# ---- design 1 ----
**Design 1: sequential cells coloured by netlist name**

Scale bar: 20 um.
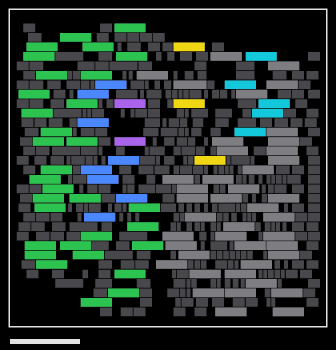

--- src/rtl/rf_debug_loader_pkg.sv ---
// Shared definitions for the register-file debug loader: widths, default
// command bytes, the frame-parser state encoding and a byte-lane helper.
package rf_debug_loader_pkg;

    localparam int REG_ADDR_W = 5;
    localparam int XLEN       = 32;

    localparam logic [7:0] DEF_CMD_WRITE = 8'h57;
    localparam logic [7:0] DEF_CMD_READ  = 8'h52;

    typedef enum logic [2:0] {
        S_IDLE,
        S_WADDR,
        S_WDATA,
        S_COMMIT,
        S_RADDR,
        S_RCAP,
        S_SEND
    } state_t;

    // Byte lane idx of a little-endian word (lane 0 = bits 7:0).
    function automatic logic [7:0] byte_sel(input logic [XLEN-1:0] word,
                                            input logic [1:0]      idx);
        return word[{idx, 3'b000} +: 8];
    endfunction

endpackage

--- src/rtl/rf_debug_loader.sv ---
// Byte-stream debug port for the register file. Parses write frames
// (CMD_WRITE, ADDR, D0..D3) into a single-cycle write-port pulse and read
// frames (CMD_READ, ADDR) into a four-byte little-endian response stream.
// Every output is a flop, so nothing on in_data reaches the rf_* ports
// combinationally.
module rf_debug_loader
    import rf_debug_loader_pkg::*;
#(
    parameter logic [7:0] CMD_WRITE = DEF_CMD_WRITE,
    parameter logic [7:0] CMD_READ  = DEF_CMD_READ,
    parameter bit         ALLOW_X0  = 1'b0
) (
    input  logic                  clk,
    input  logic                  rst,
    input  logic                  in_valid,
    output logic                  in_ready,
    input  logic [7:0]            in_data,
    output logic                  out_valid,
    input  logic                  out_ready,
    output logic [7:0]            out_data,
    output logic [REG_ADDR_W-1:0] rf_waddr,
    output logic [XLEN-1:0]       rf_wdata,
    output logic                  rf_we,
    output logic [REG_ADDR_W-1:0] rf_raddr,
    input  logic [XLEN-1:0]       rf_rdata,
    output logic                  busy,
    output logic                  err
);

    state_t         state;
    state_t         state_d;
    logic           err_d;
    logic [1:0]     cnt;
    logic [XLEN-1:0] resp;

    logic in_fire;
    logic out_fire;
    logic write_allowed;

    assign in_fire       = in_valid && in_ready;
    assign out_fire      = out_valid && out_ready;
    // Register 0 writes are parsed as normal but only reach the port when enabled.
    assign write_allowed = ALLOW_X0 || (rf_waddr != '0);

    // Next-state decode of the frame parser.
    always_comb begin
        // NOTE: every variable gets a default before the case so no path leaves it unassigned (no latch).
        state_d = state;
        err_d   = 1'b0;
        unique case (state)
            S_IDLE: begin
                if (in_fire) begin
                    if (in_data == CMD_WRITE)     state_d = S_WADDR;
                    else if (in_data == CMD_READ) state_d = S_RADDR;
                    else                          err_d   = 1'b1;
                end
            end
            S_WADDR:  if (in_fire) state_d = S_WDATA;
            S_WDATA:  if (in_fire && cnt == 2'd3) state_d = S_COMMIT;
            S_COMMIT: state_d = S_IDLE;
            S_RADDR:  if (in_fire) state_d = S_RCAP;
            S_RCAP:   state_d = S_SEND;
            S_SEND:   if (out_fire && cnt == 2'd3) state_d = S_IDLE;
            default:  state_d = S_IDLE;
        endcase
    end

    // State register plus the handshake/status flops, all derived from the next state.
    always_ff @(posedge clk or posedge rst) begin
        if (rst) begin
            state     <= S_IDLE;
            in_ready  <= 1'b1;
            out_valid <= 1'b0;
            busy      <= 1'b0;
            err       <= 1'b0;
            rf_we     <= 1'b0;
        end else begin
            // NOTE: sequential state uses non-blocking assignments so all flops update from pre-edge values.
            state     <= state_d;
            in_ready  <= (state_d == S_IDLE) || (state_d == S_WADDR) ||
                         (state_d == S_WDATA) || (state_d == S_RADDR);
            out_valid <= (state_d == S_SEND);
            busy      <= (state_d != S_IDLE);
            err       <= err_d;
            rf_we     <= (state_d == S_COMMIT) && write_allowed;
        end
    end

    // Datapath: address/data capture, read-response capture and byte serialisation.
    always_ff @(posedge clk or posedge rst) begin
        if (rst) begin
            cnt      <= 2'd0;
            resp     <= '0;
            out_data <= 8'h00;
            rf_waddr <= '0;
            rf_wdata <= '0;
            rf_raddr <= '0;
        end else begin
            unique case (state)
                S_WADDR: begin
                    if (in_fire) begin
                        rf_waddr <= in_data[REG_ADDR_W-1:0];
                        cnt      <= 2'd0;
                    end
                end
                S_WDATA: begin
                    if (in_fire) begin
                        rf_wdata[{cnt, 3'b000} +: 8] <= in_data;
                        cnt <= cnt + 2'd1;
                    end
                end
                S_RADDR: begin
                    if (in_fire) rf_raddr <= in_data[REG_ADDR_W-1:0];
                end
                S_RCAP: begin
                    resp     <= rf_rdata;
                    out_data <= byte_sel(rf_rdata, 2'd0);
                    cnt      <= 2'd0;
                end
                S_SEND: begin
                    // out_data only advances on acceptance, so it is stable through stalls.
                    if (out_fire && cnt != 2'd3) begin
                        cnt      <= cnt + 2'd1;
                        out_data <= byte_sel(resp, cnt + 2'd1);
                    end
                end
                default: ;
            endcase
        end
    end

endmodule

--- config.mk ---
export PLATFORM = sky130hd
export DESIGN_NAME = rf_debug_loader
export DESIGN_NICKNAME = d
export VERILOG_FILES = /design/src/rtl/rf_debug_loader_pkg.sv /design/src/rtl/rf_debug_loader.sv
export SDC_FILE = /design/constraint.sdc
export NUM_CORES = 1
export LEC_CHECK = 0
export CORE_MARGIN = 1.5
export CORE_UTILIZATION = 54
export DETAILED_ROUTE_END_ITERATION = 6
export GPL_ROUTABILITY_DRIVEN = 0
export HOLD_SLACK_MARGIN = 0.06
export PLACE_DENSITY = 0.95
export SLEW_MARGIN = 20
export SYNTH_ARGS = -nofsm -noshare
export SYNTH_HDL_FRONTEND = slang
export SYNTH_SLANG_ARGS = --single-unit
--- constraint.sdc ---
create_clock -name clk -period 5.35 [get_ports clk]
set_clock_uncertainty 0.2 [all_clocks]
set_input_delay 1.3375 -clock clk [delete_from_list [all_inputs] [get_ports clk]]
set_output_delay 1.3375 -clock clk [all_outputs]
set_load 0.01 [all_outputs]
# ---- design 2 ----
File: src/rtl/eth_rx_mac_filter.sv
// eth_rx_mac_filter
//   Destination-MAC filter between the Ethernet MAC RX AXI-Stream (8-bit) and
//   the command decoder. The first six bytes of each frame are held and
//   compared against FPGA_MAC_ADDR (and broadcast when accept_bcast_i=1).
//   Matching frames are forwarded byte-exact; all others are silently dropped.
//   Saturating counters track accepted and dropped frames.
//
//   Optional feature macro: ETH_RX_FILTER_OVERSIZE_EN
//     When defined, a forwarded frame reaching MAX_FRAME_LEN bytes is cut
//     with m_axis_tlast and the remainder is discarded.
//
// Ports
//   gtx_tclk_i        clock
//   gtx_tresetn_i     asynchronous reset, active-high
//   s_axis_*          MAC RX stream in (tdata/tvalid/tlast/tready)
//   m_axis_*          registered stream out to decoder (tdata/tvalid/tlast/tready)
//   accept_bcast_i    also accept ff:ff:ff:ff:ff:ff
//   frames_accepted_o frames forwarded (saturating)
//   frames_dropped_o  frames dropped: mismatch, runt, oversize (saturating)
//   busy_o            high in any state other than IDLE
module eth_rx_mac_filter #(
  parameter logic [47:0] FPGA_MAC_ADDR = 48'h5a0102030405,
  parameter int unsigned MAX_FRAME_LEN = 1518,
  parameter int unsigned CNT_W         = 16
) (
  input  logic             gtx_tclk_i,
  input  logic             gtx_tresetn_i,
  input  logic [7:0]       s_axis_tdata,
  input  logic             s_axis_tvalid,
  input  logic             s_axis_tlast,
  output logic             s_axis_tready,
  output logic [7:0]       m_axis_tdata,
  output logic             m_axis_tvalid,
  output logic             m_axis_tlast,
  input  logic             m_axis_tready,
  input  logic             accept_bcast_i,
  output logic [CNT_W-1:0] frames_accepted_o,
  output logic [CNT_W-1:0] frames_dropped_o,
  output logic             busy_o
);

`ifdef ETH_RX_FILTER_OVERSIZE_EN
  localparam bit OVERSIZE_EN = 1'b1;
`else
  localparam bit OVERSIZE_EN = 1'b0;
`endif

  typedef enum logic [2:0] {
    S_RESYNC, S_IDLE, S_CAPTURE, S_FLUSH, S_PASS, S_DROP
  } state_t;

  state_t           r_state, w_next;
  logic [7:0]       r_hold [6];
  logic [2:0]       r_idx, w_idx_next;          // capture slot, then flush slot
  logic             r_flush_last, w_flush_last_next;
  logic [10:0]      r_bcnt;
  logic [7:0]       r_m_data;
  logic             r_m_valid, r_m_last;
  logic [CNT_W-1:0] r_acc, r_drop;

  logic        w_load, w_s_tready, w_beat, w_match, w_at_max;
  logic        w_out_en, w_out_last, w_inc_acc, w_inc_drop;
  logic [7:0]  w_out_data;
  logic [47:0] w_dest;

  assign w_load     = !r_m_valid | m_axis_tready;
  assign w_s_tready = (r_state == S_FLUSH) ? 1'b0 :
                      (r_state == S_PASS)  ? w_load : 1'b1;
  assign w_beat     = s_axis_tvalid & w_s_tready;

  // Compare uses the live 6th byte so the decision lands on the same beat.
  assign w_dest  = {r_hold[0], r_hold[1], r_hold[2], r_hold[3], r_hold[4], s_axis_tdata};
  assign w_match = (w_dest == FPGA_MAC_ADDR) | (accept_bcast_i & (w_dest == '1));
  assign w_at_max = OVERSIZE_EN && ((32'(r_bcnt) + 32'd1) == MAX_FRAME_LEN);

  always_comb begin
    w_next            = r_state;
    w_idx_next        = r_idx;
    w_flush_last_next = r_flush_last;
    w_out_en          = 1'b0;
    w_out_data        = s_axis_tdata;
    w_out_last        = 1'b0;
    w_inc_acc         = 1'b0;
    w_inc_drop        = 1'b0;
    case (r_state)
      S_RESYNC: if (w_beat && s_axis_tlast) w_next = S_IDLE;
      S_IDLE: begin
        if (w_beat) begin
          w_idx_next = 3'd1;
          if (s_axis_tlast) w_inc_drop = 1'b1;
          else              w_next     = S_CAPTURE;
        end
      end
      S_CAPTURE: begin
        if (w_beat) begin
          if (r_idx == 3'd5) begin
            if (w_match) begin
              w_next            = S_FLUSH;
              w_flush_last_next = s_axis_tlast;
              // hold[0] goes out on the deciding edge when the stage is free.
              if (w_load) begin
                w_out_en   = 1'b1;
                w_out_data = r_hold[0];
                w_idx_next = 3'd1;
              end else begin
                w_idx_next = 3'd0;
              end
            end else if (s_axis_tlast) begin
              w_inc_drop = 1'b1;
              w_next     = S_IDLE;
            end else begin
              w_next = S_DROP;
            end
          end else begin
            w_idx_next = r_idx + 3'd1;
            if (s_axis_tlast) begin
              w_inc_drop = 1'b1;
              w_next     = S_IDLE;
            end
          end
        end
      end
      S_FLUSH: begin
        if (w_load) begin
          w_out_en   = 1'b1;
          w_out_data = r_hold[r_idx];
          w_out_last = (r_idx == 3'd5) & r_flush_last;
          if (r_idx == 3'd5) begin
            w_idx_next = 3'd0;
            if (r_flush_last) begin
              w_inc_acc = 1'b1;
              w_next    = S_IDLE;
            end else begin
              w_next = S_PASS;
            end
          end else begin
            w_idx_next = r_idx + 3'd1;
          end
        end
      end
      S_PASS: begin
        if (w_beat) begin
          w_out_en   = 1'b1;
          w_out_last = s_axis_tlast | w_at_max;
          if (s_axis_tlast) begin
            w_inc_acc = 1'b1;
            w_next    = S_IDLE;
          end else if (w_at_max) begin
            w_inc_acc = 1'b1;
            w_next    = S_DROP;
          end
        end
      end
      S_DROP: begin
        if (w_beat && s_axis_tlast) begin
          w_inc_drop = 1'b1;
          w_next     = S_IDLE;
        end
      end
      default: w_next = S_RESYNC;
    endcase
  end

  always_ff @(posedge gtx_tclk_i or posedge gtx_tresetn_i) begin
    if (gtx_tresetn_i) begin
      r_state      <= S_RESYNC;
      for (int unsigned i = 0; i < 6; i++) r_hold[i] <= '0;
      r_idx        <= '0;
      r_flush_last <= 1'b0;
      r_bcnt       <= '0;
      r_m_data     <= '0;
      r_m_valid    <= 1'b0;
      r_m_last     <= 1'b0;
      r_acc        <= '0;
      r_drop       <= '0;
    end else begin
      r_state      <= w_next;
      r_idx        <= w_idx_next;
      r_flush_last <= w_flush_last_next;
      if (w_beat && r_state == S_IDLE)         r_hold[0]     <= s_axis_tdata;
      else if (w_beat && r_state == S_CAPTURE) r_hold[r_idx] <= s_axis_tdata;
      if (w_beat) begin
        if (s_axis_tlast)     r_bcnt <= '0;
        else if (r_bcnt != '1) r_bcnt <= r_bcnt + 11'd1;
      end
      if (w_out_en) begin
        r_m_data  <= w_out_data;
        r_m_valid <= 1'b1;
        r_m_last  <= w_out_last;
      end else if (m_axis_tready) begin
        r_m_valid <= 1'b0;
        r_m_last  <= 1'b0;
      end
      if (w_inc_acc  && r_acc  != '1) r_acc  <= r_acc  + 1'b1;
      if (w_inc_drop && r_drop != '1) r_drop <= r_drop + 1'b1;
    end
  end

  assign s_axis_tready     = w_s_tready;
  assign m_axis_tdata      = r_m_data;
  assign m_axis_tvalid     = r_m_valid;
  assign m_axis_tlast      = r_m_last;
  assign frames_accepted_o = r_acc;
  assign frames_dropped_o  = r_drop;
  assign busy_o            = (r_state != S_IDLE);

endmodule

File: config.mk
export PLATFORM = sky130hd
export DESIGN_NAME = eth_rx_mac_filter
export DESIGN_NICKNAME = d
export VERILOG_FILES = /design/src/rtl/eth_rx_mac_filter.sv
export SDC_FILE = /design/constraint.sdc
export NUM_CORES = 1
export LEC_CHECK = 0
export CORE_ASPECT_RATIO = 0.75
export CORE_MARGIN = 4
export CORE_UTILIZATION = 45
export DETAILED_ROUTE_END_ITERATION = 16
export PLACE_DENSITY = 0.63
export SLEW_MARGIN = 20
export SYNTH_ARGS = -nofsm -noshare
export SYNTH_HDL_FRONTEND = slang
export SYNTH_SLANG_ARGS = --single-unit
File: constraint.sdc
create_clock -name gtx_tclk_i -period 3.6 [get_ports gtx_tclk_i]
set_clock_uncertainty 0.2 [all_clocks]
set_input_delay 0.36 -clock gtx_tclk_i [delete_from_list [all_inputs] [get_ports gtx_tclk_i]]
set_output_delay 0.36 -clock gtx_tclk_i [all_outputs]
set_load 0.05 [all_outputs]
# ---- design 3 ----
**src/rtl/debounce_multi.sv**
```systemverilog
// N-channel input debouncer: 2-FF synchroniser, shared 1 ms prescaler, per-channel debounce counter,
// rise/fall strobes. Define DEBOUNCE_LONGPRESS_EN to generate the per-channel long-press detector.
module debounce_multi #(
    parameter int CHANNELS    = 4,
    parameter int CLKS_PER_MS = 20000,
    parameter int DB_MS       = 10,
    parameter int LONG_MS     = 1000,
    parameter int RESET_VAL   = 0
) (
    input  logic                clk,
    input  logic                reset,
    input  logic [CHANNELS-1:0] db_in,
    output logic [CHANNELS-1:0] db_out,
    output logic [CHANNELS-1:0] rise,
    output logic [CHANNELS-1:0] fall,
    output logic [CHANNELS-1:0] long_press,
    output logic                ms_tick
);

    localparam int PW = $clog2(CLKS_PER_MS);
    localparam int CW = $clog2(DB_MS + 1);
    localparam logic [PW-1:0] PRE_LAST = PW'(CLKS_PER_MS - 1);
    localparam logic [CW-1:0] CNT_LAST = CW'(DB_MS - 1);
    localparam logic [CHANNELS-1:0] RST_LVL = {CHANNELS{RESET_VAL != 0}};

    logic [PW-1:0]       pre;
    logic [CHANNELS-1:0] sync_p0;
    logic [CHANNELS-1:0] sync_p1;
    logic [CW-1:0]       cnt [CHANNELS];

    always_ff @(posedge clk or posedge reset) begin
        if (reset) begin
            pre <= '0;
        end else if (pre == PRE_LAST) begin
            pre <= '0;
        end else begin
            pre <= pre + 1'b1;
        end
    end

    // The tick marks the cycle in which the prescaler wraps, so it is decoded, not registered.
    assign ms_tick = (pre == PRE_LAST);

    // Stage p0 -> p1: two-flop synchroniser; only sync_p1 feeds the debounce logic.
    always_ff @(posedge clk or posedge reset) begin
        if (reset) begin
            sync_p0 <= RST_LVL;
            sync_p1 <= RST_LVL;
        end else begin
            sync_p0 <= db_in;
            sync_p1 <= sync_p0;
        end
    end

    always_ff @(posedge clk or posedge reset) begin
        if (reset) begin
            for (int i = 0; i < CHANNELS; i++) cnt[i] <= '0;
            db_out <= RST_LVL;
            rise   <= '0;
            fall   <= '0;
        end else begin
            rise <= '0;
            fall <= '0;
            for (int i = 0; i < CHANNELS; i++) begin
                // Agreement clears the count even on a tick, so any glitch restarts the debounce.
                if (sync_p1[i] == db_out[i]) begin
                    cnt[i] <= '0;
                end else if (ms_tick) begin
                    if (cnt[i] == CNT_LAST) begin
                        cnt[i]    <= '0;
                        db_out[i] <= sync_p1[i];
                        rise[i]   <= sync_p1[i];
                        fall[i]   <= ~sync_p1[i];
                    end else begin
                        cnt[i] <= cnt[i] + 1'b1;
                    end
                end
            end
        end
    end

`ifdef DEBOUNCE_LONGPRESS_EN
    localparam int LW = $clog2(LONG_MS + 1);
    localparam logic [LW-1:0] LC_MAX  = LW'(LONG_MS);
    localparam logic [LW-1:0] LC_LAST = LW'(LONG_MS - 1);

    logic [LW-1:0] lc [CHANNELS];

    always_ff @(posedge clk or posedge reset) begin
        if (reset) begin
            for (int i = 0; i < CHANNELS; i++) lc[i] <= '0;
            long_press <= '0;
        end else begin
            long_press <= '0;
            for (int i = 0; i < CHANNELS; i++) begin
                // Saturating at LONG_MS makes the strobe fire once per press.
                if (!db_out[i]) begin
                    lc[i] <= '0;
                end else if (ms_tick && (lc[i] != LC_MAX)) begin
                    lc[i] <= lc[i] + 1'b1;
                    if (lc[i] == LC_LAST) long_press[i] <= 1'b1;
                end
            end
        end
    end
`else
    // An illegal LONG_MS (< 1) shows up as a stuck long_press instead of passing silently.
    assign long_press = {CHANNELS{LONG_MS < 1}};
`endif

endmodule

```
**config.mk**
```make
export PLATFORM = sky130hd
export DESIGN_NAME = debounce_multi
export DESIGN_NICKNAME = d
export VERILOG_FILES = /design/src/rtl/debounce_multi.sv
export SDC_FILE = /design/constraint.sdc
export NUM_CORES = 1
export LEC_CHECK = 0
export ABC_AREA = 1
export CAP_MARGIN = 20
export CORE_MARGIN = 10
export CORE_UTILIZATION = 33
export DETAILED_ROUTE_END_ITERATION = 7
export GPL_TIMING_DRIVEN = 0
export PLACE_DENSITY = 0.52
export SETUP_SLACK_MARGIN = 0.4
export SYNTH_ARGS = -nofsm -noshare
export SYNTH_HDL_FRONTEND = slang
export SYNTH_SLANG_ARGS = --single-unit
```
**constraint.sdc**
```tcl
create_clock -name clk -period 1.95 [get_ports clk]
set_clock_uncertainty 0.05 [all_clocks]
set_input_delay 0.39 -clock clk [delete_from_list [all_inputs] [get_ports clk]]
set_output_delay 0.39 -clock clk [all_outputs]
set_load 0.05 [all_outputs]
```
# ---- design 4 ----
[src/rtl/prm_edge_mask_accum_if.sv]
// Handshake and checker-bank bundle between the obstacle stream, the edge
// checker bank and the PRM graph updater.
interface prm_edge_mask_accum_if #(
  parameter int unsigned NUM_EDGES = 64,
  parameter int unsigned CODE_W    = 15,
  parameter int unsigned CNT_W     = 16
) ();
  logic                 pt_valid;
  logic                 pt_ready;
  logic [CODE_W-1:0]    pt_code;
  logic                 pt_last;
  logic [CODE_W-1:0]    chk_code;
  logic [NUM_EDGES-1:0] chk_mask;
  logic                 out_valid;
  logic                 out_ready;
  logic [NUM_EDGES-1:0] out_blocked;
  logic [CNT_W-1:0]     out_count;
  logic                 out_any;

  modport master (
    output pt_valid, pt_code, pt_last, chk_mask, out_ready,
    input  pt_ready, chk_code, out_valid, out_blocked, out_count, out_any
  );

  modport slave (
    input  pt_valid, pt_code, pt_last, chk_mask, out_ready,
    output pt_ready, chk_code, out_valid, out_blocked, out_count, out_any
  );
endinterface

[src/rtl/prm_edge_mask_accum.sv]
// Feeds obstacle codes to the edge checker bank, ORs the returned edge masks
// per frame and hands the blocked-edge map to the graph updater.
module prm_edge_mask_accum #(
  parameter int unsigned NUM_EDGES = 64,
  parameter int unsigned CODE_W    = 15,
  parameter int unsigned CNT_W     = 16
) (
  input  logic clk,
  input  logic rst,
  input  logic abort,
  prm_edge_mask_accum_if.slave bus
);

  typedef enum logic [1:0] {IDLE, ACCUM, DRAIN, DONE} state_t;

  state_t               state;
  logic                 s1_valid;
  logic [NUM_EDGES-1:0] acc;
  logic [CNT_W-1:0]     count;
  logic [CODE_W-1:0]    chk_code;
  logic                 pt_ready;
  logic                 out_valid;
  logic [NUM_EDGES-1:0] out_blocked;
  logic [CNT_W-1:0]     out_count;
  logic                 out_any;

  logic                 accept_c;
  logic                 handshake_c;
  logic [CNT_W-1:0]     count_inc_c;

  assign accept_c    = bus.pt_valid & pt_ready;
  assign handshake_c = out_valid & bus.out_ready;
  assign count_inc_c = (count == {CNT_W{1'b1}}) ? count : count + CNT_W'(1);

  assign bus.pt_ready    = pt_ready;
  assign bus.chk_code    = chk_code;
  assign bus.out_valid   = out_valid;
  assign bus.out_blocked = out_blocked;
  assign bus.out_count   = out_count;
  assign bus.out_any     = out_any;

  // Stage 1 registers the code for the bank; stage 2 folds the bank's mask
  // one cycle later. Result outputs trail entry into DONE by one cycle.
  always_ff @(posedge clk or posedge rst) begin
    if (rst) begin
      state       <= IDLE;
      s1_valid    <= 1'b0;
      acc         <= '0;
      count       <= '0;
      chk_code    <= '0;
      pt_ready    <= 1'b1;
      out_valid   <= 1'b0;
      out_blocked <= '0;
      out_count   <= '0;
      out_any     <= 1'b0;
    end else if (abort) begin
      state       <= IDLE;
      s1_valid    <= 1'b0;
      acc         <= '0;
      count       <= '0;
      pt_ready    <= 1'b1;
      out_valid   <= 1'b0;
      out_blocked <= '0;
      out_count   <= '0;
      out_any     <= 1'b0;
    end else begin
      s1_valid    <= accept_c;
      out_valid   <= 1'b0;
      out_blocked <= '0;
      out_count   <= '0;
      out_any     <= 1'b0;

      if (accept_c) begin
        chk_code <= bus.pt_code;
        count    <= count_inc_c;
      end

      if (s1_valid) begin
        acc <= acc | bus.chk_mask;
      end

      case (state)
        IDLE, ACCUM: begin
          if (accept_c) begin
            if (bus.pt_last) begin
              state    <= DRAIN;
              pt_ready <= 1'b0;
            end else begin
              state    <= ACCUM;
            end
          end
        end
        DRAIN: begin
          state <= DONE;
        end
        DONE: begin
          if (handshake_c) begin
            state    <= IDLE;
            acc      <= '0;
            count    <= '0;
            s1_valid <= 1'b0;
            pt_ready <= 1'b1;
          end else begin
            out_valid   <= 1'b1;
            out_blocked <= acc;
            out_count   <= count;
            out_any     <= |acc;
          end
        end
        default: begin
          state <= IDLE;
        end
      endcase
    end
  end

endmodule

[src/flat_wrapper.sv]
// flat-port wrapper written by rule: the top's interface ports become plain ports
module prm_edge_mask_accum_flat 
#(
  parameter int unsigned NUM_EDGES = 64,
  parameter int unsigned CODE_W    = 15,
  parameter int unsigned CNT_W     = 16
)
  (clk, rst, abort, bus_pt_valid, bus_pt_code, bus_pt_last, bus_chk_mask, bus_out_ready, bus_pt_ready, bus_chk_code, bus_out_valid, bus_out_blocked, bus_out_count, bus_out_any);
  prm_edge_mask_accum_if #(.NUM_EDGES(NUM_EDGES), .CODE_W(CODE_W), .CNT_W(CNT_W)) bus_i ();
  input  logic clk;
  input  logic rst;
  input  logic abort;
  input wire logic [$bits(bus_i.pt_valid)-1:0] bus_pt_valid;
  input wire logic [$bits(bus_i.pt_code)-1:0] bus_pt_code;
  input wire logic [$bits(bus_i.pt_last)-1:0] bus_pt_last;
  input wire logic [$bits(bus_i.chk_mask)-1:0] bus_chk_mask;
  input wire logic [$bits(bus_i.out_ready)-1:0] bus_out_ready;
  output wire logic [$bits(bus_i.pt_ready)-1:0] bus_pt_ready;
  output wire logic [$bits(bus_i.chk_code)-1:0] bus_chk_code;
  output wire logic [$bits(bus_i.out_valid)-1:0] bus_out_valid;
  output wire logic [$bits(bus_i.out_blocked)-1:0] bus_out_blocked;
  output wire logic [$bits(bus_i.out_count)-1:0] bus_out_count;
  output wire logic [$bits(bus_i.out_any)-1:0] bus_out_any;
  assign bus_i.pt_valid = bus_pt_valid;
  assign bus_i.pt_code = bus_pt_code;
  assign bus_i.pt_last = bus_pt_last;
  assign bus_i.chk_mask = bus_chk_mask;
  assign bus_i.out_ready = bus_out_ready;
  assign bus_pt_ready = bus_i.pt_ready;
  assign bus_chk_code = bus_i.chk_code;
  assign bus_out_valid = bus_i.out_valid;
  assign bus_out_blocked = bus_i.out_blocked;
  assign bus_out_count = bus_i.out_count;
  assign bus_out_any = bus_i.out_any;
  prm_edge_mask_accum #(.NUM_EDGES(NUM_EDGES), .CODE_W(CODE_W), .CNT_W(CNT_W)) u_core (.clk(clk), .rst(rst), .abort(abort), .bus(bus_i));
endmodule
[config.mk]
export PLATFORM = sky130hd
export DESIGN_NAME = prm_edge_mask_accum_flat
export DESIGN_NICKNAME = d
export VERILOG_FILES = /design/src/rtl/prm_edge_mask_accum_if.sv /design/src/rtl/prm_edge_mask_accum.sv /design/src/flat_wrapper.sv
export SDC_FILE = /design/constraint.sdc
export NUM_CORES = 1
export LEC_CHECK = 0
export ABC_AREA = 1
export CAP_MARGIN = 15
export CORE_MARGIN = 1
export CORE_UTILIZATION = 48
export DETAILED_ROUTE_END_ITERATION = 10
export PLACE_DENSITY = 0.78
export SYNTH_ARGS = -nofsm -noshare
export SYNTH_HDL_FRONTEND = slang
export SYNTH_SLANG_ARGS = --single-unit
[constraint.sdc]
create_clock -name clk -period 6.64 [get_ports clk]
set_input_delay 0.664 -clock clk [delete_from_list [all_inputs] [get_ports clk]]
set_output_delay 0.664 -clock clk [all_outputs]
set_load 0.01 [all_outputs]
# ---- design 5 ----
[src/rtl/stim_generator.sv]
// Stimulus vector generator: issues NUM_TESTS words (ramp, LFSR, constant or alternate)
// over a valid/ready handshake, one word per cycle when the consumer keeps up.
module stim_generator #(
  parameter int NUM_TESTS  = 16,
  parameter int DATA_WIDTH = 32
) (
  input  logic                  clk,
  input  logic                  rst,
  input  logic                  start,
  input  logic [1:0]            mode,
  input  logic [DATA_WIDTH-1:0] seed,
  input  logic [DATA_WIDTH-1:0] step,
  output logic [DATA_WIDTH-1:0] out_data,
  output logic                  out_valid,
  input  logic                  out_ready,
  output logic [15:0]           out_index,
  output logic                  busy,
  output logic                  done
);

  typedef enum logic [1:0] {
    S_IDLE = 2'd0,
    S_RUN  = 2'd1,
    S_DONE = 2'd2
  } state_t;

  localparam logic [1:0] MODE_RAMP  = 2'd0;
  localparam logic [1:0] MODE_LFSR  = 2'd1;
  localparam logic [1:0] MODE_CONST = 2'd2;
  localparam logic [1:0] MODE_ALT   = 2'd3;

  localparam logic [DATA_WIDTH-1:0] LFSR_POLY = DATA_WIDTH'(32'h8020_0003);
  localparam logic [15:0]           LAST_IDX  = 16'(NUM_TESTS - 1);

  state_t                r_state;
  logic [1:0]            r_mode;
  logic [DATA_WIDTH-1:0] r_seed;
  logic [DATA_WIDTH-1:0] r_step;
  logic                  w_xfer;
  logic                  w_last;

  function automatic logic [DATA_WIDTH-1:0] lfsr_next(input logic [DATA_WIDTH-1:0] x);
    return (x >> 1) ^ (x[0] ? LFSR_POLY : '0);
  endfunction

  // An all-zero LFSR state would lock up, so a zero seed starts from 1.
  function automatic logic [DATA_WIDTH-1:0] first_value(input logic [1:0] m,
                                                        input logic [DATA_WIDTH-1:0] sd);
    if (m == MODE_LFSR && sd == '0)
      return DATA_WIDTH'(1);
    return sd;
  endfunction

  function automatic logic [DATA_WIDTH-1:0] next_value(input logic [1:0]            m,
                                                       input logic [DATA_WIDTH-1:0] cur,
                                                       input logic [DATA_WIDTH-1:0] st);
    case (m)
      MODE_RAMP:  return cur + st;
      MODE_LFSR:  return lfsr_next(cur);
      MODE_CONST: return cur;
      MODE_ALT:   return ~cur;
      default:    return cur;
    endcase
  endfunction

  assign w_xfer = out_valid & out_ready;
  assign w_last = (out_index == LAST_IDX);

  always_ff @(posedge clk or posedge rst) begin
    if (rst) begin
      r_state   <= S_IDLE;
      r_mode    <= '0;
      r_seed    <= '0;
      r_step    <= '0;
      out_data  <= '0;
      out_valid <= 1'b0;
      out_index <= '0;
      busy      <= 1'b0;
      done      <= 1'b0;
    end else begin
      done <= 1'b0;
      case (r_state)
        S_IDLE: begin
          if (start) begin
            r_state   <= S_RUN;
            r_mode    <= mode;
            r_seed    <= seed;
            r_step    <= step;
            out_data  <= first_value(mode, seed);
            out_index <= '0;
            out_valid <= 1'b1;
            busy      <= 1'b1;
          end
        end
        S_RUN: begin
          if (w_xfer) begin
            if (w_last) begin
              r_state   <= S_DONE;
              out_valid <= 1'b0;
              busy      <= 1'b0;
              done      <= 1'b1;
            end else begin
              out_index <= out_index + 16'd1;
              out_data  <= next_value(r_mode, out_data, r_step);
            end
          end
        end
        S_DONE: begin
          r_state <= S_IDLE;
        end
        default: begin
          r_state   <= S_IDLE;
          out_valid <= 1'b0;
          busy      <= 1'b0;
        end
      endcase
    end
  end

endmodule

[config.mk]
export PLATFORM = sky130hd
export DESIGN_NAME = stim_generator
export DESIGN_NICKNAME = d
export VERILOG_FILES = /design/src/rtl/stim_generator.sv
export SDC_FILE = /design/constraint.sdc
export NUM_CORES = 1
export LEC_CHECK = 0
export CORE_MARGIN = 5
export CORE_UTILIZATION = 53
export DETAILED_ROUTE_END_ITERATION = 8
export PLACE_DENSITY = 0.82
export SYNTH_ARGS = -nofsm -noshare
export SYNTH_HDL_FRONTEND = slang
export SYNTH_SLANG_ARGS = --single-unit
[constraint.sdc]
create_clock -name clk -period 3 [get_ports clk]
set_input_delay 0.3 -clock clk [delete_from_list [all_inputs] [get_ports clk]]
set_output_delay 0.3 -clock clk [all_outputs]
set_load 0.01 [all_outputs]
**Design 5: metal 3**

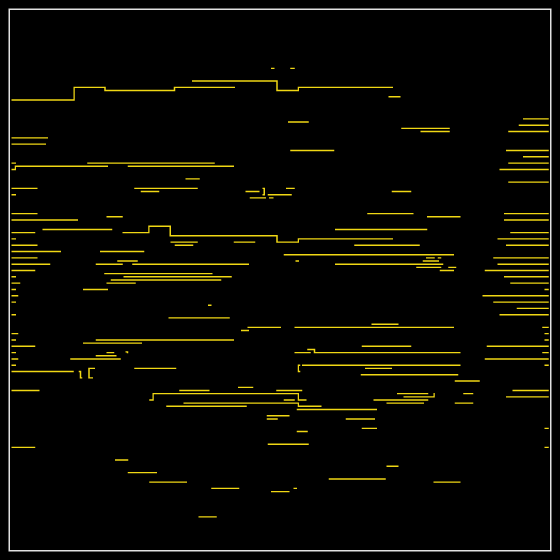
The wires run mostly horizontal. 138 nets have wire on it.
routing usage on met3: 5.13%
Routed WL: 17800 um
total number of vias: 5783

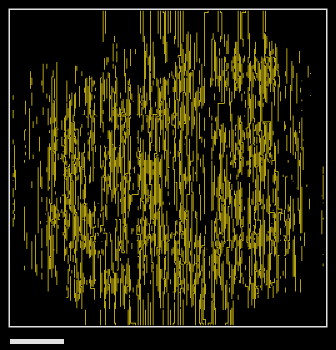
**Above:** design 5 (met2 routing).
Scale bar: 20 um.
The layer holds 49% of the routed length. The layer carries 8690 um of wire. 787 nets have wire on it. The wires run mostly vertical. The longest straight run is 46.6 um.
M2 GR Usage: 45.0%

==> results_dict.tcl, design 5 <==
# flow metrics
set metrics [dict create \
    fp_util_pct 54.7 \
    wl_met2_um 8690 \
    status "complete, no violations" \
    postPlaceCellArea_um2 7390 \
    clk_latency_ns 0.36 \
    r2r_end "out_data[22]$_DFFE_PP0P_" \
    p_per_area_nw_per_um2 1300 \
    hold_slack_ns 0.367 \
    top_cell_area_share_pct 36.0 \
    pg_comb_mw 6.67 \
    period_used_pct 96.5 \
    synthTopCellsByArea "dfrtp_1 36%, mux2_2 6.8%, ha_1 6.7%, o21ai_0 4.8%, a21oi_1 4.2%" \
    synthCells 669 \
    die_h_um 116 \
    synthTopLogicFamily "AND-OR/OR-AND gates" \
    ant_nets 0 \
    internal-power_mw 5.47 \
    path_class "flip-flop to flip-flop" \
    port_buffers 120 \
]
[design 5: state kept, by name (all words and copies together), names as in the netlist]
name	cells
r_step	32
r_state	2
out_data	32
busy	1
out_index	16
done	1
r_mode	2
[design 5: cell type report]
class	count	share of cell area [%]
Multi-Input combinational cell	526	47.4
Tap cell	140	2.26
Sequential cell	86	27.8
Clock inverter	5	0.776
Inverter	21	1.03
Timing Repair Buffer	140	17.6
Clock buffer	10	3.09
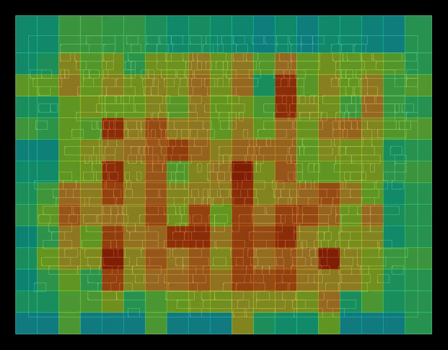
**Above:** design 2 (congestion heat map).
All-Layer GR Usage: 20.9%
M2 GR Usage: 29.3%
WL/cell: 20.2 um

==> results_dict.tcl, design 2 <==
# flow metrics
set metrics [dict create \
    fa_ha_area_share_pct 0.476 \
    synthCells 473 \
    ys_cells 473 \
    timing.final.ws_setup_ns 0.654 \
    clk_latency_ns 0.34 \
    cp.arrival_ns 2.39 \
    antenna_found_initial 0 \
    synth.distinct_cells 69 \
    power.total_mw 4.65 \
    synthMostInstantiatedCell "dfrtp_1" \
    worstHoldPathType "input pin to asynchronous set/reset pin" \
    p_per_area_nw_per_um2 739 \
    placed_cells 658 \
    status "complete, no violations" \
    grt-ovfl-total 0 \
    ys.flop_type "dfrtp_1" \
    yosys-mux-area-fraction_pct 16.3 \
]
## design 2: layout make-up
type,count,share of cell area [%]
multi-input combinational,332,41.7
sequential,97,38.5
timing repair buffer,72,11.0
clock buffer,11,4.01
tap,140,2.78
inverter,17,1.05
clock inverter,5,0.854
## design 2: per-layer routing
| metal | global-route usage [%] | wire, um | vias to the layer above |
|---|---|---|---|
| met4 | 4.07 | 79 | 0 |
| met1 | 32.6 | 6620 | 2088 |
| met2 | 29.3 | 5800 | 157 |
| li1 | - | - | 1872 |
| met5 | 0 | 0 | - |
| met3 | 5.46 | 1090 | 10 |
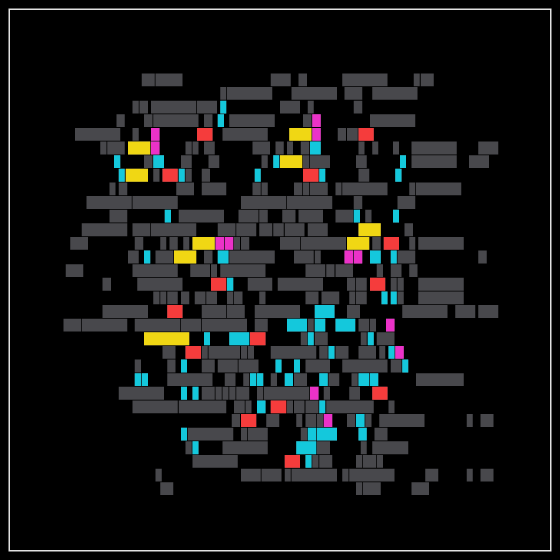
**Above:** design 3 (gate-type map).
Key: magenta = aoi and oai cells [cells 12]; red = xor and xnor cells [cells 14]; cyan = nor cells [cells 56]; yellow = fa/ha/maj cells [cells 9]

==> results_dict.tcl, design 3 <==
# flow metrics
set metrics [dict create \
    synth_warnings 0 \
    cp-end-kind "output port" \
    met1_length_um 2760 \
    worstPathRequired_ns 1.51 \
    highest_layer "met4" \
    use_met2_pct 16.6 \
    crit_chain "inv_2 > nand4_1 > nor2_4 > nand2_2 > buf_6 > clkinvlp_4 > buf_8" \
    setup_viol 0 \
    synthSimpleGateAreaFrac_pct 30.0 \
    syn_avg_cell_area_um2 8.62 \
    r2r_end "db_out[1]$_DFFE_PP0P_" \
    globalRoute.busiestLayer "met2" \
    p_per_area_nw_per_um2 515 \
    yosys-mux-area-fraction_pct 0 \
    finalHoldViolCount 0 \
    postPlaceCellArea_um2 2890 \
    dominant_cells "flip-flops and latches" \
    status "complete, no violations" \
    clk_latency_ns 0.30 \
    io-pin-count 23 \
    synth_seq_share_pct 50.2 \
    vias 2101 \
    htree_levels 2 \
    pg_comb_mw 0.0813 \
]
==> design 3: sequential cells by signal, indices dropped and copies added, names as in the netlist <==
register  cells
cnt          16
pre          15
db_out        4
fall          4
rise          4
sync_p0       4
sync_p1       4
==> design 3: timing repair <==
action                     in CTS  in global routing
pin swaps                      12                 27
hold buffers                    0                  0
gates cloned                    2                  0
setup endpoints to repair      40                 40
setup buffers                  16                  6
gates resized                  63                 42
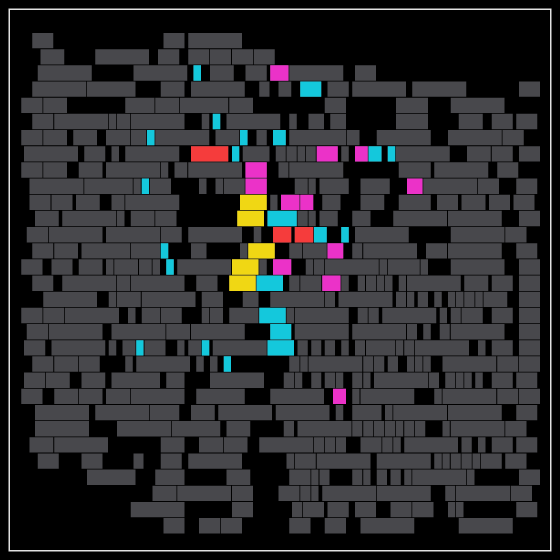
**Above:** design 1 (gate-type map).
Key: yellow = fa/ha/maj cells [cells 5, where middle]; magenta = and/or cells [cells 12]; cyan = nor cells [cells 22]; red = non-inverting ao/oa cells [cells 3]

About 'sequential cells coloured by netlist name' of design 1:
Key: green = resp [placed flops 32]; purple = cnt [placed flops 2]; yellow = state [placed flops 3]; cyan = rf_waddr [placed flops 5]; blue = out_data [placed flops 8]

==> results_dict.tcl, design 1 <==
# flow metrics
set metrics [dict create \
    die_h_um 90.8 \
    drt-initial-drc-count 183 \
    worst_r2r_startpoint "cnt[0]$_DFFE_PP0P_" \
    final_cell_mix "98 x clkdlybuf4s50_1, 91 x dfrtp_1, 54 x nand2_1, 38 x mux2_2" \
    pg_clk_mw 0.441 \
    yosysChipArea_um2 4170 \
    ir_drop_uv 283 \
    clk_latency_ns 0.37 \
    layout.nets 496 \
    cp-startpoint "cnt[0]$_DFFE_PP0P_" \
    yosys-top-cells-count "91 x dfrtp_1, 54 x nand2_1, 38 x mux2_2" \
    fillers 515 \
    max_freq_mhz 328 \
    post_cts_buffers 0 \
    crit_end "rf_wdata[18]$_DFFE_PP0P_" \
    hold_end "rf_wdata[24]$_DFFE_PP0P_" \
    pg_seq_mw 1.18 \
    path_clk_slew_ns 0.10 \
    status "complete, no violations" \
    fin_util_pct 72.5 \
    synth.cell_area_um2 4170 \
    buf_share_pct 18.7 \
    synth-compound-area-share_pct 7.27 \
    synthTopCellsByArea "dfrtp_1 55%, mux2_2 10%, nand2_1 4.9%, mux4_2 4.3%, o21ai_1 2.5%" \
    fp_util_pct 56.5 \
    postPlaceCellArea_um2 5160 \
    power.total_mw 2.88 \
    startpoint_type "flip-flop" \
    grt_max_degree 38 \
]
design 1: per-layer routing:
metal / global-route usage (%) / vias up / wire length, um
met5: 0 / - / 0
met4: 7.03 / 0 / 118
met3: 6.82 / 10 / 615
met2: 39.7 / 115 / 4620
met1: 32.0 / 1524 / 3940
li1: - / 1412 / -
design 1: worst max-delay path, stage by stage (launching register included):
cell     delay [ns]
dfrtp_1        0.78
inv_1          0.26
ha_1           0.83
nor3b_2        0.59
nand2_1        0.09
o21ai_0        0.19
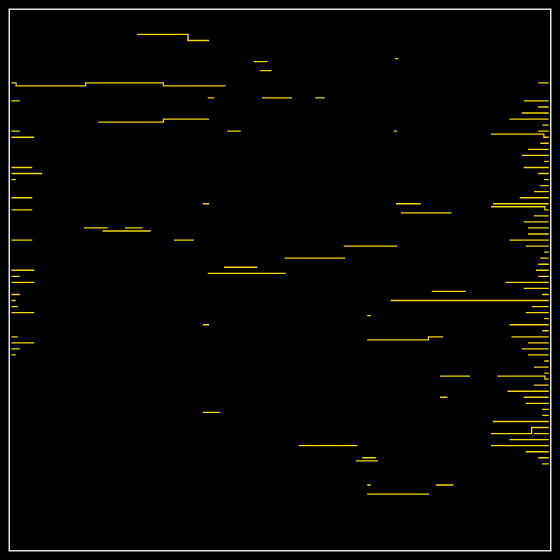
**Above:** design 4 (metal 3).
The longest straight run is 35.2 um. The layer holds 4.4% of the routed length. The layer carries 664 um of wire. 97 nets have wire on it.
total number of vias: 5128
Routed WL: 15000 um
routing usage on met3: 4.32%

==> results_dict.tcl, design 4 <==
# flow metrics
set metrics [dict create \
    status "complete, no violations" \
    worst_pin_slew_ns 1.01 \
    tool_warnings 26 \
    cts_resized 0 \
    internal-power_mw 1.81 \
    rsz0062_at_grt "no" \
    clockPowerShare_pct 39.4 \
    synthMostInstantiatedCell "nor2_1" \
    hold_slack_ns 0.503 \
    cpPeakStageDelay_ns 0.57 \
    cp-startpoint "bus_out_ready" \
    worst_r2r_startpoint "u_core.bus.out_valid$_DFF_PP0_" \
    path_class "input pin to flip-flop" \
    synthTopLogicFamily "simple AND/OR/NAND/NOR gates" \
    ir_drop_uv 173 \
    comb-cell-share_pct 19.5 \
    synthSimpleGateAreaFrac_pct 17.4 \
    cp.arrival_ns 2.70 \
    core_area_um2 13900 \
    clkSinkCount 181 \
    wl_met2_um 7820 \
    min_period_ns 2.39 \
    stdcell_count 1063 \
    rr_worst_depth 6 \
    cts_buffer_depth 2 \
    gp_congestion 0.811 \
    path_clk_slew_ns 0.06 \
    synth_flops 181 \
    crit_end "u_core.count[1]$_DFF_PP0_" \
    p_leak_nw 4.22 \
]
-- design 4: power groups by stage --
stage	Sequential (mW)	Combinational, mW	Clock [mW]
floorplan	1.20	0.115	0
global placement	1.19	0.247	0
detailed placement	1.19	0.251	0
CTS	1.17	0.252	0.942
global route	1.18	0.274	0.987
finish	1.17	0.248	0.923
-- design 4: critical path, delay by kind of cell --
family                 cells  cell delay (ns)
AOI/OAI and AO/OA          2             0.35
and+or+nand+nor            2             0.18
buffers and inverters      3             1.49

# ---- design 6 ----
**Design 6: congestion heat map**

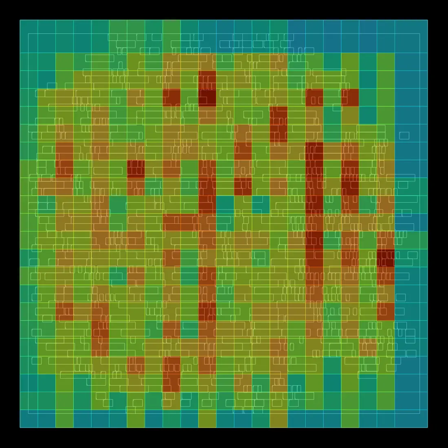

==> src/rtl/cwdarr_rx.sv <==
// cwdarr_rx -- codeword-array receive buffer and timed issue stage.
//
// Buffers {codeword array, timing, opcode} entries from the PSU in a small
// FIFO. Each entry is issued to the QXU after waiting its own timing value
// in idle cycles, counted from the edge that makes it the head entry.
//
// Ports:
//   clk          clock, rising edge
//   rst          synchronous active-high reset
//   psu_valid    upstream entry present
//   cwdarray_in  per-physical-qubit codeword array
//   timing_in    idle cycles to wait before issuing this entry
//   opcode_in    opcode tag
//   cwdgen_stall backpressure to the PSU, high while the buffer is full
//   qxu_stall    downstream not ready; a due issue is held
//   qxu_valid    one-cycle pulse per issued entry
//   cwdarray_out last issued codeword array
//   opcode_out   last issued opcode
//   count        buffer occupancy, 0..DEPTH
module cwdarr_rx #(
  parameter int DEPTH_BW  = 2,
  parameter int NUM_PQ    = 4,
  parameter int CWD_BW    = 8,
  parameter int TIME_BW   = 8,
  parameter int OPCODE_BW = 4,
  parameter logic [OPCODE_BW-1:0] INVALID_OPCODE = '1
) (
  input  logic                        clk,
  input  logic                        rst,
  input  logic                        psu_valid,
  input  logic [NUM_PQ*CWD_BW-1:0]    cwdarray_in,
  input  logic [TIME_BW-1:0]          timing_in,
  input  logic [OPCODE_BW-1:0]        opcode_in,
  output logic                        cwdgen_stall,
  input  logic                        qxu_stall,
  output logic                        qxu_valid,
  output logic [NUM_PQ*CWD_BW-1:0]    cwdarray_out,
  output logic [OPCODE_BW-1:0]        opcode_out,
  output logic [DEPTH_BW:0]           count
);

  localparam int DEPTH = 1 << DEPTH_BW;
  localparam int CW    = NUM_PQ * CWD_BW;
  localparam logic [DEPTH_BW:0] FULL_CNT = (DEPTH_BW + 1)'(DEPTH);
  localparam logic [DEPTH_BW:0] ONE_CNT  = (DEPTH_BW + 1)'(1);

  typedef enum logic {IDLE, WAIT} state_t;

  logic [CW-1:0]        cwd_mem  [DEPTH];
  logic [TIME_BW-1:0]   time_mem [DEPTH];
  logic [OPCODE_BW-1:0] op_mem   [DEPTH];

  logic [DEPTH_BW-1:0]  wr_ptr;
  logic [DEPTH_BW-1:0]  rd_ptr;
  logic [DEPTH_BW-1:0]  rd_ptr_nxt;
  logic [TIME_BW-1:0]   wait_cnt;
  state_t               state;
  logic                 push;
  logic                 pop;

  // Full blocks the push even when a pop happens on the same edge, so the
  // stall is a pure function of the registered occupancy.
  assign cwdgen_stall = (count == FULL_CNT);
  assign push         = psu_valid && !cwdgen_stall;
  assign pop          = (state == WAIT) && (wait_cnt == '0) && !qxu_stall;
  assign rd_ptr_nxt   = rd_ptr + DEPTH_BW'(1);

  // NOTE: storage carries no reset; entries are only read once count says
  // they were written, so clearing them would buy nothing.
  always_ff @(posedge clk) begin
    if (push) begin
      cwd_mem[wr_ptr]  <= cwdarray_in;
      time_mem[wr_ptr] <= timing_in;
      op_mem[wr_ptr]   <= opcode_in;
    end
  end

  // NOTE: all state here uses non-blocking assignments so every branch reads
  // the pre-edge values of count, rd_ptr and wait_cnt.
  always_ff @(posedge clk) begin
    if (rst) begin
      wr_ptr       <= '0;
      rd_ptr       <= '0;
      count        <= '0;
      state        <= IDLE;
      wait_cnt     <= '0;
      qxu_valid    <= 1'b0;
      cwdarray_out <= '0;
      opcode_out   <= INVALID_OPCODE;
    end else begin
      // Pulse output: defaults low, raised only on an issuing edge.
      qxu_valid <= 1'b0;

      if (push) wr_ptr <= wr_ptr + DEPTH_BW'(1);
      if (pop)  rd_ptr <= rd_ptr_nxt;

      unique case ({push, pop})
        2'b10:   count <= count + ONE_CNT;
        2'b01:   count <= count - ONE_CNT;
        default: ;
      endcase

      unique case (state)
        IDLE: begin
          if (count != '0) begin
            state    <= WAIT;
            wait_cnt <= time_mem[rd_ptr];
          end
        end
        WAIT: begin
          if (wait_cnt != '0) begin
            // Idle countdown proceeds even while the QXU is stalled.
            wait_cnt <= wait_cnt - TIME_BW'(1);
          end else if (!qxu_stall) begin
            qxu_valid    <= 1'b1;
            cwdarray_out <= cwd_mem[rd_ptr];
            opcode_out   <= op_mem[rd_ptr];
            // Another entry is already buffered: start its countdown now so
            // back-to-back issues are spaced by that entry's timing + 1.
            if (count > ONE_CNT) wait_cnt <= time_mem[rd_ptr_nxt];
            else                 state    <= IDLE;
          end
        end
        default: state <= IDLE;
      endcase
    end
  end

endmodule

==> config.mk <==
export PLATFORM = sky130hd
export DESIGN_NAME = cwdarr_rx
export DESIGN_NICKNAME = d
export VERILOG_FILES = /design/src/rtl/cwdarr_rx.sv
export SDC_FILE = /design/constraint.sdc
export NUM_CORES = 1
export LEC_CHECK = 0
export ABC_AREA = 1
export CORE_MARGIN = 3
export CORE_UTILIZATION = 40
export DETAILED_ROUTE_END_ITERATION = 8
export PLACE_DENSITY_LB_ADDON = 0.15
export SYNTH_ARGS = -nofsm -noshare
export SYNTH_HDL_FRONTEND = slang
export SYNTH_SLANG_ARGS = --single-unit
==> constraint.sdc <==
create_clock -name clk -period 3.6 [get_ports clk]
set_clock_uncertainty 0.2 [all_clocks]
set_input_delay 0.36 -clock clk [delete_from_list [all_inputs] [get_ports clk]]
set_output_delay 0.36 -clock clk [all_outputs]
set_load 0.01 [all_outputs]
# ---- design 7 ----
[src/rtl/vending_pkg.sv]
// Shared constants and types for the 15-cent coin-accepting vending controller.
package vending_pkg;

  localparam logic [3:0] PRICE_N = 4'd3;
  localparam logic [3:0] N_VAL   = 4'd1;
  localparam logic [3:0] D_VAL   = 4'd2;
  localparam logic [3:0] Q_VAL   = 4'd5;

  typedef enum logic [1:0] {
    ACCEPT = 2'd0,
    VEND   = 2'd1,
    CHANGE = 2'd2
  } state_t;

  localparam logic [1:0] Z_IDLE     = 2'b00;
  localparam logic [1:0] Z_DISPENSE = 2'b01;
  localparam logic [1:0] Z_NICKEL   = 2'b10;

endpackage

[src/rtl/vending_machine.sv]
// Vending FSM: sums coin deposits in nickel units, dispenses at 15 cents and
// returns any excess as back-to-back single-nickel pulses on z.
module vending_machine
  import vending_pkg::*;
(
  output logic [1:0] z,
  input  logic       reset,
  input  logic       clk,
  input  logic       n,
  input  logic       d,
  input  logic       q,
  input  logic       D
);

  state_t     r_state;
  logic [1:0] r_credit;
  logic [2:0] r_change;
  logic [1:0] r_z;

  state_t     w_state_next;
  logic [1:0] w_credit_next;
  logic [2:0] w_change_next;
  logic [1:0] w_z_next;
  logic [3:0] w_total;
  logic       w_coin;

  // Credit never exceeds 2, so the widest total is 2+1+2+5 = 10.
  assign w_total = {2'b00, r_credit}
                 + (n ? N_VAL : 4'd0)
                 + (d ? D_VAL : 4'd0)
                 + (q ? Q_VAL : 4'd0);
  assign w_coin  = n | d | q;

  always_comb begin
    w_state_next  = r_state;
    w_credit_next = r_credit;
    w_change_next = r_change;
    w_z_next      = Z_IDLE;
    case (r_state)
      ACCEPT: begin
        if (D && w_coin) begin
          if (w_total < PRICE_N) begin
            w_credit_next = w_total[1:0];
          end else begin
            w_credit_next = 2'd0;
            w_change_next = 3'(w_total - PRICE_N);
            w_state_next  = VEND;
            w_z_next      = Z_DISPENSE;
          end
        end
      end
      // Both busy states behave alike: coins are dropped, change drains.
      VEND, CHANGE: begin
        if (r_change != 3'd0) begin
          w_state_next  = CHANGE;
          w_change_next = r_change - 3'd1;
          w_z_next      = Z_NICKEL;
        end else begin
          w_state_next  = ACCEPT;
        end
      end
      default: begin
        w_state_next = ACCEPT;
      end
    endcase
  end

  always_ff @(posedge clk) begin
    if (reset) begin
      r_state  <= ACCEPT;
      r_credit <= 2'd0;
      r_change <= 3'd0;
      r_z      <= Z_IDLE;
    end else begin
      r_state  <= w_state_next;
      r_credit <= w_credit_next;
      r_change <= w_change_next;
      r_z      <= w_z_next;
    end
  end

  assign z = r_z;

endmodule

[config.mk]
export PLATFORM = sky130hd
export DESIGN_NAME = vending_machine
export DESIGN_NICKNAME = d
export VERILOG_FILES = /design/src/rtl/vending_pkg.sv /design/src/rtl/vending_machine.sv
export SDC_FILE = /design/constraint.sdc
export NUM_CORES = 1
export LEC_CHECK = 0
export CORE_UTILIZATION = 45
export DETAILED_ROUTE_END_ITERATION = 7
export PLACE_DENSITY = 0.67
export SETUP_SLACK_MARGIN = 0.05
export SYNTH_ARGS = -nofsm -noshare
export SYNTH_HDL_FRONTEND = slang
export SYNTH_SLANG_ARGS = --single-unit
export TNS_END_PERCENT = 30
[constraint.sdc]
create_clock -name clk -period 3.1 [get_ports clk]
set_input_delay 0.31 -clock clk [delete_from_list [all_inputs] [get_ports clk]]
set_output_delay 0.31 -clock clk [all_outputs]
set_load 0.005 [all_outputs]
# ---- design 8 ----
<file path="config.mk">
export PLATFORM = sky130hd
export DESIGN_NAME = instr_assembler_flat
export DESIGN_NICKNAME = d
export VERILOG_FILES = /design/src/rtl/instr_assembler_pkg.sv /design/src/rtl/instr_assembler_if.sv /design/src/rtl/instr_assembler_imm_pack.sv /design/src/rtl/instr_assembler.sv /design/src/flat_wrapper.sv
export SDC_FILE = /design/constraint.sdc
export NUM_CORES = 1
export LEC_CHECK = 0
export ABC_AREA = 1
export CAP_MARGIN = 20
export CELL_PAD_IN_SITES_DETAIL_PLACEMENT = 2
export CELL_PAD_IN_SITES_GLOBAL_PLACEMENT = 2
export CORE_MARGIN = 2
export CORE_UTILIZATION = 30
export CTS_BUF_LIST = sky130_fd_sc_hd__clkbuf_2 sky130_fd_sc_hd__clkbuf_4 sky130_fd_sc_hd__clkbuf_8
export CTS_CLUSTER_SIZE = 30
export DETAILED_ROUTE_END_ITERATION = 10
export PLACE_DENSITY_LB_ADDON = 0.05
export SLEW_MARGIN = 20
export SYNTH_ARGS = -nofsm -noshare
export SYNTH_HDL_FRONTEND = slang
export SYNTH_SLANG_ARGS = --single-unit
</file>
<file path="constraint.sdc">
create_clock -name clk -period 1.8 [get_ports clk]
set_clock_uncertainty 0.05 [all_clocks]
set_input_delay 0.45 -clock clk [delete_from_list [all_inputs] [get_ports clk]]
set_output_delay 0.45 -clock clk [all_outputs]
set_load 0.01 [all_outputs]
</file>
<file path="src/rtl/instr_assembler_pkg.sv">
// Shared types, constants and helpers for the instruction assembler.
//   XLEN           : datapath / instruction width
//   imm_fmt_t      : instruction format selector (6 and 7 are illegal)
//   OP_*           : RV32I opcodes commonly fed to the assembler
//   fields_t       : one symbolic field bundle as captured by the first stage
//   imm_range_err  : immediate range / alignment check for a given format
package instr_assembler_pkg;

    localparam int unsigned XLEN = 32;

    typedef enum logic [2:0] {
        FMT_R = 3'd0,
        FMT_I = 3'd1,
        FMT_S = 3'd2,
        FMT_B = 3'd3,
        FMT_U = 3'd4,
        FMT_J = 3'd5
    } imm_fmt_t;

    localparam logic [6:0] OP_IMM    = 7'h13;
    localparam logic [6:0] OP_STORE  = 7'h23;
    localparam logic [6:0] OP_BRANCH = 7'h63;
    localparam logic [6:0] OP_LUI    = 7'h37;
    localparam logic [6:0] OP_JAL    = 7'h6f;

    typedef struct packed {
        logic [2:0]      fmt;
        logic [6:0]      opcode;
        logic [4:0]      rd;
        logic [4:0]      rs1;
        logic [4:0]      rs2;
        logic [2:0]      funct3;
        logic [6:0]      funct7;
        logic [XLEN-1:0] imm;
    } fields_t;

    // An immediate fits a signed N-bit field when every bit from N-1 upward
    // equals the sign, i.e. the slice is all zeros or all ones.
    function automatic logic imm_range_err(logic [2:0] fmt, logic [XLEN-1:0] imm);
        logic err;
        err = 1'b0;
        case (fmt)
            FMT_R:        err = 1'b0;
            FMT_I, FMT_S: err = !((&imm[31:11]) || !(|imm[31:11]));
            FMT_B:        err = !((&imm[31:12]) || !(|imm[31:12])) || imm[0];
            FMT_U:        err = |imm[11:0];
            FMT_J:        err = !((&imm[31:20]) || !(|imm[31:20])) || imm[0];
            default:      err = 1'b1;
        endcase
        return err;
    endfunction

endpackage

</file>
<file path="src/rtl/instr_assembler_if.sv">
// Handshake bundle between the loader, the assembler and the instruction-memory
// write port.
//   in_*      : symbolic field bundle with valid/ready
//   out_*     : packed instruction word, its byte address and range-error flag
// Modports:
//   master : loader side (drives fields, consumes words)
//   slave  : assembler side
interface instr_assembler_if #(
    parameter int unsigned BITS   = 32,
    parameter int unsigned ADDR_W = 16
) ();

    logic              in_valid;
    logic              in_ready;
    logic [2:0]        in_fmt;
    logic [6:0]        in_opcode;
    logic [4:0]        in_rd;
    logic [4:0]        in_rs1;
    logic [4:0]        in_rs2;
    logic [2:0]        in_funct3;
    logic [6:0]        in_funct7;
    logic [BITS-1:0]   in_imm;

    logic              out_valid;
    logic              out_ready;
    logic [BITS-1:0]   out_instr;
    logic [ADDR_W-1:0] out_addr;
    logic              out_err;

    modport master (
        output in_valid, in_fmt, in_opcode, in_rd, in_rs1, in_rs2, in_funct3,
               in_funct7, in_imm, out_ready,
        input  in_ready, out_valid, out_instr, out_addr, out_err
    );

    modport slave (
        input  in_valid, in_fmt, in_opcode, in_rd, in_rs1, in_rs2, in_funct3,
               in_funct7, in_imm, out_ready,
        output in_ready, out_valid, out_instr, out_addr, out_err
    );

endinterface

</file>
<file path="src/rtl/instr_assembler_imm_pack.sv">
// Combinational packer: turns a symbolic field bundle into an RV32I word.
//   fields : format, opcode, register/function fields and signed immediate
//   instr  : packed instruction word (zero for an illegal format)
//   err    : immediate out of range / misaligned for the format, or illegal
//            format; the word is still built from the truncated immediate bits
module instr_assembler_imm_pack
    import instr_assembler_pkg::*;
(
    input  fields_t         fields,
    output logic [XLEN-1:0] instr,
    output logic            err
);

    always_comb begin
        instr = '0;
        err   = imm_range_err(fields.fmt, fields.imm);
        case (fields.fmt)
            FMT_R: instr = {fields.funct7, fields.rs2, fields.rs1, fields.funct3,
                            fields.rd, fields.opcode};
            FMT_I: instr = {fields.imm[11:0], fields.rs1, fields.funct3, fields.rd,
                            fields.opcode};
            FMT_S: instr = {fields.imm[11:5], fields.rs2, fields.rs1, fields.funct3,
                            fields.imm[4:0], fields.opcode};
            FMT_B: instr = {fields.imm[12], fields.imm[10:5], fields.rs2, fields.rs1,
                            fields.funct3, fields.imm[4:1], fields.imm[11],
                            fields.opcode};
            FMT_U: instr = {fields.imm[31:12], fields.rd, fields.opcode};
            FMT_J: instr = {fields.imm[20], fields.imm[10:1], fields.imm[11],
                            fields.imm[19:12], fields.rd, fields.opcode};
            default: instr = '0;
        endcase
    end

endmodule

</file>
<file path="src/rtl/instr_assembler.sv">
// Instruction assembler: accepts symbolic RV32I fields from the loader and
// emits packed words with sequential byte addresses toward instruction memory.
// Two-stage pipeline: S1 holds the fields plus range-check result, S2 holds
// the packed word. Handshake-to-output latency is 2 cycles, 1 word/cycle.
//   clk      : system clock
//   rst_n    : asynchronous active-low reset, flushes both stages
//   bus      : field/word handshake bundle (slave side)
//   addr_clr : synchronous restart of the address sequence at BASE_ADDR
//   err_cnt  : saturating count of erroneous words handed off downstream
module instr_assembler
    import instr_assembler_pkg::*;
#(
    parameter int unsigned       BITS      = XLEN,
    parameter int unsigned       ADDR_W    = 16,
    parameter logic [ADDR_W-1:0] BASE_ADDR = '0
) (
    input  logic                 clk,
    input  logic                 rst_n,
    instr_assembler_if.slave     bus,
    input  logic                 addr_clr,
    output logic [7:0]           err_cnt
);

    // Handshake / ready chain
    logic s1_valid_q;
    logic s2_valid_q;
    logic s1_ready;
    logic s2_ready;
    logic out_fire;

    // Ready propagates backward combinationally so a full pipe still moves
    // one word per cycle when the consumer is ready.
    assign s2_ready     = !s2_valid_q || bus.out_ready;
    assign s1_ready     = !s1_valid_q || s2_ready;
    assign bus.in_ready = s1_ready;
    assign out_fire     = s2_valid_q && bus.out_ready;

    // Stage 1: captured fields and range check
    fields_t in_fields;
    fields_t s1_fields_q;
    logic    s1_err_q;

    always_comb begin
        in_fields        = '0;
        in_fields.fmt    = bus.in_fmt;
        in_fields.opcode = bus.in_opcode;
        in_fields.rd     = bus.in_rd;
        in_fields.rs1    = bus.in_rs1;
        in_fields.rs2    = bus.in_rs2;
        in_fields.funct3 = bus.in_funct3;
        in_fields.funct7 = bus.in_funct7;
        in_fields.imm    = bus.in_imm;
    end

    always_ff @(posedge clk or negedge rst_n) begin
        if (!rst_n) begin
            s1_valid_q  <= 1'b0;
            s1_fields_q <= '0;
            s1_err_q    <= 1'b0;
        end else if (s1_ready) begin
            s1_valid_q <= bus.in_valid;
            if (bus.in_valid) begin
                s1_fields_q <= in_fields;
                s1_err_q    <= imm_range_err(bus.in_fmt, bus.in_imm);
            end
        end
    end

    // Packing between S1 and S2
    logic [BITS-1:0] pack_instr;
    logic            pack_err;

    instr_assembler_imm_pack u_imm_pack (
        .fields (s1_fields_q),
        .instr  (pack_instr),
        .err    (pack_err)
    );

`ifndef SYNTHESIS
    // The early check in S1 and the packer's own check must agree.
    always_comb begin
        if (s1_valid_q) begin
            assert (pack_err == s1_err_q);
        end
    end
`endif

    // Stage 2: packed word
    logic [BITS-1:0] s2_instr_q;
    logic            s2_err_q;

    always_ff @(posedge clk or negedge rst_n) begin
        if (!rst_n) begin
            s2_valid_q <= 1'b0;
            s2_instr_q <= '0;
            s2_err_q   <= 1'b0;
        end else if (s2_ready) begin
            s2_valid_q <= s1_valid_q;
            if (s1_valid_q) begin
                s2_instr_q <= pack_instr;
                s2_err_q   <= s1_err_q;
            end
        end
    end

    // Output address and error counter
    logic [ADDR_W-1:0] addr_q;
    logic [ADDR_W-1:0] addr_d;
    logic [7:0]        err_cnt_q;
    logic [7:0]        err_cnt_d;

    always_comb begin
        addr_d = addr_q;
        // Clear wins over the increment of a simultaneous handshake.
        if (addr_clr) begin
            addr_d = BASE_ADDR;
        end else if (out_fire) begin
            addr_d = addr_q + ADDR_W'(4);
        end
    end

    always_comb begin
        err_cnt_d = err_cnt_q;
        if (out_fire && s2_err_q && (err_cnt_q != 8'hff)) begin
            err_cnt_d = err_cnt_q + 8'd1;
        end
    end

    always_ff @(posedge clk or negedge rst_n) begin
        if (!rst_n) begin
            addr_q    <= BASE_ADDR;
            err_cnt_q <= 8'd0;
        end else begin
            addr_q    <= addr_d;
            err_cnt_q <= err_cnt_d;
        end
    end

    assign bus.out_valid = s2_valid_q;
    assign bus.out_instr = s2_instr_q;
    assign bus.out_err   = s2_err_q;
    assign bus.out_addr  = addr_q;
    assign err_cnt       = err_cnt_q;

endmodule

</file>
<file path="src/flat_wrapper.sv">
// flat-port wrapper written by rule: the top's interface ports become plain ports
module instr_assembler_flat import instr_assembler_pkg::*;
#(
    parameter int unsigned       BITS      = XLEN,
    parameter int unsigned       ADDR_W    = 16,
    parameter logic [ADDR_W-1:0] BASE_ADDR = '0
)
  (clk, rst_n, addr_clr, err_cnt, bus_in_valid, bus_in_fmt, bus_in_opcode, bus_in_rd, bus_in_rs1, bus_in_rs2, bus_in_funct3, bus_in_funct7, bus_in_imm, bus_out_ready, bus_in_ready, bus_out_valid, bus_out_instr, bus_out_addr, bus_out_err);
  instr_assembler_if #(.BITS(BITS), .ADDR_W(ADDR_W)) bus_i ();
  input  logic clk;
  input  logic rst_n;
  input  logic addr_clr;
  output logic [7:0] err_cnt;
  input wire logic [$bits(bus_i.in_valid)-1:0] bus_in_valid;
  input wire logic [$bits(bus_i.in_fmt)-1:0] bus_in_fmt;
  input wire logic [$bits(bus_i.in_opcode)-1:0] bus_in_opcode;
  input wire logic [$bits(bus_i.in_rd)-1:0] bus_in_rd;
  input wire logic [$bits(bus_i.in_rs1)-1:0] bus_in_rs1;
  input wire logic [$bits(bus_i.in_rs2)-1:0] bus_in_rs2;
  input wire logic [$bits(bus_i.in_funct3)-1:0] bus_in_funct3;
  input wire logic [$bits(bus_i.in_funct7)-1:0] bus_in_funct7;
  input wire logic [$bits(bus_i.in_imm)-1:0] bus_in_imm;
  input wire logic [$bits(bus_i.out_ready)-1:0] bus_out_ready;
  output wire logic [$bits(bus_i.in_ready)-1:0] bus_in_ready;
  output wire logic [$bits(bus_i.out_valid)-1:0] bus_out_valid;
  output wire logic [$bits(bus_i.out_instr)-1:0] bus_out_instr;
  output wire logic [$bits(bus_i.out_addr)-1:0] bus_out_addr;
  output wire logic [$bits(bus_i.out_err)-1:0] bus_out_err;
  assign bus_i.in_valid = bus_in_valid;
  assign bus_i.in_fmt = bus_in_fmt;
  assign bus_i.in_opcode = bus_in_opcode;
  assign bus_i.in_rd = bus_in_rd;
  assign bus_i.in_rs1 = bus_in_rs1;
  assign bus_i.in_rs2 = bus_in_rs2;
  assign bus_i.in_funct3 = bus_in_funct3;
  assign bus_i.in_funct7 = bus_in_funct7;
  assign bus_i.in_imm = bus_in_imm;
  assign bus_i.out_ready = bus_out_ready;
  assign bus_in_ready = bus_i.in_ready;
  assign bus_out_valid = bus_i.out_valid;
  assign bus_out_instr = bus_i.out_instr;
  assign bus_out_addr = bus_i.out_addr;
  assign bus_out_err = bus_i.out_err;
  instr_assembler #(.BITS(BITS), .ADDR_W(ADDR_W), .BASE_ADDR(BASE_ADDR)) u_core (.clk(clk), .rst_n(rst_n), .bus(bus_i), .addr_clr(addr_clr), .err_cnt(err_cnt));
endmodule
</file>
# ---- design 9 ----
File: src/rtl/conv1d_mac_seq.sv
// 1-D convolution MAC sequencer: one window of KERNEL_LEN taps per start.
// Optional RELU_EN macro clamps negative activations to zero.
module conv1d_mac_seq #(
  parameter int KERNEL_LEN = 3,
  parameter int ADDR_W     = 4,
  parameter int ACC_W      = 20
) (
  input  logic               clk,
  input  logic               rst_n,
  input  logic               start,
  input  logic [ADDR_W-1:0]  in_base,
  input  logic signed [15:0] bias,
  output logic               rd_en,
  output logic [ADDR_W-1:0]  data_addr,
  output logic [3:0]         wgt_addr,
  input  logic signed [7:0]  data_in,
  input  logic signed [7:0]  wgt_in,
  output logic               busy,
  output logic signed [15:0] result,
  output logic               result_valid,
  input  logic               result_ready
);

  typedef enum logic [1:0] {
    IDLE,
    RUN,
    LAST,
    OUT
  } state_t;

  localparam logic [3:0] TAP_LAST = 4'(KERNEL_LEN - 1);
  localparam logic signed [ACC_W-1:0] SAT_MAX = ACC_W'(32767);
  localparam logic signed [ACC_W-1:0] SAT_MIN = ACC_W'(-32768);

  state_t state;
  state_t nstate;

  logic [ADDR_W-1:0]       base;
  logic [3:0]              tap;
  logic signed [ACC_W-1:0] acc;
  logic signed [15:0]      prod;
  logic signed [ACC_W-1:0] sum;
  logic signed [15:0]      sat;
  logic signed [15:0]      act;

  assign prod = 16'(data_in) * 16'(wgt_in);
  assign sum  = acc + ACC_W'(prod);

  always_comb begin
    sat = sum[15:0];
    if (sum > SAT_MAX) begin
      sat = 16'sh7fff;
    end else if (sum < SAT_MIN) begin
      sat = 16'sh8000;
    end
  end

`ifdef RELU_EN
  assign act = sat[15] ? 16'sd0 : sat;
`else
  assign act = sat;
`endif

  assign data_addr = base + ADDR_W'(tap);
  assign wgt_addr  = tap;

  always_ff @(posedge clk) begin
    if (!rst_n) begin
      state <= IDLE;
    end else begin
      state <= nstate;
    end
  end

  always_comb begin
    nstate = state;
    unique case (state)
      IDLE: if (start) nstate = RUN;
      RUN:  if (tap == TAP_LAST) nstate = LAST;
      LAST: nstate = OUT;
      OUT:  if (result_ready) nstate = IDLE;
      default: nstate = IDLE;
    endcase
  end

  always_comb begin
    rd_en = (state == RUN);
    busy  = (state != IDLE);
  end

  // The first RUN edge only launches tap 0; its data lands one cycle later.
  always_ff @(posedge clk) begin
    if (!rst_n) begin
      base         <= '0;
      tap          <= '0;
      acc          <= '0;
      result       <= '0;
      result_valid <= 1'b0;
    end else begin
      unique case (state)
        IDLE: begin
          if (start) begin
            base <= in_base;
            acc  <= ACC_W'(bias);
            tap  <= '0;
          end
        end
        RUN: begin
          tap <= tap + 4'd1;
          if (tap != 4'd0) acc <= sum;
        end
        LAST: begin
          result       <= act;
          result_valid <= 1'b1;
        end
        OUT: begin
          if (result_ready) result_valid <= 1'b0;
        end
        default: ;
      endcase
    end
  end

endmodule

File: config.mk
export PLATFORM = sky130hd
export DESIGN_NAME = conv1d_mac_seq
export DESIGN_NICKNAME = d
export VERILOG_FILES = /design/src/rtl/conv1d_mac_seq.sv
export SDC_FILE = /design/constraint.sdc
export NUM_CORES = 1
export LEC_CHECK = 0
export CAP_MARGIN = 20
export CELL_PAD_IN_SITES_DETAIL_PLACEMENT = 1
export CELL_PAD_IN_SITES_GLOBAL_PLACEMENT = 1
export CORE_MARGIN = 2
export CORE_UTILIZATION = 48
export DETAILED_ROUTE_END_ITERATION = 12
export PLACE_DENSITY = 0.95
export SYNTH_ARGS = -nofsm -noshare
export SYNTH_HDL_FRONTEND = slang
export SYNTH_SLANG_ARGS = --single-unit
File: constraint.sdc
create_clock -name clk -period 16.05 [get_ports clk]
set_input_delay 3.21 -clock clk [delete_from_list [all_inputs] [get_ports clk]]
set_output_delay 3.21 -clock clk [all_outputs]
set_load 0.01 [all_outputs]

==> screenshots <==
Met2 routing.
Plate I
Scale bar: 10 um.
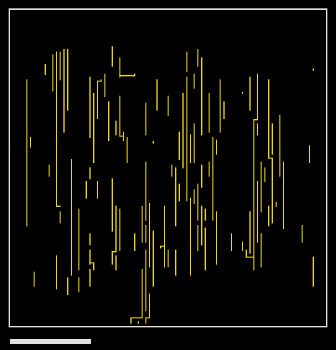
Plate II
Scale bar: 50 um.
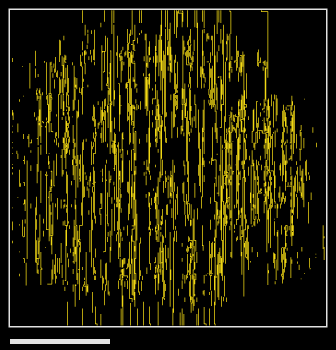
Plate III
Scale bar: 20 um.
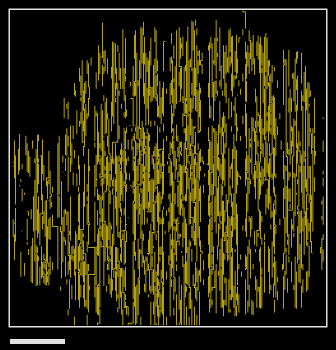
Plate IV
Scale bar: 50 um.
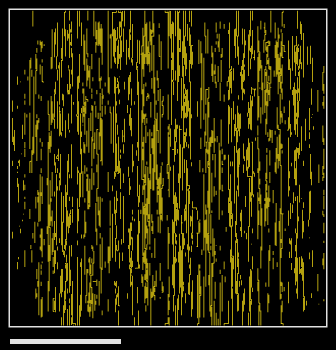
Design 7 is Plate I.
Design 6 is Plate II.
Design 9 is Plate III.
Design 8 is Plate IV.
Of these, largest die: Plate II
Of these, smallest die: Plate I

Key to Plate I:
77 nets have wire on it. The longest straight run is 19.0 um.

**Design 8: gate-type map**

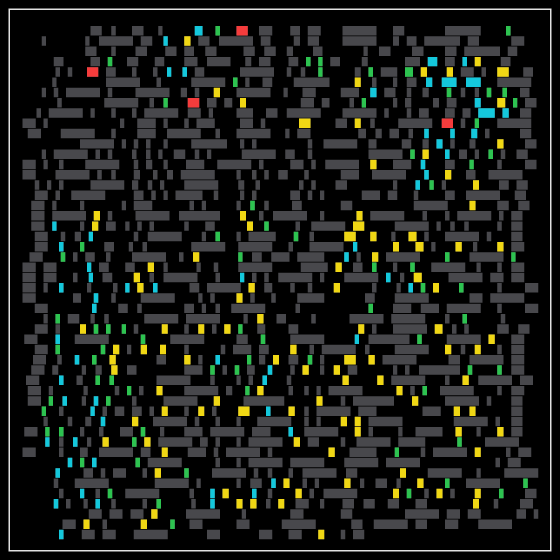
Key: cyan = nor cells [cells 62, where all over the die]; yellow = aoi and oai cells [cells 108, where all over the die]; red = xor and xnor cells [cells 4]; green = inv cells [cells 76, where all over the die]
most frequent logic cell in the layout: nand2_1
Finished Layout Cells: 1185
logic share of the area: 27.2%

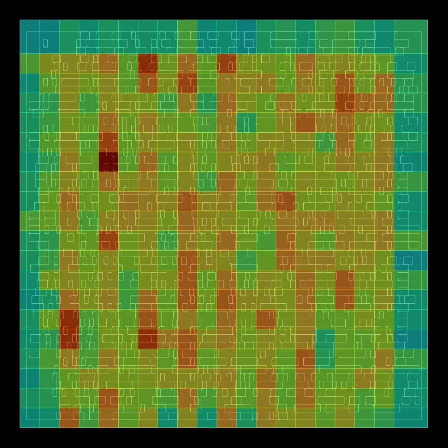
**Above:** design 8 (congestion heat map).
most used routing layer: met2
M2 GR Usage: 35.4%
WL/cell: 16.8 um
All-Layer GR Usage: 20.6%
Util after Layout: 43.6%

==> results_dict.tcl, design 8 <==
# flow metrics
set metrics [dict create \
    tool_warnings 27 \
    top_cell_area_share_pct 54.1 \
    taps 260 \
    cp-startpoint "u_core.err_cnt[0]$_DFFE_PN0P_" \
    dominant_cells "flip-flops and latches" \
    path_class "flip-flop to flip-flop" \
    viasPerCell 4.62 \
    synthMostInstantiatedCell "nand2_1" \
    setup_viol 0 \
    status "complete, no violations" \
    max_freq_mhz 581 \
    cts_root_buf "clkbuf_8" \
    timing.final.ws_setup_ns 0.0798 \
    yosysChipArea_um2 5780 \
    crit_family "simple AND/OR/NAND/NOR gates" \
    fp_util_pct 30.7 \
    finalHoldViolCount 0 \
    worst_r2r_startpoint "u_core.err_cnt[0]$_DFFE_PN0P_" \
    cts_buffer_depth 2 \
    cp-end-kind "flip-flop" \
    synth.distinct_cells 33 \
    final_cell_mix "283 x nand2_1, 120 x dfrtp_1, 77 x o21ai_0, 71 x inv_1, 70 x clkdlybuf4s50_1" \
]
[design 8: per-layer routing]
| metal | wire length (um) | part of all wire, % |
|---|---|---|
| met5 | 0 | 0 |
| met4 | 69 | 0.35 |
| met3 | 518 | 2.6 |
| met2 | 9870 | 50 |
| met1 | 9410 | 47 |
[design 8: state kept, by name (all words and copies together), names as in the netlist]
name and flops:
u_core.bus.out_addr 14, u_core.bus.out_err 1, u_core.bus.out_instr 32, u_core.bus.out_valid 1
u_core.err_cnt 8, u_core.s1_err_q 1, u_core.s1_fields_q 67, u_core.s1_valid_q 1
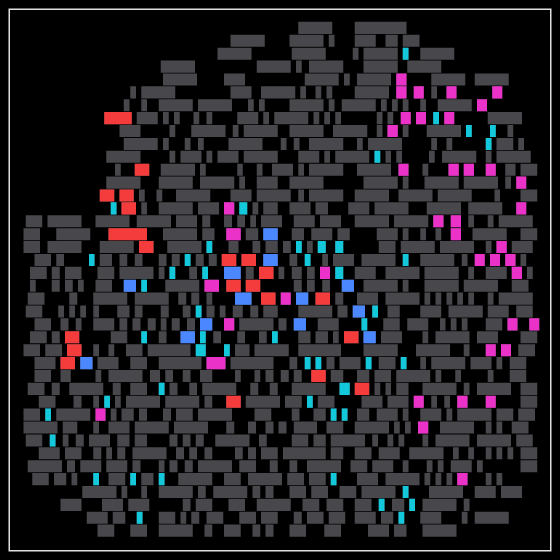
**Above:** design 9 (gate-type map).
Key: red = xor and xnor cells [cells 21]; blue = non-inverting ao/oa cells [cells 13, where middle]; magenta = and/or cells [cells 41]; cyan = nor cells [cells 49]
logic share of the area: 64.3%
most frequent logic cell in the layout: inv_1
Finished Layout Cells: 841

==> results_dict.tcl, design 9 <==
# flow metrics
set metrics [dict create \
    status "complete, no violations" \
    use_met2_pct 54.5 \
    synth_warnings 0 \
    drive_gt1_share_pct 2.74 \
    fa_ha_area_share_pct 43.0 \
    gp_congestion 0.863 \
    met1_length_um 6730 \
    grtUsageTotal_pct 27.8 \
    rr_worst_depth 20 \
    final_cell_mix "114 x inv_1, 89 x fa_1, 66 x clkdlybuf4s50_1, 57 x ha_1, 47 x dfxtp_1" \
    synthMostInstantiatedCell "inv_1" \
    cts_made_buffers 5 \
    n_antenna_cell 0 \
    yosysChipArea_um2 5800 \
    fin_util_pct 56.6 \
    grt-ovfl-total 0 \
    period_used_pct 58.7 \
    post_cts_buffers 0 \
    grt_util_met3_pct 3.40 \
    crit_family "adder cells" \
    min_path_cells 2 \
    drt-initial-drc-count 223 \
    tns_ns 0 \
    syn_nets 821 \
]
design 9: cell type report:
cell class / instances / area [um^2]
Sequential cell: 47 / 941
Clock inverter: 2 / 35.0
Timing Repair Buffer: 68 / 676
Multi-Input combinational cell: 455 / 4330
Clock buffer: 6 / 139
Tap cell: 147 / 184
Inverter: 116 / 435
Fill cell: 1386 / 5170
design 9: per-stage QoR:
step | hold WS, ns
2_1_floorplan | 0.440
3_3_place_gp | 0.460
3_5_place_dp | 0.486
4_1_cts | 0.494
5_1_grt | 0.517
6_report | 0.492
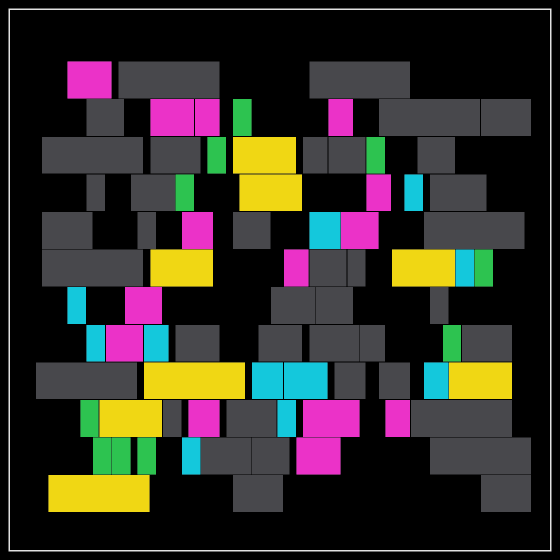
**Above:** design 7 (gate-type map).
Key: cyan = nor cells [cells 11]; green = inv cells [cells 10]; yellow = fa/ha/maj cells [cells 8]; magenta = aoi and oai cells [cells 14]

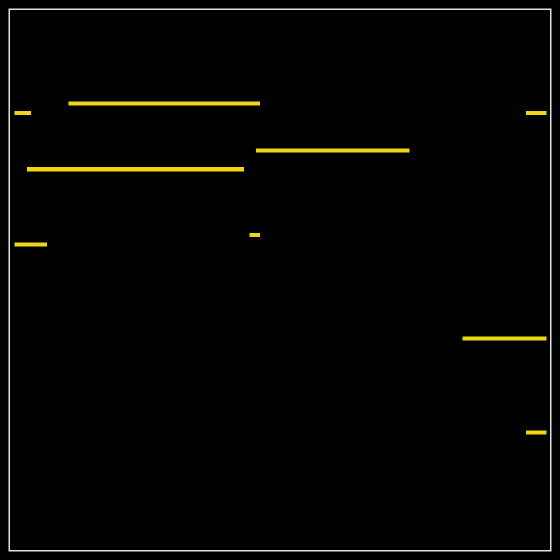
**Above:** design 7 (metal 3).
The layer holds 4.8% of the routed length. The wires run mostly horizontal. 6 nets have wire on it. The layer carries 51.1 um of wire. The longest straight run is 15.4 um.
total number of vias: 518
Routed WL: 1060 um
routing usage on met3: 10.4%

==> results_dict.tcl, design 7 <==
# flow metrics
set metrics [dict create \
    cp.depth 11 \
    cp.arrival_ns 2.86 \
    status "complete, no violations" \
    hold_slack_ns 0.493 \
    synth_flops 9 \
    drv_cap 0 \
    num_rows 12 \
    dpl.hpwl_um 856 \
    max_freq_mhz 372 \
    io-pin-count 8 \
    die-area_um2 1530 \
    placed_cells 92 \
    nNonClkInverters 10 \
    path_class "input pin to flip-flop" \
    worst_pin_slew_ns 0.475 \
    holdBufCountCts 0 \
    gp_congestion 0.781 \
]
-- design 7: layer usage --
layer | global-route usage (%) | share of wire [%] | wire length [um]
met1 | 20.5 | 48 | 503
met2 | 30.0 | 46 | 488
met3 | 10.4 | 4.8 | 51
met4 | 5.17 | 1.2 | 13
met5 | 0 | 0 | 0
-- design 7: sequential cells by signal, indices dropped and copies added (netlist names) --
register  flops
r_change      3
r_state       2
r_credit      2
z             2
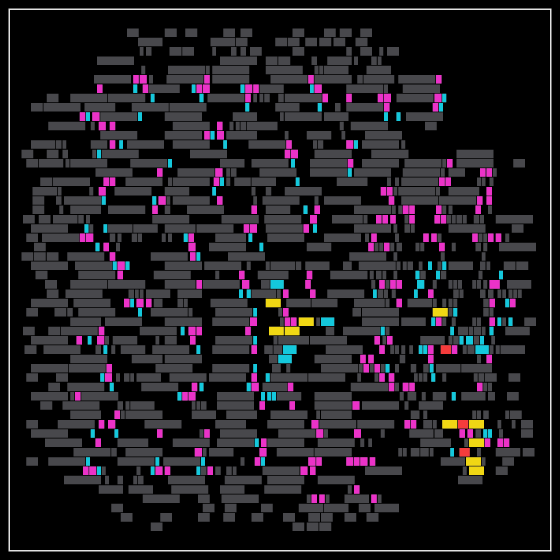
**Above:** design 6 (gate-type map).
Key: magenta = aoi and oai cells [cells 185, where all over the die]; red = xor and xnor cells [cells 3]; cyan = nor cells [cells 101]; yellow = fa/ha/maj cells [cells 10]
logic share of the area: 21.8%
most frequent logic cell in the layout: edfxtp_1
Finished Layout Cells: 1214

About 'congestion heat map' of design 6:
All-Layer GR Usage: 17.1%
M2 GR Usage: 28.3%
routing usage on met3: 2.95%
WL/cell: 17.2 um
met1 usage: 23.9%

==> results_dict.tcl, design 6 <==
# flow metrics
set metrics [dict create \
    timing.final.ws_setup_ns 0.984 \
    rsz0062_at_grt "no" \
    design_area_um2 11100 \
    hold_slack_ns 0.269 \
    r2r_end "op_mem[3][2]$_DFFE_PP_" \
    drt-pass1-iter-count 5 \
    holdBufCountCts 0 \
    xor_share_pct 0.286 \
    port_buffers 88 \
    tool_warnings 32 \
    drv_slew 0 \
    layout.nets 974 \
    gp_congestion 0.818 \
    tns_ns 0 \
    highest_layer "met4" \
    synth_seq_share_pct 69.5 \
    drc 0 \
    synth.cell_area_um2 9190 \
    core_area_um2 22200 \
    wl_met3_um 921 \
    status "complete, no violations" \
    pre_cts_slack_ns 0.930 \
    dominant_cells "flip-flops and latches" \
    worst_r2r_startpoint "count[0]$_SDFFE_PP0P_" \
    min_path_cells 2 \
    cts_buffer_depth 3 \
    crit_family "simple AND/OR/NAND/NOR gates" \
    fp_util_pct 41.4 \
    synthTopCellsByArea "edfxtp_1 57%, dfxtp_1 12%, o21ai_0 6.5%, nand2_1 6.2%, nor2_1 4.0%" \
]
## design 6: state kept, by name (all words and copies together) (netlist names), named ones only
register / count
wait_cnt: 8
state: 1
wr_ptr: 2
time_mem: 32
count: 3
op_mem: 16
cwd_mem: 128
qxu_valid: 1
cwdarray_out: 32
opcode_out: 4
rd_ptr: 2

# ---- design 10 ----
===== config.mk =====
export PLATFORM = sky130hd
export DESIGN_NAME = hazard_stall_ctrl
export DESIGN_NICKNAME = d
export VERILOG_FILES = /design/src/rtl/hazard_stall_ctrl.sv
export SDC_FILE = /design/constraint.sdc
export NUM_CORES = 1
export LEC_CHECK = 0
export ABC_AREA = 1
export CORE_MARGIN = 10
export CORE_UTILIZATION = 50
export DETAILED_ROUTE_END_ITERATION = 8
export PLACE_DENSITY_LB_ADDON = 0.15
export SLEW_MARGIN = 20
export SYNTH_ARGS = -nofsm -noshare
export SYNTH_HDL_FRONTEND = slang
export SYNTH_SLANG_ARGS = --single-unit

===== constraint.sdc =====
create_clock -name clk -period 4.6 [get_ports clk]
set_clock_uncertainty 0.2 [all_clocks]
set_input_delay 1.15 -clock clk [delete_from_list [all_inputs] [get_ports clk]]
set_output_delay 1.15 -clock clk [all_outputs]
set_load 0.1 [all_outputs]

===== src/rtl/hazard_stall_ctrl.sv =====
// Pipeline sequencer for the FD -> X -> MW RV32I core: load-use interlock,
// dcache back-pressure stalls, branch redirect/kill, and stall/flush perf counters.
//
// Ports:
//   clk, rst_n        clock, asynchronous active-low reset
//   fd_inst/fd_valid  instruction in FD and its valid flag
//   x_inst/x_valid    instruction in X and its valid flag
//   x_br_taken        control transfer in X resolved taken
//   dmem_req_ready    dcache accepts the X request this cycle
//   dmem_req_valid    X load/store request to dcache
//   stall_fd/stall_x  hold PC+FD / hold X
//   bubble_x/mw       load NOP into X / MW at the next edge
//   kill_fd           squash FD contents
//   pc_redirect       select branch target as next PC
//   cnt_clr           synchronous clear of both perf counters
//   stall_cycles      saturating count of stall_fd cycles
//   flush_cycles      saturating count of kill_fd cycles
module hazard_stall_ctrl #(
    parameter int REDIRECT_LAT = 2,
    parameter int CNT_W        = 32
) (
    input  logic             clk,
    input  logic             rst_n,
    input  logic [31:0]      fd_inst,
    input  logic             fd_valid,
    input  logic [31:0]      x_inst,
    input  logic             x_valid,
    input  logic             x_br_taken,
    input  logic             dmem_req_ready,
    output logic             dmem_req_valid,
    output logic             stall_fd,
    output logic             stall_x,
    output logic             bubble_x,
    output logic             bubble_mw,
    output logic             kill_fd,
    output logic             pc_redirect,
    input  logic             cnt_clr,
    output logic [CNT_W-1:0] stall_cycles,
    output logic [CNT_W-1:0] flush_cycles
);

    localparam logic [6:0] OP_LOAD   = 7'b0000011;
    localparam logic [6:0] OP_STORE  = 7'b0100011;
    localparam logic [6:0] OP_BRANCH = 7'b1100011;
    localparam logic [6:0] OP_OP     = 7'b0110011;
    localparam logic [6:0] OP_LUI    = 7'b0110111;
    localparam logic [6:0] OP_AUIPC  = 7'b0010111;
    localparam logic [6:0] OP_JAL    = 7'b1101111;

    // Redirect counter only ever holds values up to REDIRECT_LAT-1.
    localparam int RCW = (REDIRECT_LAT > 2) ? $clog2(REDIRECT_LAT) : 1;
    localparam logic [RCW-1:0] RCNT_INIT = RCW'(REDIRECT_LAT - 1);
    localparam logic [RCW-1:0] RCNT_ONE  = RCW'(1);

    typedef enum logic [1:0] {
        S_RUN      = 2'd0,
        S_DWAIT    = 2'd1,
        S_REDIRECT = 2'd2
    } state_e;

    state_e         state_q, state_d;
    logic [RCW-1:0] count_q, count_d;
    logic [CNT_W-1:0] stall_cnt_q, stall_cnt_d;
    logic [CNT_W-1:0] flush_cnt_q, flush_cnt_d;

    // ---------------- decode ----------------
    logic [6:0] fd_op, x_op;
    logic [4:0] fd_rs1, fd_rs2, x_rd;
    logic       fd_use_rs1, fd_use_rs2;
    logic       x_is_load, x_is_mem;
    logic       load_use;

    assign fd_op  = fd_inst[6:0];
    assign fd_rs1 = fd_inst[19:15];
    assign fd_rs2 = fd_inst[24:20];
    assign x_op   = x_inst[6:0];
    assign x_rd   = x_inst[11:7];

    assign fd_use_rs1 = !((fd_op == OP_LUI) || (fd_op == OP_AUIPC) ||
                          (fd_op == OP_JAL));
    assign fd_use_rs2 = (fd_op == OP_BRANCH) || (fd_op == OP_STORE) ||
                        (fd_op == OP_OP);

    assign x_is_load = (x_op == OP_LOAD);
    assign x_is_mem  = x_is_load || (x_op == OP_STORE);

    assign load_use = x_valid && x_is_load && (x_rd != 5'd0) && fd_valid &&
                      ((fd_use_rs1 && (x_rd == fd_rs1)) ||
                       (fd_use_rs2 && (x_rd == fd_rs2)));

    // Opcode/register fields not needed for hazard detection.
    logic unused_bits;
    assign unused_bits = ^{fd_inst[31:25], fd_inst[14:7], x_inst[31:12]};

    // ---------------- next state / controls ----------------
    logic req_c, sfd_c, sx_c, bx_c, bmw_c, kill_c, redir_c;

    always_comb begin
        state_d = state_q;
        count_d = count_q;
        req_c   = 1'b0;
        sfd_c   = 1'b0;
        sx_c    = 1'b0;
        bx_c    = 1'b0;
        bmw_c   = 1'b0;
        kill_c  = 1'b0;
        redir_c = 1'b0;
        unique case (state_q)
            S_RUN: begin
                if (x_valid && x_br_taken) begin
                    redir_c = 1'b1;
                    kill_c  = 1'b1;
                    if (REDIRECT_LAT > 1) begin
                        state_d = S_REDIRECT;
                        count_d = RCNT_INIT;
                    end
                end else if (x_valid && x_is_mem) begin
                    req_c = 1'b1;
                    if (!dmem_req_ready) begin
                        sfd_c   = 1'b1;
                        sx_c    = 1'b1;
                        bmw_c   = 1'b1;
                        state_d = S_DWAIT;
                    end else if (load_use) begin
                        sfd_c = 1'b1;
                        bx_c  = 1'b1;
                    end
                end else if (load_use) begin
                    sfd_c = 1'b1;
                    bx_c  = 1'b1;
                end
            end
            S_DWAIT: begin
                // The X load/store is held; keep asking until accepted.
                req_c = 1'b1;
                if (!dmem_req_ready) begin
                    sfd_c = 1'b1;
                    sx_c  = 1'b1;
                    bmw_c = 1'b1;
                end else begin
                    state_d = S_RUN;
                    if (load_use) begin
                        sfd_c = 1'b1;
                        bx_c  = 1'b1;
                    end
                end
            end
            S_REDIRECT: begin
                kill_c = 1'b1;
                if (count_q <= RCNT_ONE) begin
                    state_d = S_RUN;
                    count_d = '0;
                end else begin
                    count_d = count_q - RCNT_ONE;
                end
            end
            default: begin
                state_d = S_RUN;
                count_d = '0;
            end
        endcase
    end

    // All controls forced low while reset is asserted.
    assign dmem_req_valid = rst_n & req_c;
    assign stall_fd       = rst_n & sfd_c;
    assign stall_x        = rst_n & sx_c;
    assign bubble_x       = rst_n & bx_c;
    assign bubble_mw      = rst_n & bmw_c;
    assign kill_fd        = rst_n & kill_c;
    assign pc_redirect    = rst_n & redir_c;

    // ---------------- perf counters ----------------
    always_comb begin
        stall_cnt_d = stall_cnt_q;
        flush_cnt_d = flush_cnt_q;
        if (cnt_clr) begin
            stall_cnt_d = '0;
            flush_cnt_d = '0;
        end else begin
            if (sfd_c && (stall_cnt_q != '1)) begin
                stall_cnt_d = stall_cnt_q + 1'b1;
            end
            if (kill_c && (flush_cnt_q != '1)) begin
                flush_cnt_d = flush_cnt_q + 1'b1;
            end
        end
    end

    assign stall_cycles = stall_cnt_q;
    assign flush_cycles = flush_cnt_q;

    always_ff @(posedge clk or negedge rst_n) begin
        if (!rst_n) begin
            state_q     <= S_RUN;
            count_q     <= '0;
            stall_cnt_q <= '0;
            flush_cnt_q <= '0;
        end else begin
            state_q     <= state_d;
            count_q     <= count_d;
            stall_cnt_q <= stall_cnt_d;
            flush_cnt_q <= flush_cnt_d;
        end
    end

endmodule

# ---- design 11 ----
--- src/rtl/decoder_arbiter_4.sv ---
// decoder_arbiter_4: round-robin arbiter sharing a 2-to-4 decoder between
// four requesters. Drives the decoder enable/select lines and an equivalent
// one-hot grant. Every output comes straight from a register.
// Optional feature macro: DECODER_ARB_TIMEOUT_EN (hold-time preemption).
module decoder_arbiter_4 #(
    parameter int unsigned HOLD_MAX = 16
) (
    input  logic       clk,
    input  logic       rst_n,
    input  logic [3:0] req,
    output logic       enable,
    output logic       a,
    output logic       b,
    output logic [3:0] gnt,
    output logic       busy,
    output logic       preempt
);

    typedef enum logic [1:0] {
        IDLE  = 2'd0,
        GRANT = 2'd1,
        GAP   = 2'd2
    } state_t;

    state_t     state_q, state_d;
    logic [1:0] owner_q, owner_d;
    logic [1:0] ptr_q, ptr_d;
    logic [1:0] win;
    logic [1:0] idx;
    logic       found;
    logic       any_req;
    logic       force_rel;
    logic       en_q, en_d;
    logic       busy_q, busy_d;
    logic       pre_q, pre_d;
    logic [3:0] gnt_q, gnt_d;

    // Out-of-range HOLD_MAX leaves a marker block in the elaborated hierarchy.
    if (HOLD_MAX < 2 || HOLD_MAX > 255) begin : g_hold_max_out_of_range
    end

    assign any_req = |req;

    // Winner search: first set request scanning upward from ptr, wrapping.
    always_comb begin
        win   = ptr_q;
        idx   = '0;
        found = 1'b0;
        for (int unsigned i = 0; i < 4; i++) begin
            idx = ptr_q + 2'(i);
            if (!found && req[idx]) begin
                win   = idx;
                found = 1'b1;
            end
        end
    end

`ifdef DECODER_ARB_TIMEOUT_EN
    localparam logic [7:0] HOLD_LAST = 8'(HOLD_MAX - 1);

    logic [7:0] cnt_q, cnt_d;

    // Saturating >= keeps a late competitor from waiting forever once the
    // owner has already passed the limit with nobody else asking.
    always_comb begin
        force_rel = (state_q == GRANT) && (cnt_q >= HOLD_LAST) &&
                    ((req & ~gnt_q) != '0);
    end

    // Hold counter: clears on entry to GRANT, counts GRANT cycles, saturates.
    always_comb begin
        cnt_d = cnt_q;
        if (state_d == GRANT) begin
            if (state_q != GRANT) begin
                cnt_d = '0;
            end else if (cnt_q != '1) begin
                cnt_d = cnt_q + 8'd1;
            end
        end
    end

    // Hold counter register.
    always_ff @(posedge clk or negedge rst_n) begin
        if (!rst_n) begin
            cnt_q <= '0;
        end else begin
            cnt_q <= cnt_d;
        end
    end
`else
    assign force_rel = 1'b0;
`endif

    // Next-state, owner/pointer update and next registered outputs.
    always_comb begin
        state_d = state_q;
        owner_d = owner_q;
        ptr_d   = ptr_q;
        pre_d   = 1'b0;
        case (state_q)
            IDLE: begin
                if (any_req) begin
                    state_d = GRANT;
                    owner_d = win;
                    ptr_d   = win + 2'd1;
                end
            end
            GRANT: begin
                if (!req[owner_q] || force_rel) begin
                    state_d = GAP;
                    pre_d   = force_rel;
                end
            end
            GAP: begin
                if (any_req) begin
                    state_d = GRANT;
                    owner_d = win;
                    ptr_d   = win + 2'd1;
                end else begin
                    state_d = IDLE;
                end
            end
            default: begin
                state_d = IDLE;
            end
        endcase
        en_d   = (state_d == GRANT);
        busy_d = (state_d != IDLE);
        gnt_d  = en_d ? (4'b0001 << owner_d) : 4'b0000;
    end

    // State and output registers; outputs are decoded ahead so they never glitch.
    always_ff @(posedge clk or negedge rst_n) begin
        if (!rst_n) begin
            state_q <= IDLE;
            owner_q <= '0;
            ptr_q   <= '0;
            en_q    <= 1'b0;
            busy_q  <= 1'b0;
            pre_q   <= 1'b0;
            gnt_q   <= '0;
        end else begin
            state_q <= state_d;
            owner_q <= owner_d;
            ptr_q   <= ptr_d;
            en_q    <= en_d;
            busy_q  <= busy_d;
            pre_q   <= pre_d;
            gnt_q   <= gnt_d;
        end
    end

    assign enable  = en_q;
    assign a       = owner_q[0];
    assign b       = owner_q[1];
    assign gnt     = gnt_q;
    assign busy    = busy_q;
    assign preempt = pre_q;

endmodule

--- config.mk ---
export PLATFORM = sky130hd
export DESIGN_NAME = decoder_arbiter_4
export DESIGN_NICKNAME = d
export VERILOG_FILES = /design/src/rtl/decoder_arbiter_4.sv
export SDC_FILE = /design/constraint.sdc
export NUM_CORES = 1
export LEC_CHECK = 0
export CAP_MARGIN = 20
export CORE_MARGIN = 8
export CORE_UTILIZATION = 44
export CTS_BUF_LIST = sky130_fd_sc_hd__clkbuf_4 sky130_fd_sc_hd__clkbuf_8
export DETAILED_ROUTE_END_ITERATION = 16
export GPL_TIMING_DRIVEN = 0
export PLACE_DENSITY = 0.75
export SLEW_MARGIN = 30
export SYNTH_ARGS = -nofsm -noshare
export SYNTH_HDL_FRONTEND = slang
export SYNTH_SLANG_ARGS = --single-unit
--- constraint.sdc ---
create_clock -name clk -period 1.29 [get_ports clk]
set_input_delay 0.258 -clock clk [delete_from_list [all_inputs] [get_ports clk]]
set_output_delay 0.258 -clock clk [all_outputs]
set_load 0.05 [all_outputs]

==> notes/layouts.md <==
Pictures saved along the way, in no particular order.

Met2 routing.
Scale bar: 20 um.
(a)
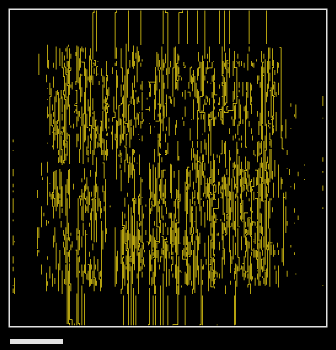
(b)
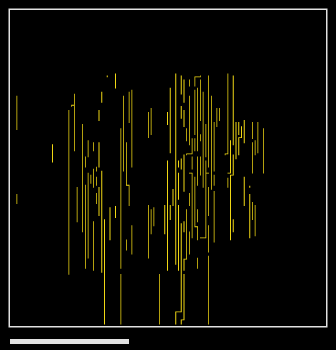
The one with the largest die is (a).
- (a) = design 10
- (b) = design 11

Key to (b):
The longest straight run is 32.0 um. The layer holds 52% of the routed length. 81 nets have wire on it.

**Design 10: congestion heat map**

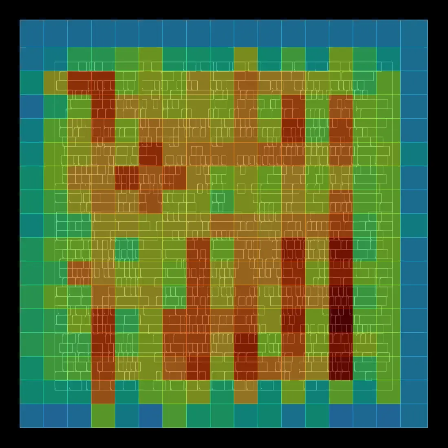
M2 GR Usage: 31.8%
All-Layer GR Usage: 21.4%
WL/cell: 15.9 um
routing usage on met3: 5.57%

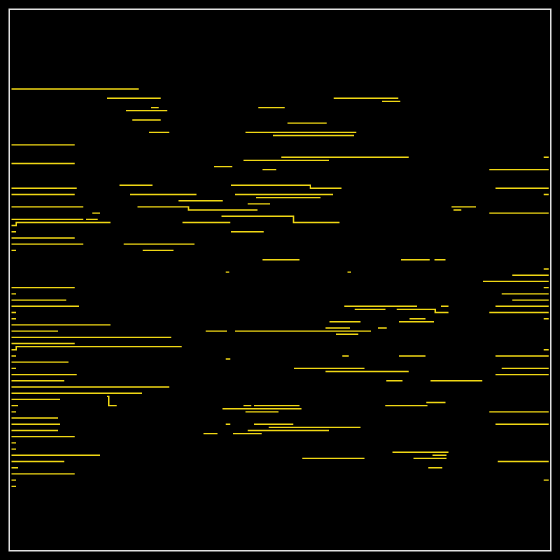
**Above:** design 10 (metal 3).
The layer carries 1370 um of wire. The longest straight run is 36.1 um. 122 nets have wire on it.

==> results_dict.tcl, design 10 <==
# flow metrics
set metrics [dict create \
    max_freq_mhz 239 \
    worstPathRequired_ns 3.25 \
    grt_max_degree 67 \
    fa_ha_area_share_pct 0.518 \
    top_cell_area_share_pct 34.2 \
    areaGrowthSynthToFinish_pct 28.7 \
    worst_r2r_startpoint "flush_cycles[0]$_DFFE_PN0P_" \
    synth_seq_share_pct 34.2 \
    fillers 867 \
    tns_ns 0 \
    setup_viol 0 \
    die_h_um 118 \
    register_area_um2 1650 \
    status "complete, no violations" \
    buf_share_pct 18.7 \
    cts_buffer_depth 2 \
    async_reset_ff_share_pct 100 \
    ir_drop_uv 107 \
    sw_frac_of_total_pct 28.1 \
    mostFrequentLayoutCell "nand2_1" \
    ys.flop_type "dfrtp_1" \
    drv_slew 0 \
    worstHoldPathType "flip-flop to flip-flop" \
    cp-end-kind "output port" \
]
==> design 10: critical path: stages <==
cell and delay, ns:
clkdlybuf4s50_1 0.49, nand2_1 0.07, nor3b_1 0.25, nand2_1 0.14, nor2_1 0.14, nand2_1 0.10, a21oi_2 0.28, buf_12 0.22
==> design 10: stage by stage <==
step                cells  hold WS [ns]  total power [mW]  setup slack (ns)  utilization [%]
global route          958         0.330              1.21             0.177             66.6
finish                958         0.310              1.17             0.410             66.6
floorplan             726         0.272             0.672             0.165                -
global placement      942         0.291             0.735             0.465             64.8
CTS                   958         0.312              1.17             0.397             66.6
detailed placement    942         0.302             0.739             0.405             64.8
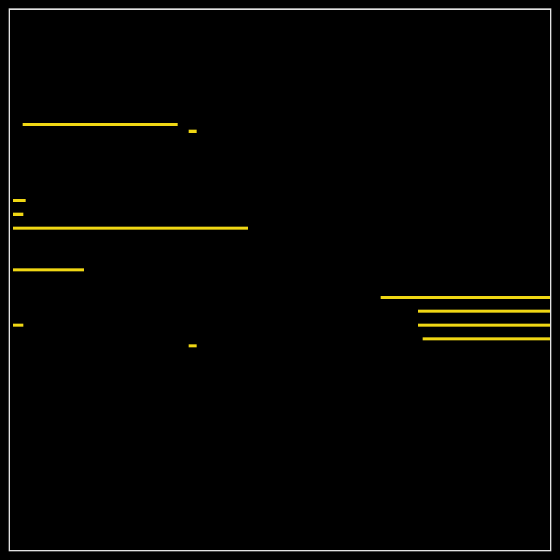
**Above:** design 11 (metal 3).
The layer holds 7.0% of the routed length. The longest straight run is 22.8 um.
Routed WL: 1450 um
routing usage on met3: 4.76%

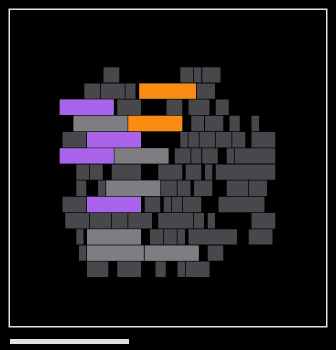
**Above:** design 11 (sequential cells coloured by netlist name).
Scale bar: 20 um.
Key: orange = ptr_q [placed flops 2]; purple = gnt [placed flops 4]
Another 6 sequential cells are not coloured.
P_seq: 0.660 mW
flop share of the area: 33.6%

==> results_dict.tcl, design 11 <==
# flow metrics
set metrics [dict create \
    status "finished, violations left" \
    violations "setup timing" \
    setup_viol 8 \
    ant_nets 0 \
    timing.final.ws_setup_ns -0.181 \
    cts_made_buffers 3 \
    clockPowerShare_pct 12.2 \
    max_freq_mhz 680 \
    die_h_um 53.1 \
    grt_use_met1_pct 12.4 \
    synth.cell_area_um2 604 \
    clock_buffers 4 \
    crit_chain "buf_6 > a2111oi_4 > o31a_1 > and3_1" \
    taps 15 \
    drt-initial-drc-count 4 \
    cts_tree "built" \
    ir_drop_uv 1670 \
    cp.arrival_ns 1.68 \
    worstPathRequired_ns 1.50 \
    drive_gt1_share_pct 43.2 \
    num_rows 13 \
    gp_congestion 0.788 \
    placed_cells 86 \
]
[design 11: cell usage after synthesis (all sizes together)]
library cell  number
dfrtp             12
nor2               6
inv                4
o21ai              4
a21oi              3
nand2b             3
nor2b              3
o21a               3
and3               2
nor3               2
a2111oi            1
a21o               1
a311o              1
a31oi              1
buf                1
clkinv             1
conb               1
mux4               1
nand2              1
nand4              1
nor3b              1
nor4               1
o2111ai            1
o31a               1
o41a               1
or2                1
[design 11: worst max-delay path: cells and delay by family (launching register included)]
kind,cells,cell delay (ns)
simple gates,1,0.18
buf+inv,1,0.13
compound gates,2,0.64
flops,1,0.45

# ---- design 12 ----
**Design 12: metal 3**

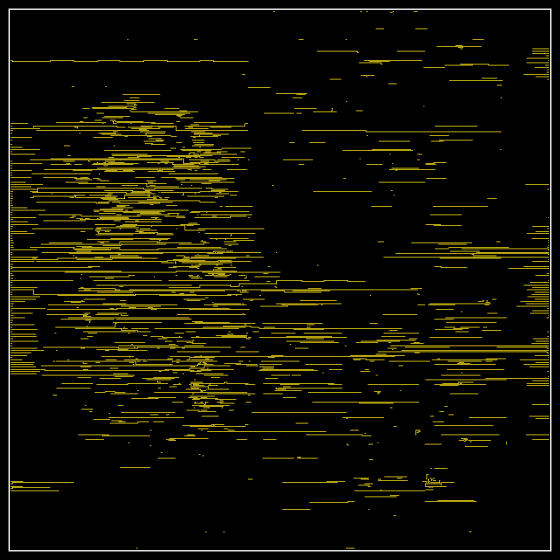

<file path="config.mk">
export PLATFORM = sky130hd
export DESIGN_NAME = mul_reservation_station
export DESIGN_NICKNAME = d
export VERILOG_FILES = /design/src/rtl/rs_pkg.sv /design/src/rtl/rs_oldest_select.sv /design/src/rtl/mul_reservation_station.sv
export SDC_FILE = /design/constraint.sdc
export NUM_CORES = 2
export LEC_CHECK = 0
export CORE_MARGIN = 8
export CORE_UTILIZATION = 45
export CTS_CLUSTER_DIAMETER = 100
export DETAILED_ROUTE_END_ITERATION = 16
export GPL_TIMING_DRIVEN = 0
export PLACE_DENSITY = 0.67
export SYNTH_ARGS = -nofsm -noshare
export SYNTH_HDL_FRONTEND = slang
export SYNTH_HIERARCHICAL = 1
export SYNTH_SLANG_ARGS = --single-unit
</file>
<file path="constraint.sdc">
create_clock -name clk -period 29.9 [get_ports clk]
set_clock_uncertainty 0.05 [all_clocks]
set_input_delay 8.97 -clock clk [delete_from_list [all_inputs] [get_ports clk]]
set_output_delay 8.97 -clock clk [all_outputs]
set_load 0.03 [all_outputs]
</file>
<file path="src/rtl/rs_pkg.sv">
// Shared reservation-station types and decode constants, used by every
// functional-unit station and by the dispatch decoder.
package rs_pkg;

    localparam int DEF_XLEN   = 32;
    localparam int DEF_PREG_W = 8;

    localparam logic [6:0] OPCODE_RTYPE  = 7'b0110011;
    localparam logic [6:0] FUNCT7_MULDIV = 7'b0000001;

    typedef struct packed {
        logic                  valid;
        logic                  rdy1;
        logic                  rdy2;
        logic [DEF_XLEN-1:0]   op1;
        logic [DEF_XLEN-1:0]   op2;
        logic [DEF_PREG_W-1:0] tag1;
        logic [DEF_PREG_W-1:0] tag2;
        logic [2:0]            func3;
        logic [3:0]            aluop;
        logic [DEF_XLEN-1:0]   pc;
        logic [DEF_PREG_W-1:0] rd;
        logic [31:0]           inst_num;
    } rs_entry_t;

endpackage

</file>
<file path="src/rtl/rs_oldest_select.sv">
// Picks the requesting entry with the smallest program-order number using a
// binary comparator tree; DEPTH must be a power of two.
module rs_oldest_select #(
    parameter int DEPTH = 4,
    parameter int IDX_W = $clog2(DEPTH)
) (
    input  logic [DEPTH-1:0]       req_i,
    input  logic [DEPTH-1:0][31:0] inst_num_i,
    output logic [IDX_W-1:0]       idx_o,
    output logic                   found_o
);

    always_comb begin
        logic             nv [2*DEPTH-1];
        logic [IDX_W-1:0] ni [2*DEPTH-1];
        logic [31:0]      nn [2*DEPTH-1];
        for (int i = 0; i < 2*DEPTH-1; i++) begin
            nv[i] = 1'b0;
            ni[i] = '0;
            nn[i] = '0;
        end
        for (int i = 0; i < DEPTH; i++) begin
            nv[DEPTH-1+i] = req_i[i];
            ni[DEPTH-1+i] = IDX_W'(i);
            nn[DEPTH-1+i] = inst_num_i[i];
        end
        // Heap layout: node n has children 2n+1 and 2n+2, leaves at the tail.
        for (int n = DEPTH-2; n >= 0; n--) begin
            if (nv[2*n+1] && (!nv[2*n+2] || nn[2*n+1] < nn[2*n+2])) begin
                nv[n] = 1'b1;
                ni[n] = ni[2*n+1];
                nn[n] = nn[2*n+1];
            end else begin
                nv[n] = nv[2*n+2];
                ni[n] = ni[2*n+2];
                nn[n] = nn[2*n+2];
            end
        end
        idx_o   = ni[0];
        found_o = nv[0];
    end

endmodule

</file>
<file path="src/rtl/mul_reservation_station.sv">
// MUL-class reservation station: buffers dispatched ops, captures operands
// from the CDB and issues the oldest ready op through a registered port.
module mul_reservation_station
    import rs_pkg::*;
#(
    parameter int DEPTH  = 4,
    parameter int XLEN   = DEF_XLEN,
    parameter int PREG_W = DEF_PREG_W
) (
    input  logic                       clk,
    input  logic                       reset,
    input  logic                       flush,
    input  logic                       mul_rs_on,
    input  logic [XLEN-1:0]            mul_alu_operand1,
    input  logic [XLEN-1:0]            mul_alu_operand2,
    input  logic [2:0]                 mul_alu_func3,
    input  logic [XLEN-1:0]            mul_alu_pc,
    input  logic [PREG_W-1:0]          mul_rd_phy_reg,
    input  logic [PREG_W-1:0]          mul_operand1_phy,
    input  logic [PREG_W-1:0]          mul_operand2_phy,
    input  logic [1:0]                 mul_valid,
    input  logic [3:0]                 mul_aluop,
    input  logic [31:0]                mul_inst_num,
    input  logic                       cdb_valid,
    input  logic [PREG_W-1:0]          cdb_phy,
    input  logic [XLEN-1:0]            cdb_data,
    output logic                       rs_full,
    output logic [$clog2(DEPTH):0]     rs_count,
    output logic                       rs_overflow,
    output logic                       issue_valid,
    input  logic                       issue_ready,
    output logic [XLEN-1:0]            issue_operand1,
    output logic [XLEN-1:0]            issue_operand2,
    output logic [2:0]                 issue_func3,
    output logic [3:0]                 issue_aluop,
    output logic [XLEN-1:0]            issue_pc,
    output logic [PREG_W-1:0]          issue_rd_phy,
    output logic [31:0]                issue_inst_num
);

    localparam int IDX_W = $clog2(DEPTH);
    localparam int CNT_W = IDX_W + 1;

    rs_entry_t              ent_q [DEPTH];
    rs_entry_t              ent_d [DEPTH];
    rs_entry_t              disp_ent;
    logic [CNT_W-1:0]       count_q, count_d;
    logic                   overflow_q;
    logic                   iss_valid_q;
    logic [XLEN-1:0]        iss_op1_q, iss_op2_q, iss_pc_q;
    logic [2:0]             iss_func3_q;
    logic [3:0]             iss_aluop_q;
    logic [PREG_W-1:0]      iss_rd_q;
    logic [31:0]            iss_inst_q;

    logic [DEPTH-1:0]       req;
    logic [DEPTH-1:0][31:0] inst_nums;
    logic [IDX_W-1:0]       sel_idx, free_idx;
    logic                   sel_found, dispatch, issue_load;

    assign rs_full    = (count_q == CNT_W'(DEPTH));
    assign dispatch   = mul_rs_on && !rs_full && !flush;
    assign issue_load = !flush && sel_found && (!iss_valid_q || issue_ready);
    assign count_d    = flush ? '0 : count_q + CNT_W'(dispatch) - CNT_W'(issue_load);

    always_comb begin
        for (int i = 0; i < DEPTH; i++) begin
            req[i]       = ent_q[i].valid && ent_q[i].rdy1 && ent_q[i].rdy2;
            inst_nums[i] = ent_q[i].inst_num;
        end
    end

    rs_oldest_select #(.DEPTH(DEPTH), .IDX_W(IDX_W)) u_select (
        .req_i      (req),
        .inst_num_i (inst_nums),
        .idx_o      (sel_idx),
        .found_o    (sel_found)
    );

    always_comb begin
        free_idx = '0;
        for (int i = DEPTH-1; i >= 0; i--) begin
            if (!ent_q[i].valid) free_idx = IDX_W'(i);
        end
    end

    // A not-yet-ready source can be satisfied by the broadcast on the dispatch edge.
    always_comb begin
        disp_ent          = '0;
        disp_ent.valid    = 1'b1;
        disp_ent.rdy1     = mul_valid[1];
        disp_ent.rdy2     = mul_valid[0];
        disp_ent.op1      = mul_alu_operand1;
        disp_ent.op2      = mul_alu_operand2;
        disp_ent.tag1     = mul_operand1_phy;
        disp_ent.tag2     = mul_operand2_phy;
        disp_ent.func3    = mul_alu_func3;
        disp_ent.aluop    = mul_aluop;
        disp_ent.pc       = mul_alu_pc;
        disp_ent.rd       = mul_rd_phy_reg;
        disp_ent.inst_num = mul_inst_num;
        if (!mul_valid[1] && cdb_valid && mul_operand1_phy == cdb_phy) begin
            disp_ent.rdy1 = 1'b1;
            disp_ent.op1  = cdb_data;
        end
        if (!mul_valid[0] && cdb_valid && mul_operand2_phy == cdb_phy) begin
            disp_ent.rdy2 = 1'b1;
            disp_ent.op2  = cdb_data;
        end
    end

    always_comb begin
        for (int i = 0; i < DEPTH; i++) begin
            ent_d[i] = ent_q[i];
            if (ent_q[i].valid && cdb_valid && !ent_q[i].rdy1 && ent_q[i].tag1 == cdb_phy) begin
                ent_d[i].rdy1 = 1'b1;
                ent_d[i].op1  = cdb_data;
            end
            if (ent_q[i].valid && cdb_valid && !ent_q[i].rdy2 && ent_q[i].tag2 == cdb_phy) begin
                ent_d[i].rdy2 = 1'b1;
                ent_d[i].op2  = cdb_data;
            end
        end
        if (issue_load) ent_d[sel_idx].valid = 1'b0;
        if (dispatch)   ent_d[free_idx] = disp_ent;
        if (flush) begin
            for (int i = 0; i < DEPTH; i++) ent_d[i].valid = 1'b0;
        end
    end

    always_ff @(posedge clk or posedge reset) begin
        if (reset) begin
            for (int i = 0; i < DEPTH; i++) ent_q[i] <= '0;
            count_q     <= '0;
            overflow_q  <= 1'b0;
            iss_valid_q <= 1'b0;
            iss_op1_q   <= '0;
            iss_op2_q   <= '0;
            iss_func3_q <= '0;
            iss_aluop_q <= '0;
            iss_pc_q    <= '0;
            iss_rd_q    <= '0;
            iss_inst_q  <= '0;
        end else begin
            for (int i = 0; i < DEPTH; i++) ent_q[i] <= ent_d[i];
            count_q <= count_d;
            if (mul_rs_on && rs_full) overflow_q <= 1'b1;
            if (flush) begin
                iss_valid_q <= 1'b0;
            end else if (issue_load) begin
                iss_valid_q <= 1'b1;
                iss_op1_q   <= ent_q[sel_idx].op1;
                iss_op2_q   <= ent_q[sel_idx].op2;
                iss_func3_q <= ent_q[sel_idx].func3;
                iss_aluop_q <= ent_q[sel_idx].aluop;
                iss_pc_q    <= ent_q[sel_idx].pc;
                iss_rd_q    <= ent_q[sel_idx].rd;
                iss_inst_q  <= ent_q[sel_idx].inst_num;
            end else if (issue_ready) begin
                iss_valid_q <= 1'b0;
            end
        end
    end

    assign rs_count       = count_q;
    assign rs_overflow    = overflow_q;
    assign issue_valid    = iss_valid_q;
    assign issue_operand1 = iss_op1_q;
    assign issue_operand2 = iss_op2_q;
    assign issue_func3    = iss_func3_q;
    assign issue_aluop    = iss_aluop_q;
    assign issue_pc       = iss_pc_q;
    assign issue_rd_phy   = iss_rd_q;
    assign issue_inst_num = iss_inst_q;

endmodule

</file>
# ---- design 13 ----
`src/rtl/pipe_bus_sequencer.sv`:
```
// Memory-bus sequencer for the JAM-1 front end: arbitrates DMA, data and
// fetch, and drives the fetch flush and PC/RA flip flag into pipe_stage0.
module pipe_bus_sequencer #(
    parameter int FLUSH_CYCLES = 2,
    parameter int DMA_MAX      = 64
) (
    input  logic       clk,
    input  logic       rst,
    input  logic       DataBusReq,
    input  logic       BranchTaken,
    input  logic       PcraFlipReq,
    input  logic       DmaReq,
    output logic       DmaAck,
    output logic       BusRequest,
    output logic       FetchSuppress,
    output logic       Flag5_PCRA_Flip,
    output logic [1:0] BusOwner
);

    typedef enum logic [1:0] {
        RUN       = 2'd0,
        DMA_SYNC  = 2'd1,
        DMA_GRANT = 2'd2,
        DMA_REL   = 2'd3
    } state_t;

    localparam logic [3:0] FLUSH_LOAD = 4'(FLUSH_CYCLES);
    localparam logic [7:0] GRANT_LAST = 8'(DMA_MAX - 1);

    state_t     state;
    state_t     state_nxt;
    logic [7:0] grant_cnt;
    logic [3:0] flush_cnt;
    logic       flip;
    logic       ack;
    logic       grant_done;

    // The last grant cycle is the one whose count reaches DMA_MAX at this edge.
    assign grant_done = (grant_cnt >= GRANT_LAST);

    always_ff @(posedge clk) begin
        if (rst) begin
            state <= RUN;
        end else begin
            state <= state_nxt;
        end
    end

    always_comb begin
        state_nxt = state;
        case (state)
            RUN: begin
                if (DmaReq && !DataBusReq) begin
                    state_nxt = DMA_SYNC;
                end
            end
            DMA_SYNC: begin
                state_nxt = DMA_GRANT;
            end
            DMA_GRANT: begin
                if (!DmaReq || grant_done) begin
                    state_nxt = DMA_REL;
                end
            end
            // Always back to RUN, so a forced release leaves one fetch/data slot.
            DMA_REL: begin
                state_nxt = RUN;
            end
            default: begin
                state_nxt = RUN;
            end
        endcase
    end

    always_comb begin
        BusRequest = 1'b1;
        BusOwner   = 2'b11;
        case (state)
            RUN: begin
                BusRequest = DataBusReq;
                BusOwner   = DataBusReq ? 2'b01 : 2'b00;
            end
            DMA_GRANT: begin
                BusOwner = 2'b10;
            end
            default: begin
                BusOwner = 2'b11;
            end
        endcase
    end

    always_ff @(posedge clk) begin
        if (rst) begin
            ack       <= 1'b0;
            grant_cnt <= 8'd0;
        end else begin
            ack <= (state_nxt == DMA_GRANT);
            if (state != DMA_GRANT) begin
                grant_cnt <= 8'd0;
            end else if (grant_cnt != 8'hff) begin
                grant_cnt <= grant_cnt + 8'd1;
            end
        end
    end

    // Only RUN cycles without a data access consume a fetched byte.
    always_ff @(posedge clk) begin
        if (rst) begin
            flush_cnt <= 4'd0;
        end else if (BranchTaken) begin
            flush_cnt <= FLUSH_LOAD;
        end else if (state == RUN && !DataBusReq && flush_cnt != 4'd0) begin
            flush_cnt <= flush_cnt - 4'd1;
        end
    end

    always_ff @(posedge clk) begin
        if (rst) begin
            flip <= 1'b0;
        end else if (PcraFlipReq) begin
            flip <= ~flip;
        end
    end

    assign DmaAck          = ack;
    assign FetchSuppress   = (flush_cnt != 4'd0);
    assign Flag5_PCRA_Flip = flip;

endmodule

```
`config.mk`:
```
export PLATFORM = sky130hd
export DESIGN_NAME = pipe_bus_sequencer
export DESIGN_NICKNAME = d
export VERILOG_FILES = /design/src/rtl/pipe_bus_sequencer.sv
export SDC_FILE = /design/constraint.sdc
export NUM_CORES = 1
export LEC_CHECK = 0
export CAP_MARGIN = 10
export CORE_ASPECT_RATIO = 0.8
export CORE_MARGIN = 2
export CORE_UTILIZATION = 34
export DETAILED_ROUTE_END_ITERATION = 10
export PLACE_DENSITY = 0.58
export RECOVER_POWER = 100
export REMOVE_ABC_BUFFERS = 1
export SLEW_MARGIN = 0
export SYNTH_ARGS = -nofsm -noshare
export SYNTH_HDL_FRONTEND = slang
export SYNTH_SLANG_ARGS = --single-unit
```
`constraint.sdc`:
```
create_clock -name clk -period 1.43 [get_ports clk]
set_input_delay 0.286 -clock clk [delete_from_list [all_inputs] [get_ports clk]]
set_output_delay 0.286 -clock clk [all_outputs]
set_load 0.01 [all_outputs]
```
**Design 13: metal 3**

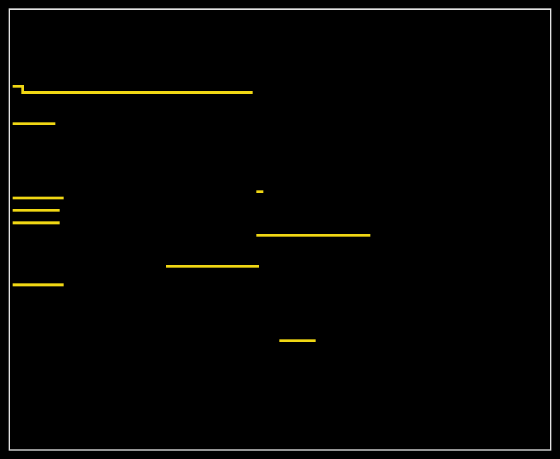
The wires run mostly horizontal. 8 nets have wire on it. The layer holds 3.9% of the routed length.
total number of vias: 806
Routed WL: 2000 um
routing usage on met3: 4.77%

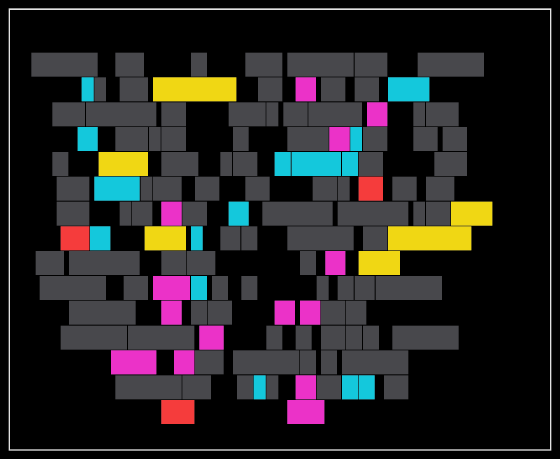
**Above:** design 13 (gate-type map).
Key: magenta = and/or cells [cells 14]; red = non-inverting ao/oa cells [cells 3]; yellow = fa/ha/maj cells [cells 6]; cyan = nor cells [cells 15]
most frequent logic cell in the layout: buf_4
logic share of the area: 45.1%

==> results_dict.tcl, design 13 <==
# flow metrics
set metrics [dict create \
    violations "setup timing" \
    synthMostInstantiatedCell "dfxtp_1" \
    drt-pass1-iter-count 4 \
    register_area_um2 325 \
    pg_seq_mw 0.544 \
    timing.final.ws_setup_ns -0.108 \
    fa_ha_area_share_pct 9.06 \
    post_cts_buffers 2 \
    clock_area_share_pct 1.80 \
    largest_register_ffs 8 \
    n_antenna_cell 0 \
    worst_r2r_startpoint "state[0]$_SDFF_PP0_" \
    flops 16 \
    cts_buffer_depth 2 \
    grtUsageTotal_pct 14.9 \
    clock_buffers 3 \
    grt-ovfl-total 0 \
    yosysChipArea_um2 828 \
    die_w_um 59.2 \
    synthSimpleGateAreaFrac_pct 27.9 \
    cts_tree "built" \
    ant_nets 0 \
    final-comb-area_um2 563 \
    status "finished, violations left" \
    path_max_fanout 3 \
    grt_use_met1_pct 20.2 \
    htree_levels 1 \
    setup_viol 5 \
    dominant_cells "logic gates" \
]
[design 13: worst max-delay path, stage by stage, from the launching register on]
cell      delay [ns]
dfxtp_2         0.34
inv_2           0.05
buf_6           0.11
ha_4            0.15
or4b_4          0.49
a211oi_4        0.20
nor4_1          0.08
[design 13: per-stage QoR]
stage	setup WS [ns]	cell area (um^2)	util, %
finish	-0.108	1250	55.9
global route	-0.162	1250	55.9
global placement	-0.343	1140	51.0
CTS	-0.105	1220	54.5
floorplan	-0.0405	825	-
detailed placement	-0.357	1140	51.0
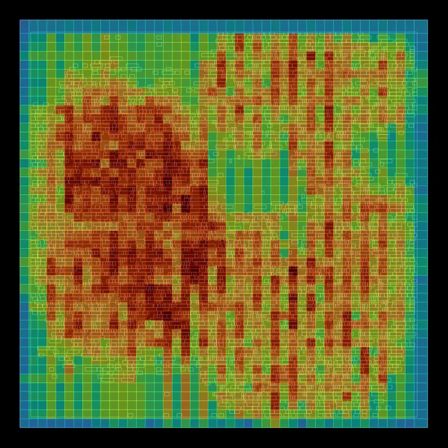
**Above:** design 12 (congestion heat map).
M2 GR Usage: 44.1%
most used routing layer: met2

About 'metal 3' of design 12:
The layer holds 10% of the routed length. 699 nets have wire on it.

==> results_dict.tcl, design 12 <==
# flow metrics
set metrics [dict create \
    grt-ovfl-total 0 \
    wl_met3_um 15000 \
    drv_cap 0 \
    flops 796 \
    ir_drop_uv 49.9 \
    register_area_um2 19900 \
    fin_util_pct 54.9 \
    vias 32900 \
    worst_r2r_startpoint "ent_q[181]$_DFFE_PP0P_" \
    buf_share_pct 10.7 \
    max_freq_mhz 77.6 \
    worstPathRequired_ns 30.39 \
    status "complete, no violations" \
    path_max_fanout 10 \
    gp_congestion 0.957 \
    power.total_mw 3.69 \
    seq_area_share_pct 41.1 \
    die-area_um2 98600 \
    maxSlewHeadroom_pct 5.45 \
    synth.distinct_cells 68 \
    p_per_area_nw_per_um2 76.2 \
    top_cell_area_share_pct 49.9 \
    ys.flop_type "dfrtp_1" \
    synthSimpleGateAreaFrac_pct 13.2 \
]
design 12: power groups by stage:
stage          Combinational, mW  Sequential (mW)  Clock (mW)
3_3_place_gp                1.01             1.52           0
2_1_floorplan              0.606             1.56           0
4_1_cts                     1.04             1.50        1.15
3_5_place_dp                1.03             1.52           0
6_report                    1.04             1.51        1.14
5_1_grt                     1.13             1.54        1.19
design 12: worst register-to-register path, delay by kind of cell (launching register included):
kind | cells | cell delay (ns)
simple gates | 3 | 0.97
fa+ha+maj | 2 | 0.60
buf+inv | 3 | 1.78
mux | 3 | 1.26
flops | 1 | 0.42
compound gates | 9 | 3.31

==> screenshots <==
Sequential cells coloured by netlist name.
panel A
Scale bar: 100 um.
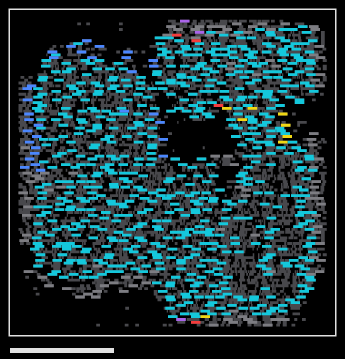
panel B
Scale bar: 20 um.
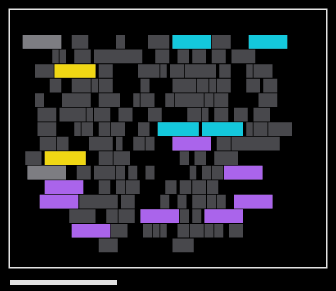
panel B -> design 13
panel A -> design 12



==> gallery <==
Congestion heat map.
shot_01.png
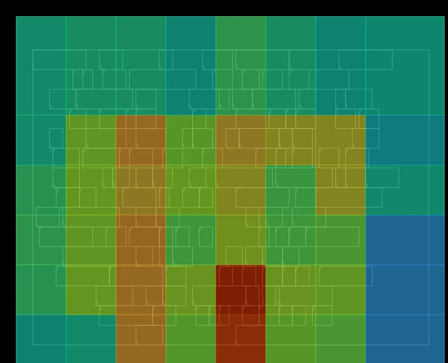
shot_02.png
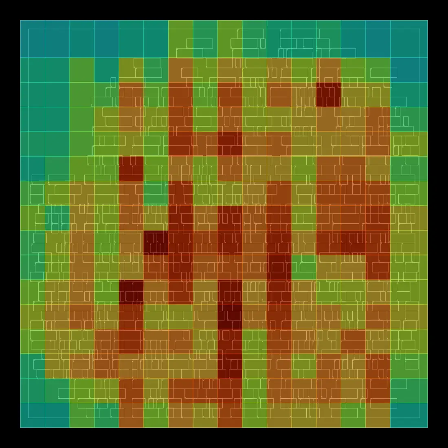
shot_03.png
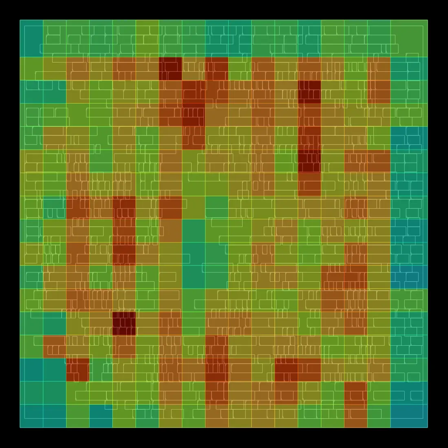
shot_04.png
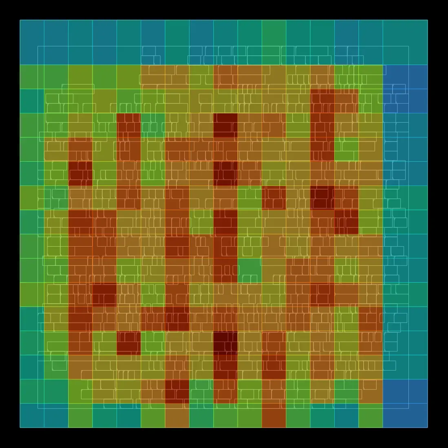
shot_05.png
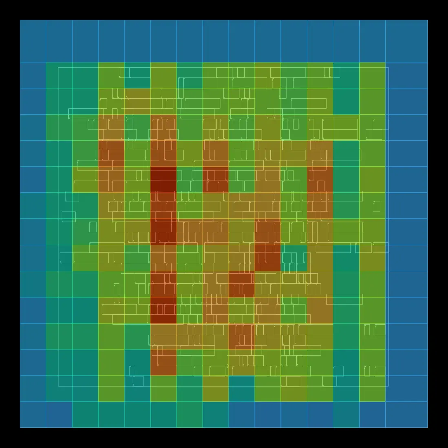
shot_06.png
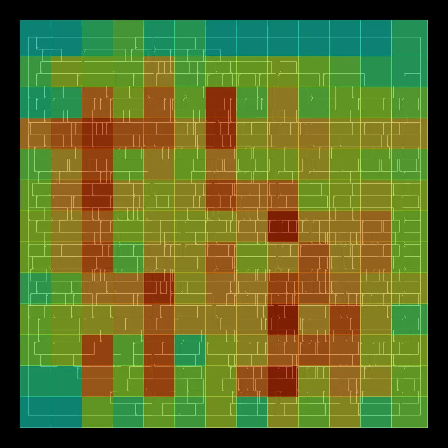
The one with the lowest track usage is shot_05.png.
The one with the lowest utilization is shot_05.png.
For design 5, see shot_04.png.
For design 3, see shot_05.png.
For design 4, see shot_03.png.
For design 9, see shot_02.png.
For design 1, see shot_06.png.
For design 13, see shot_01.png.


## Gallery

Gate-type map.
image #1
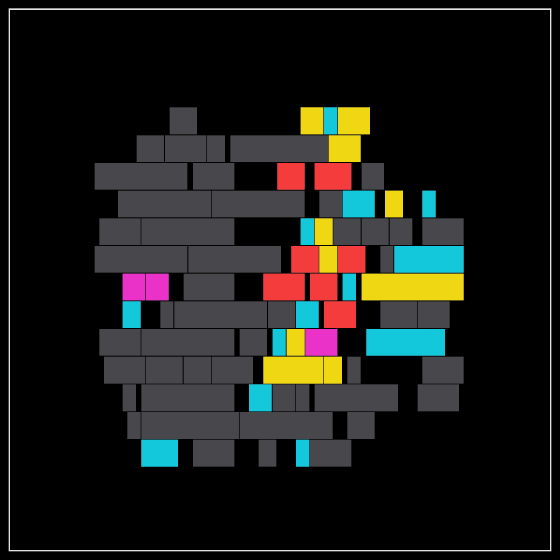
image #2
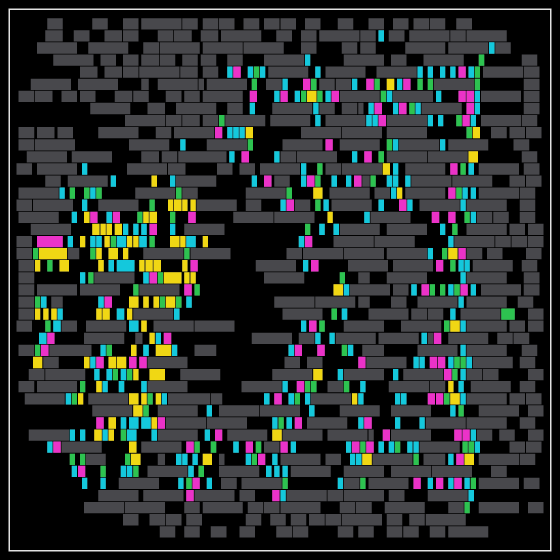
image #3
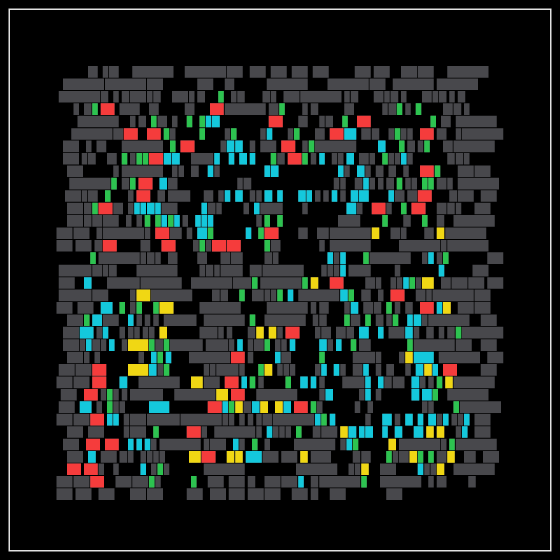
image #4
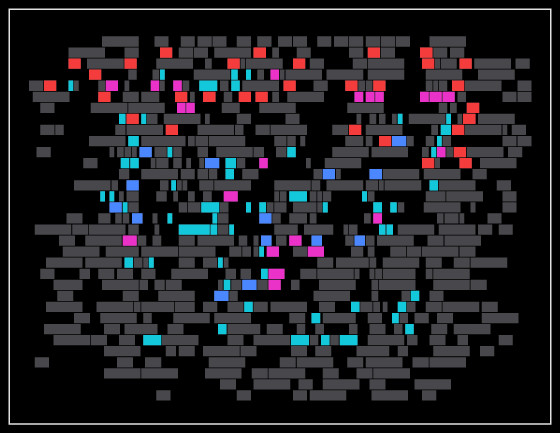
image #5
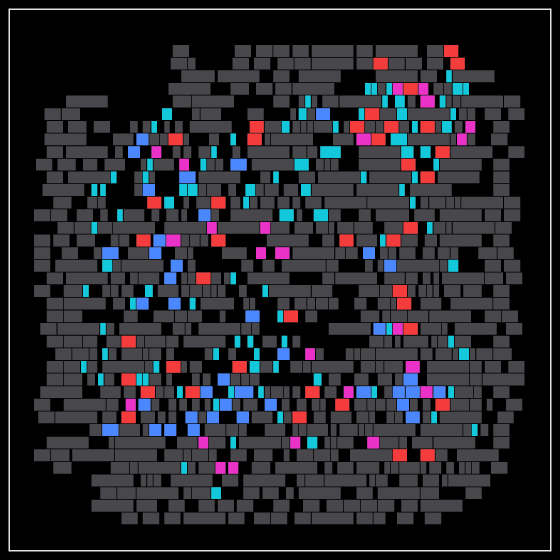
image #6
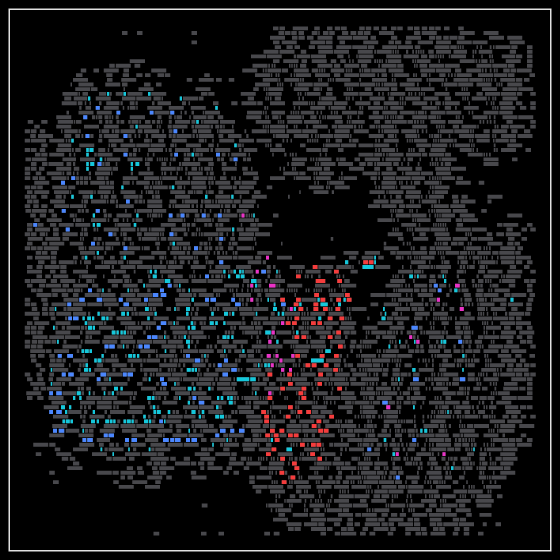
The one with the most cells is image #6.
The one with the fewest cells is image #1.
For design 2, see image #4.
For design 12, see image #6.
For design 4, see image #2.
For design 10, see image #3.
For design 5, see image #5.
For design 11, see image #1.

Power is estimated from default activity; no workload was simulated.
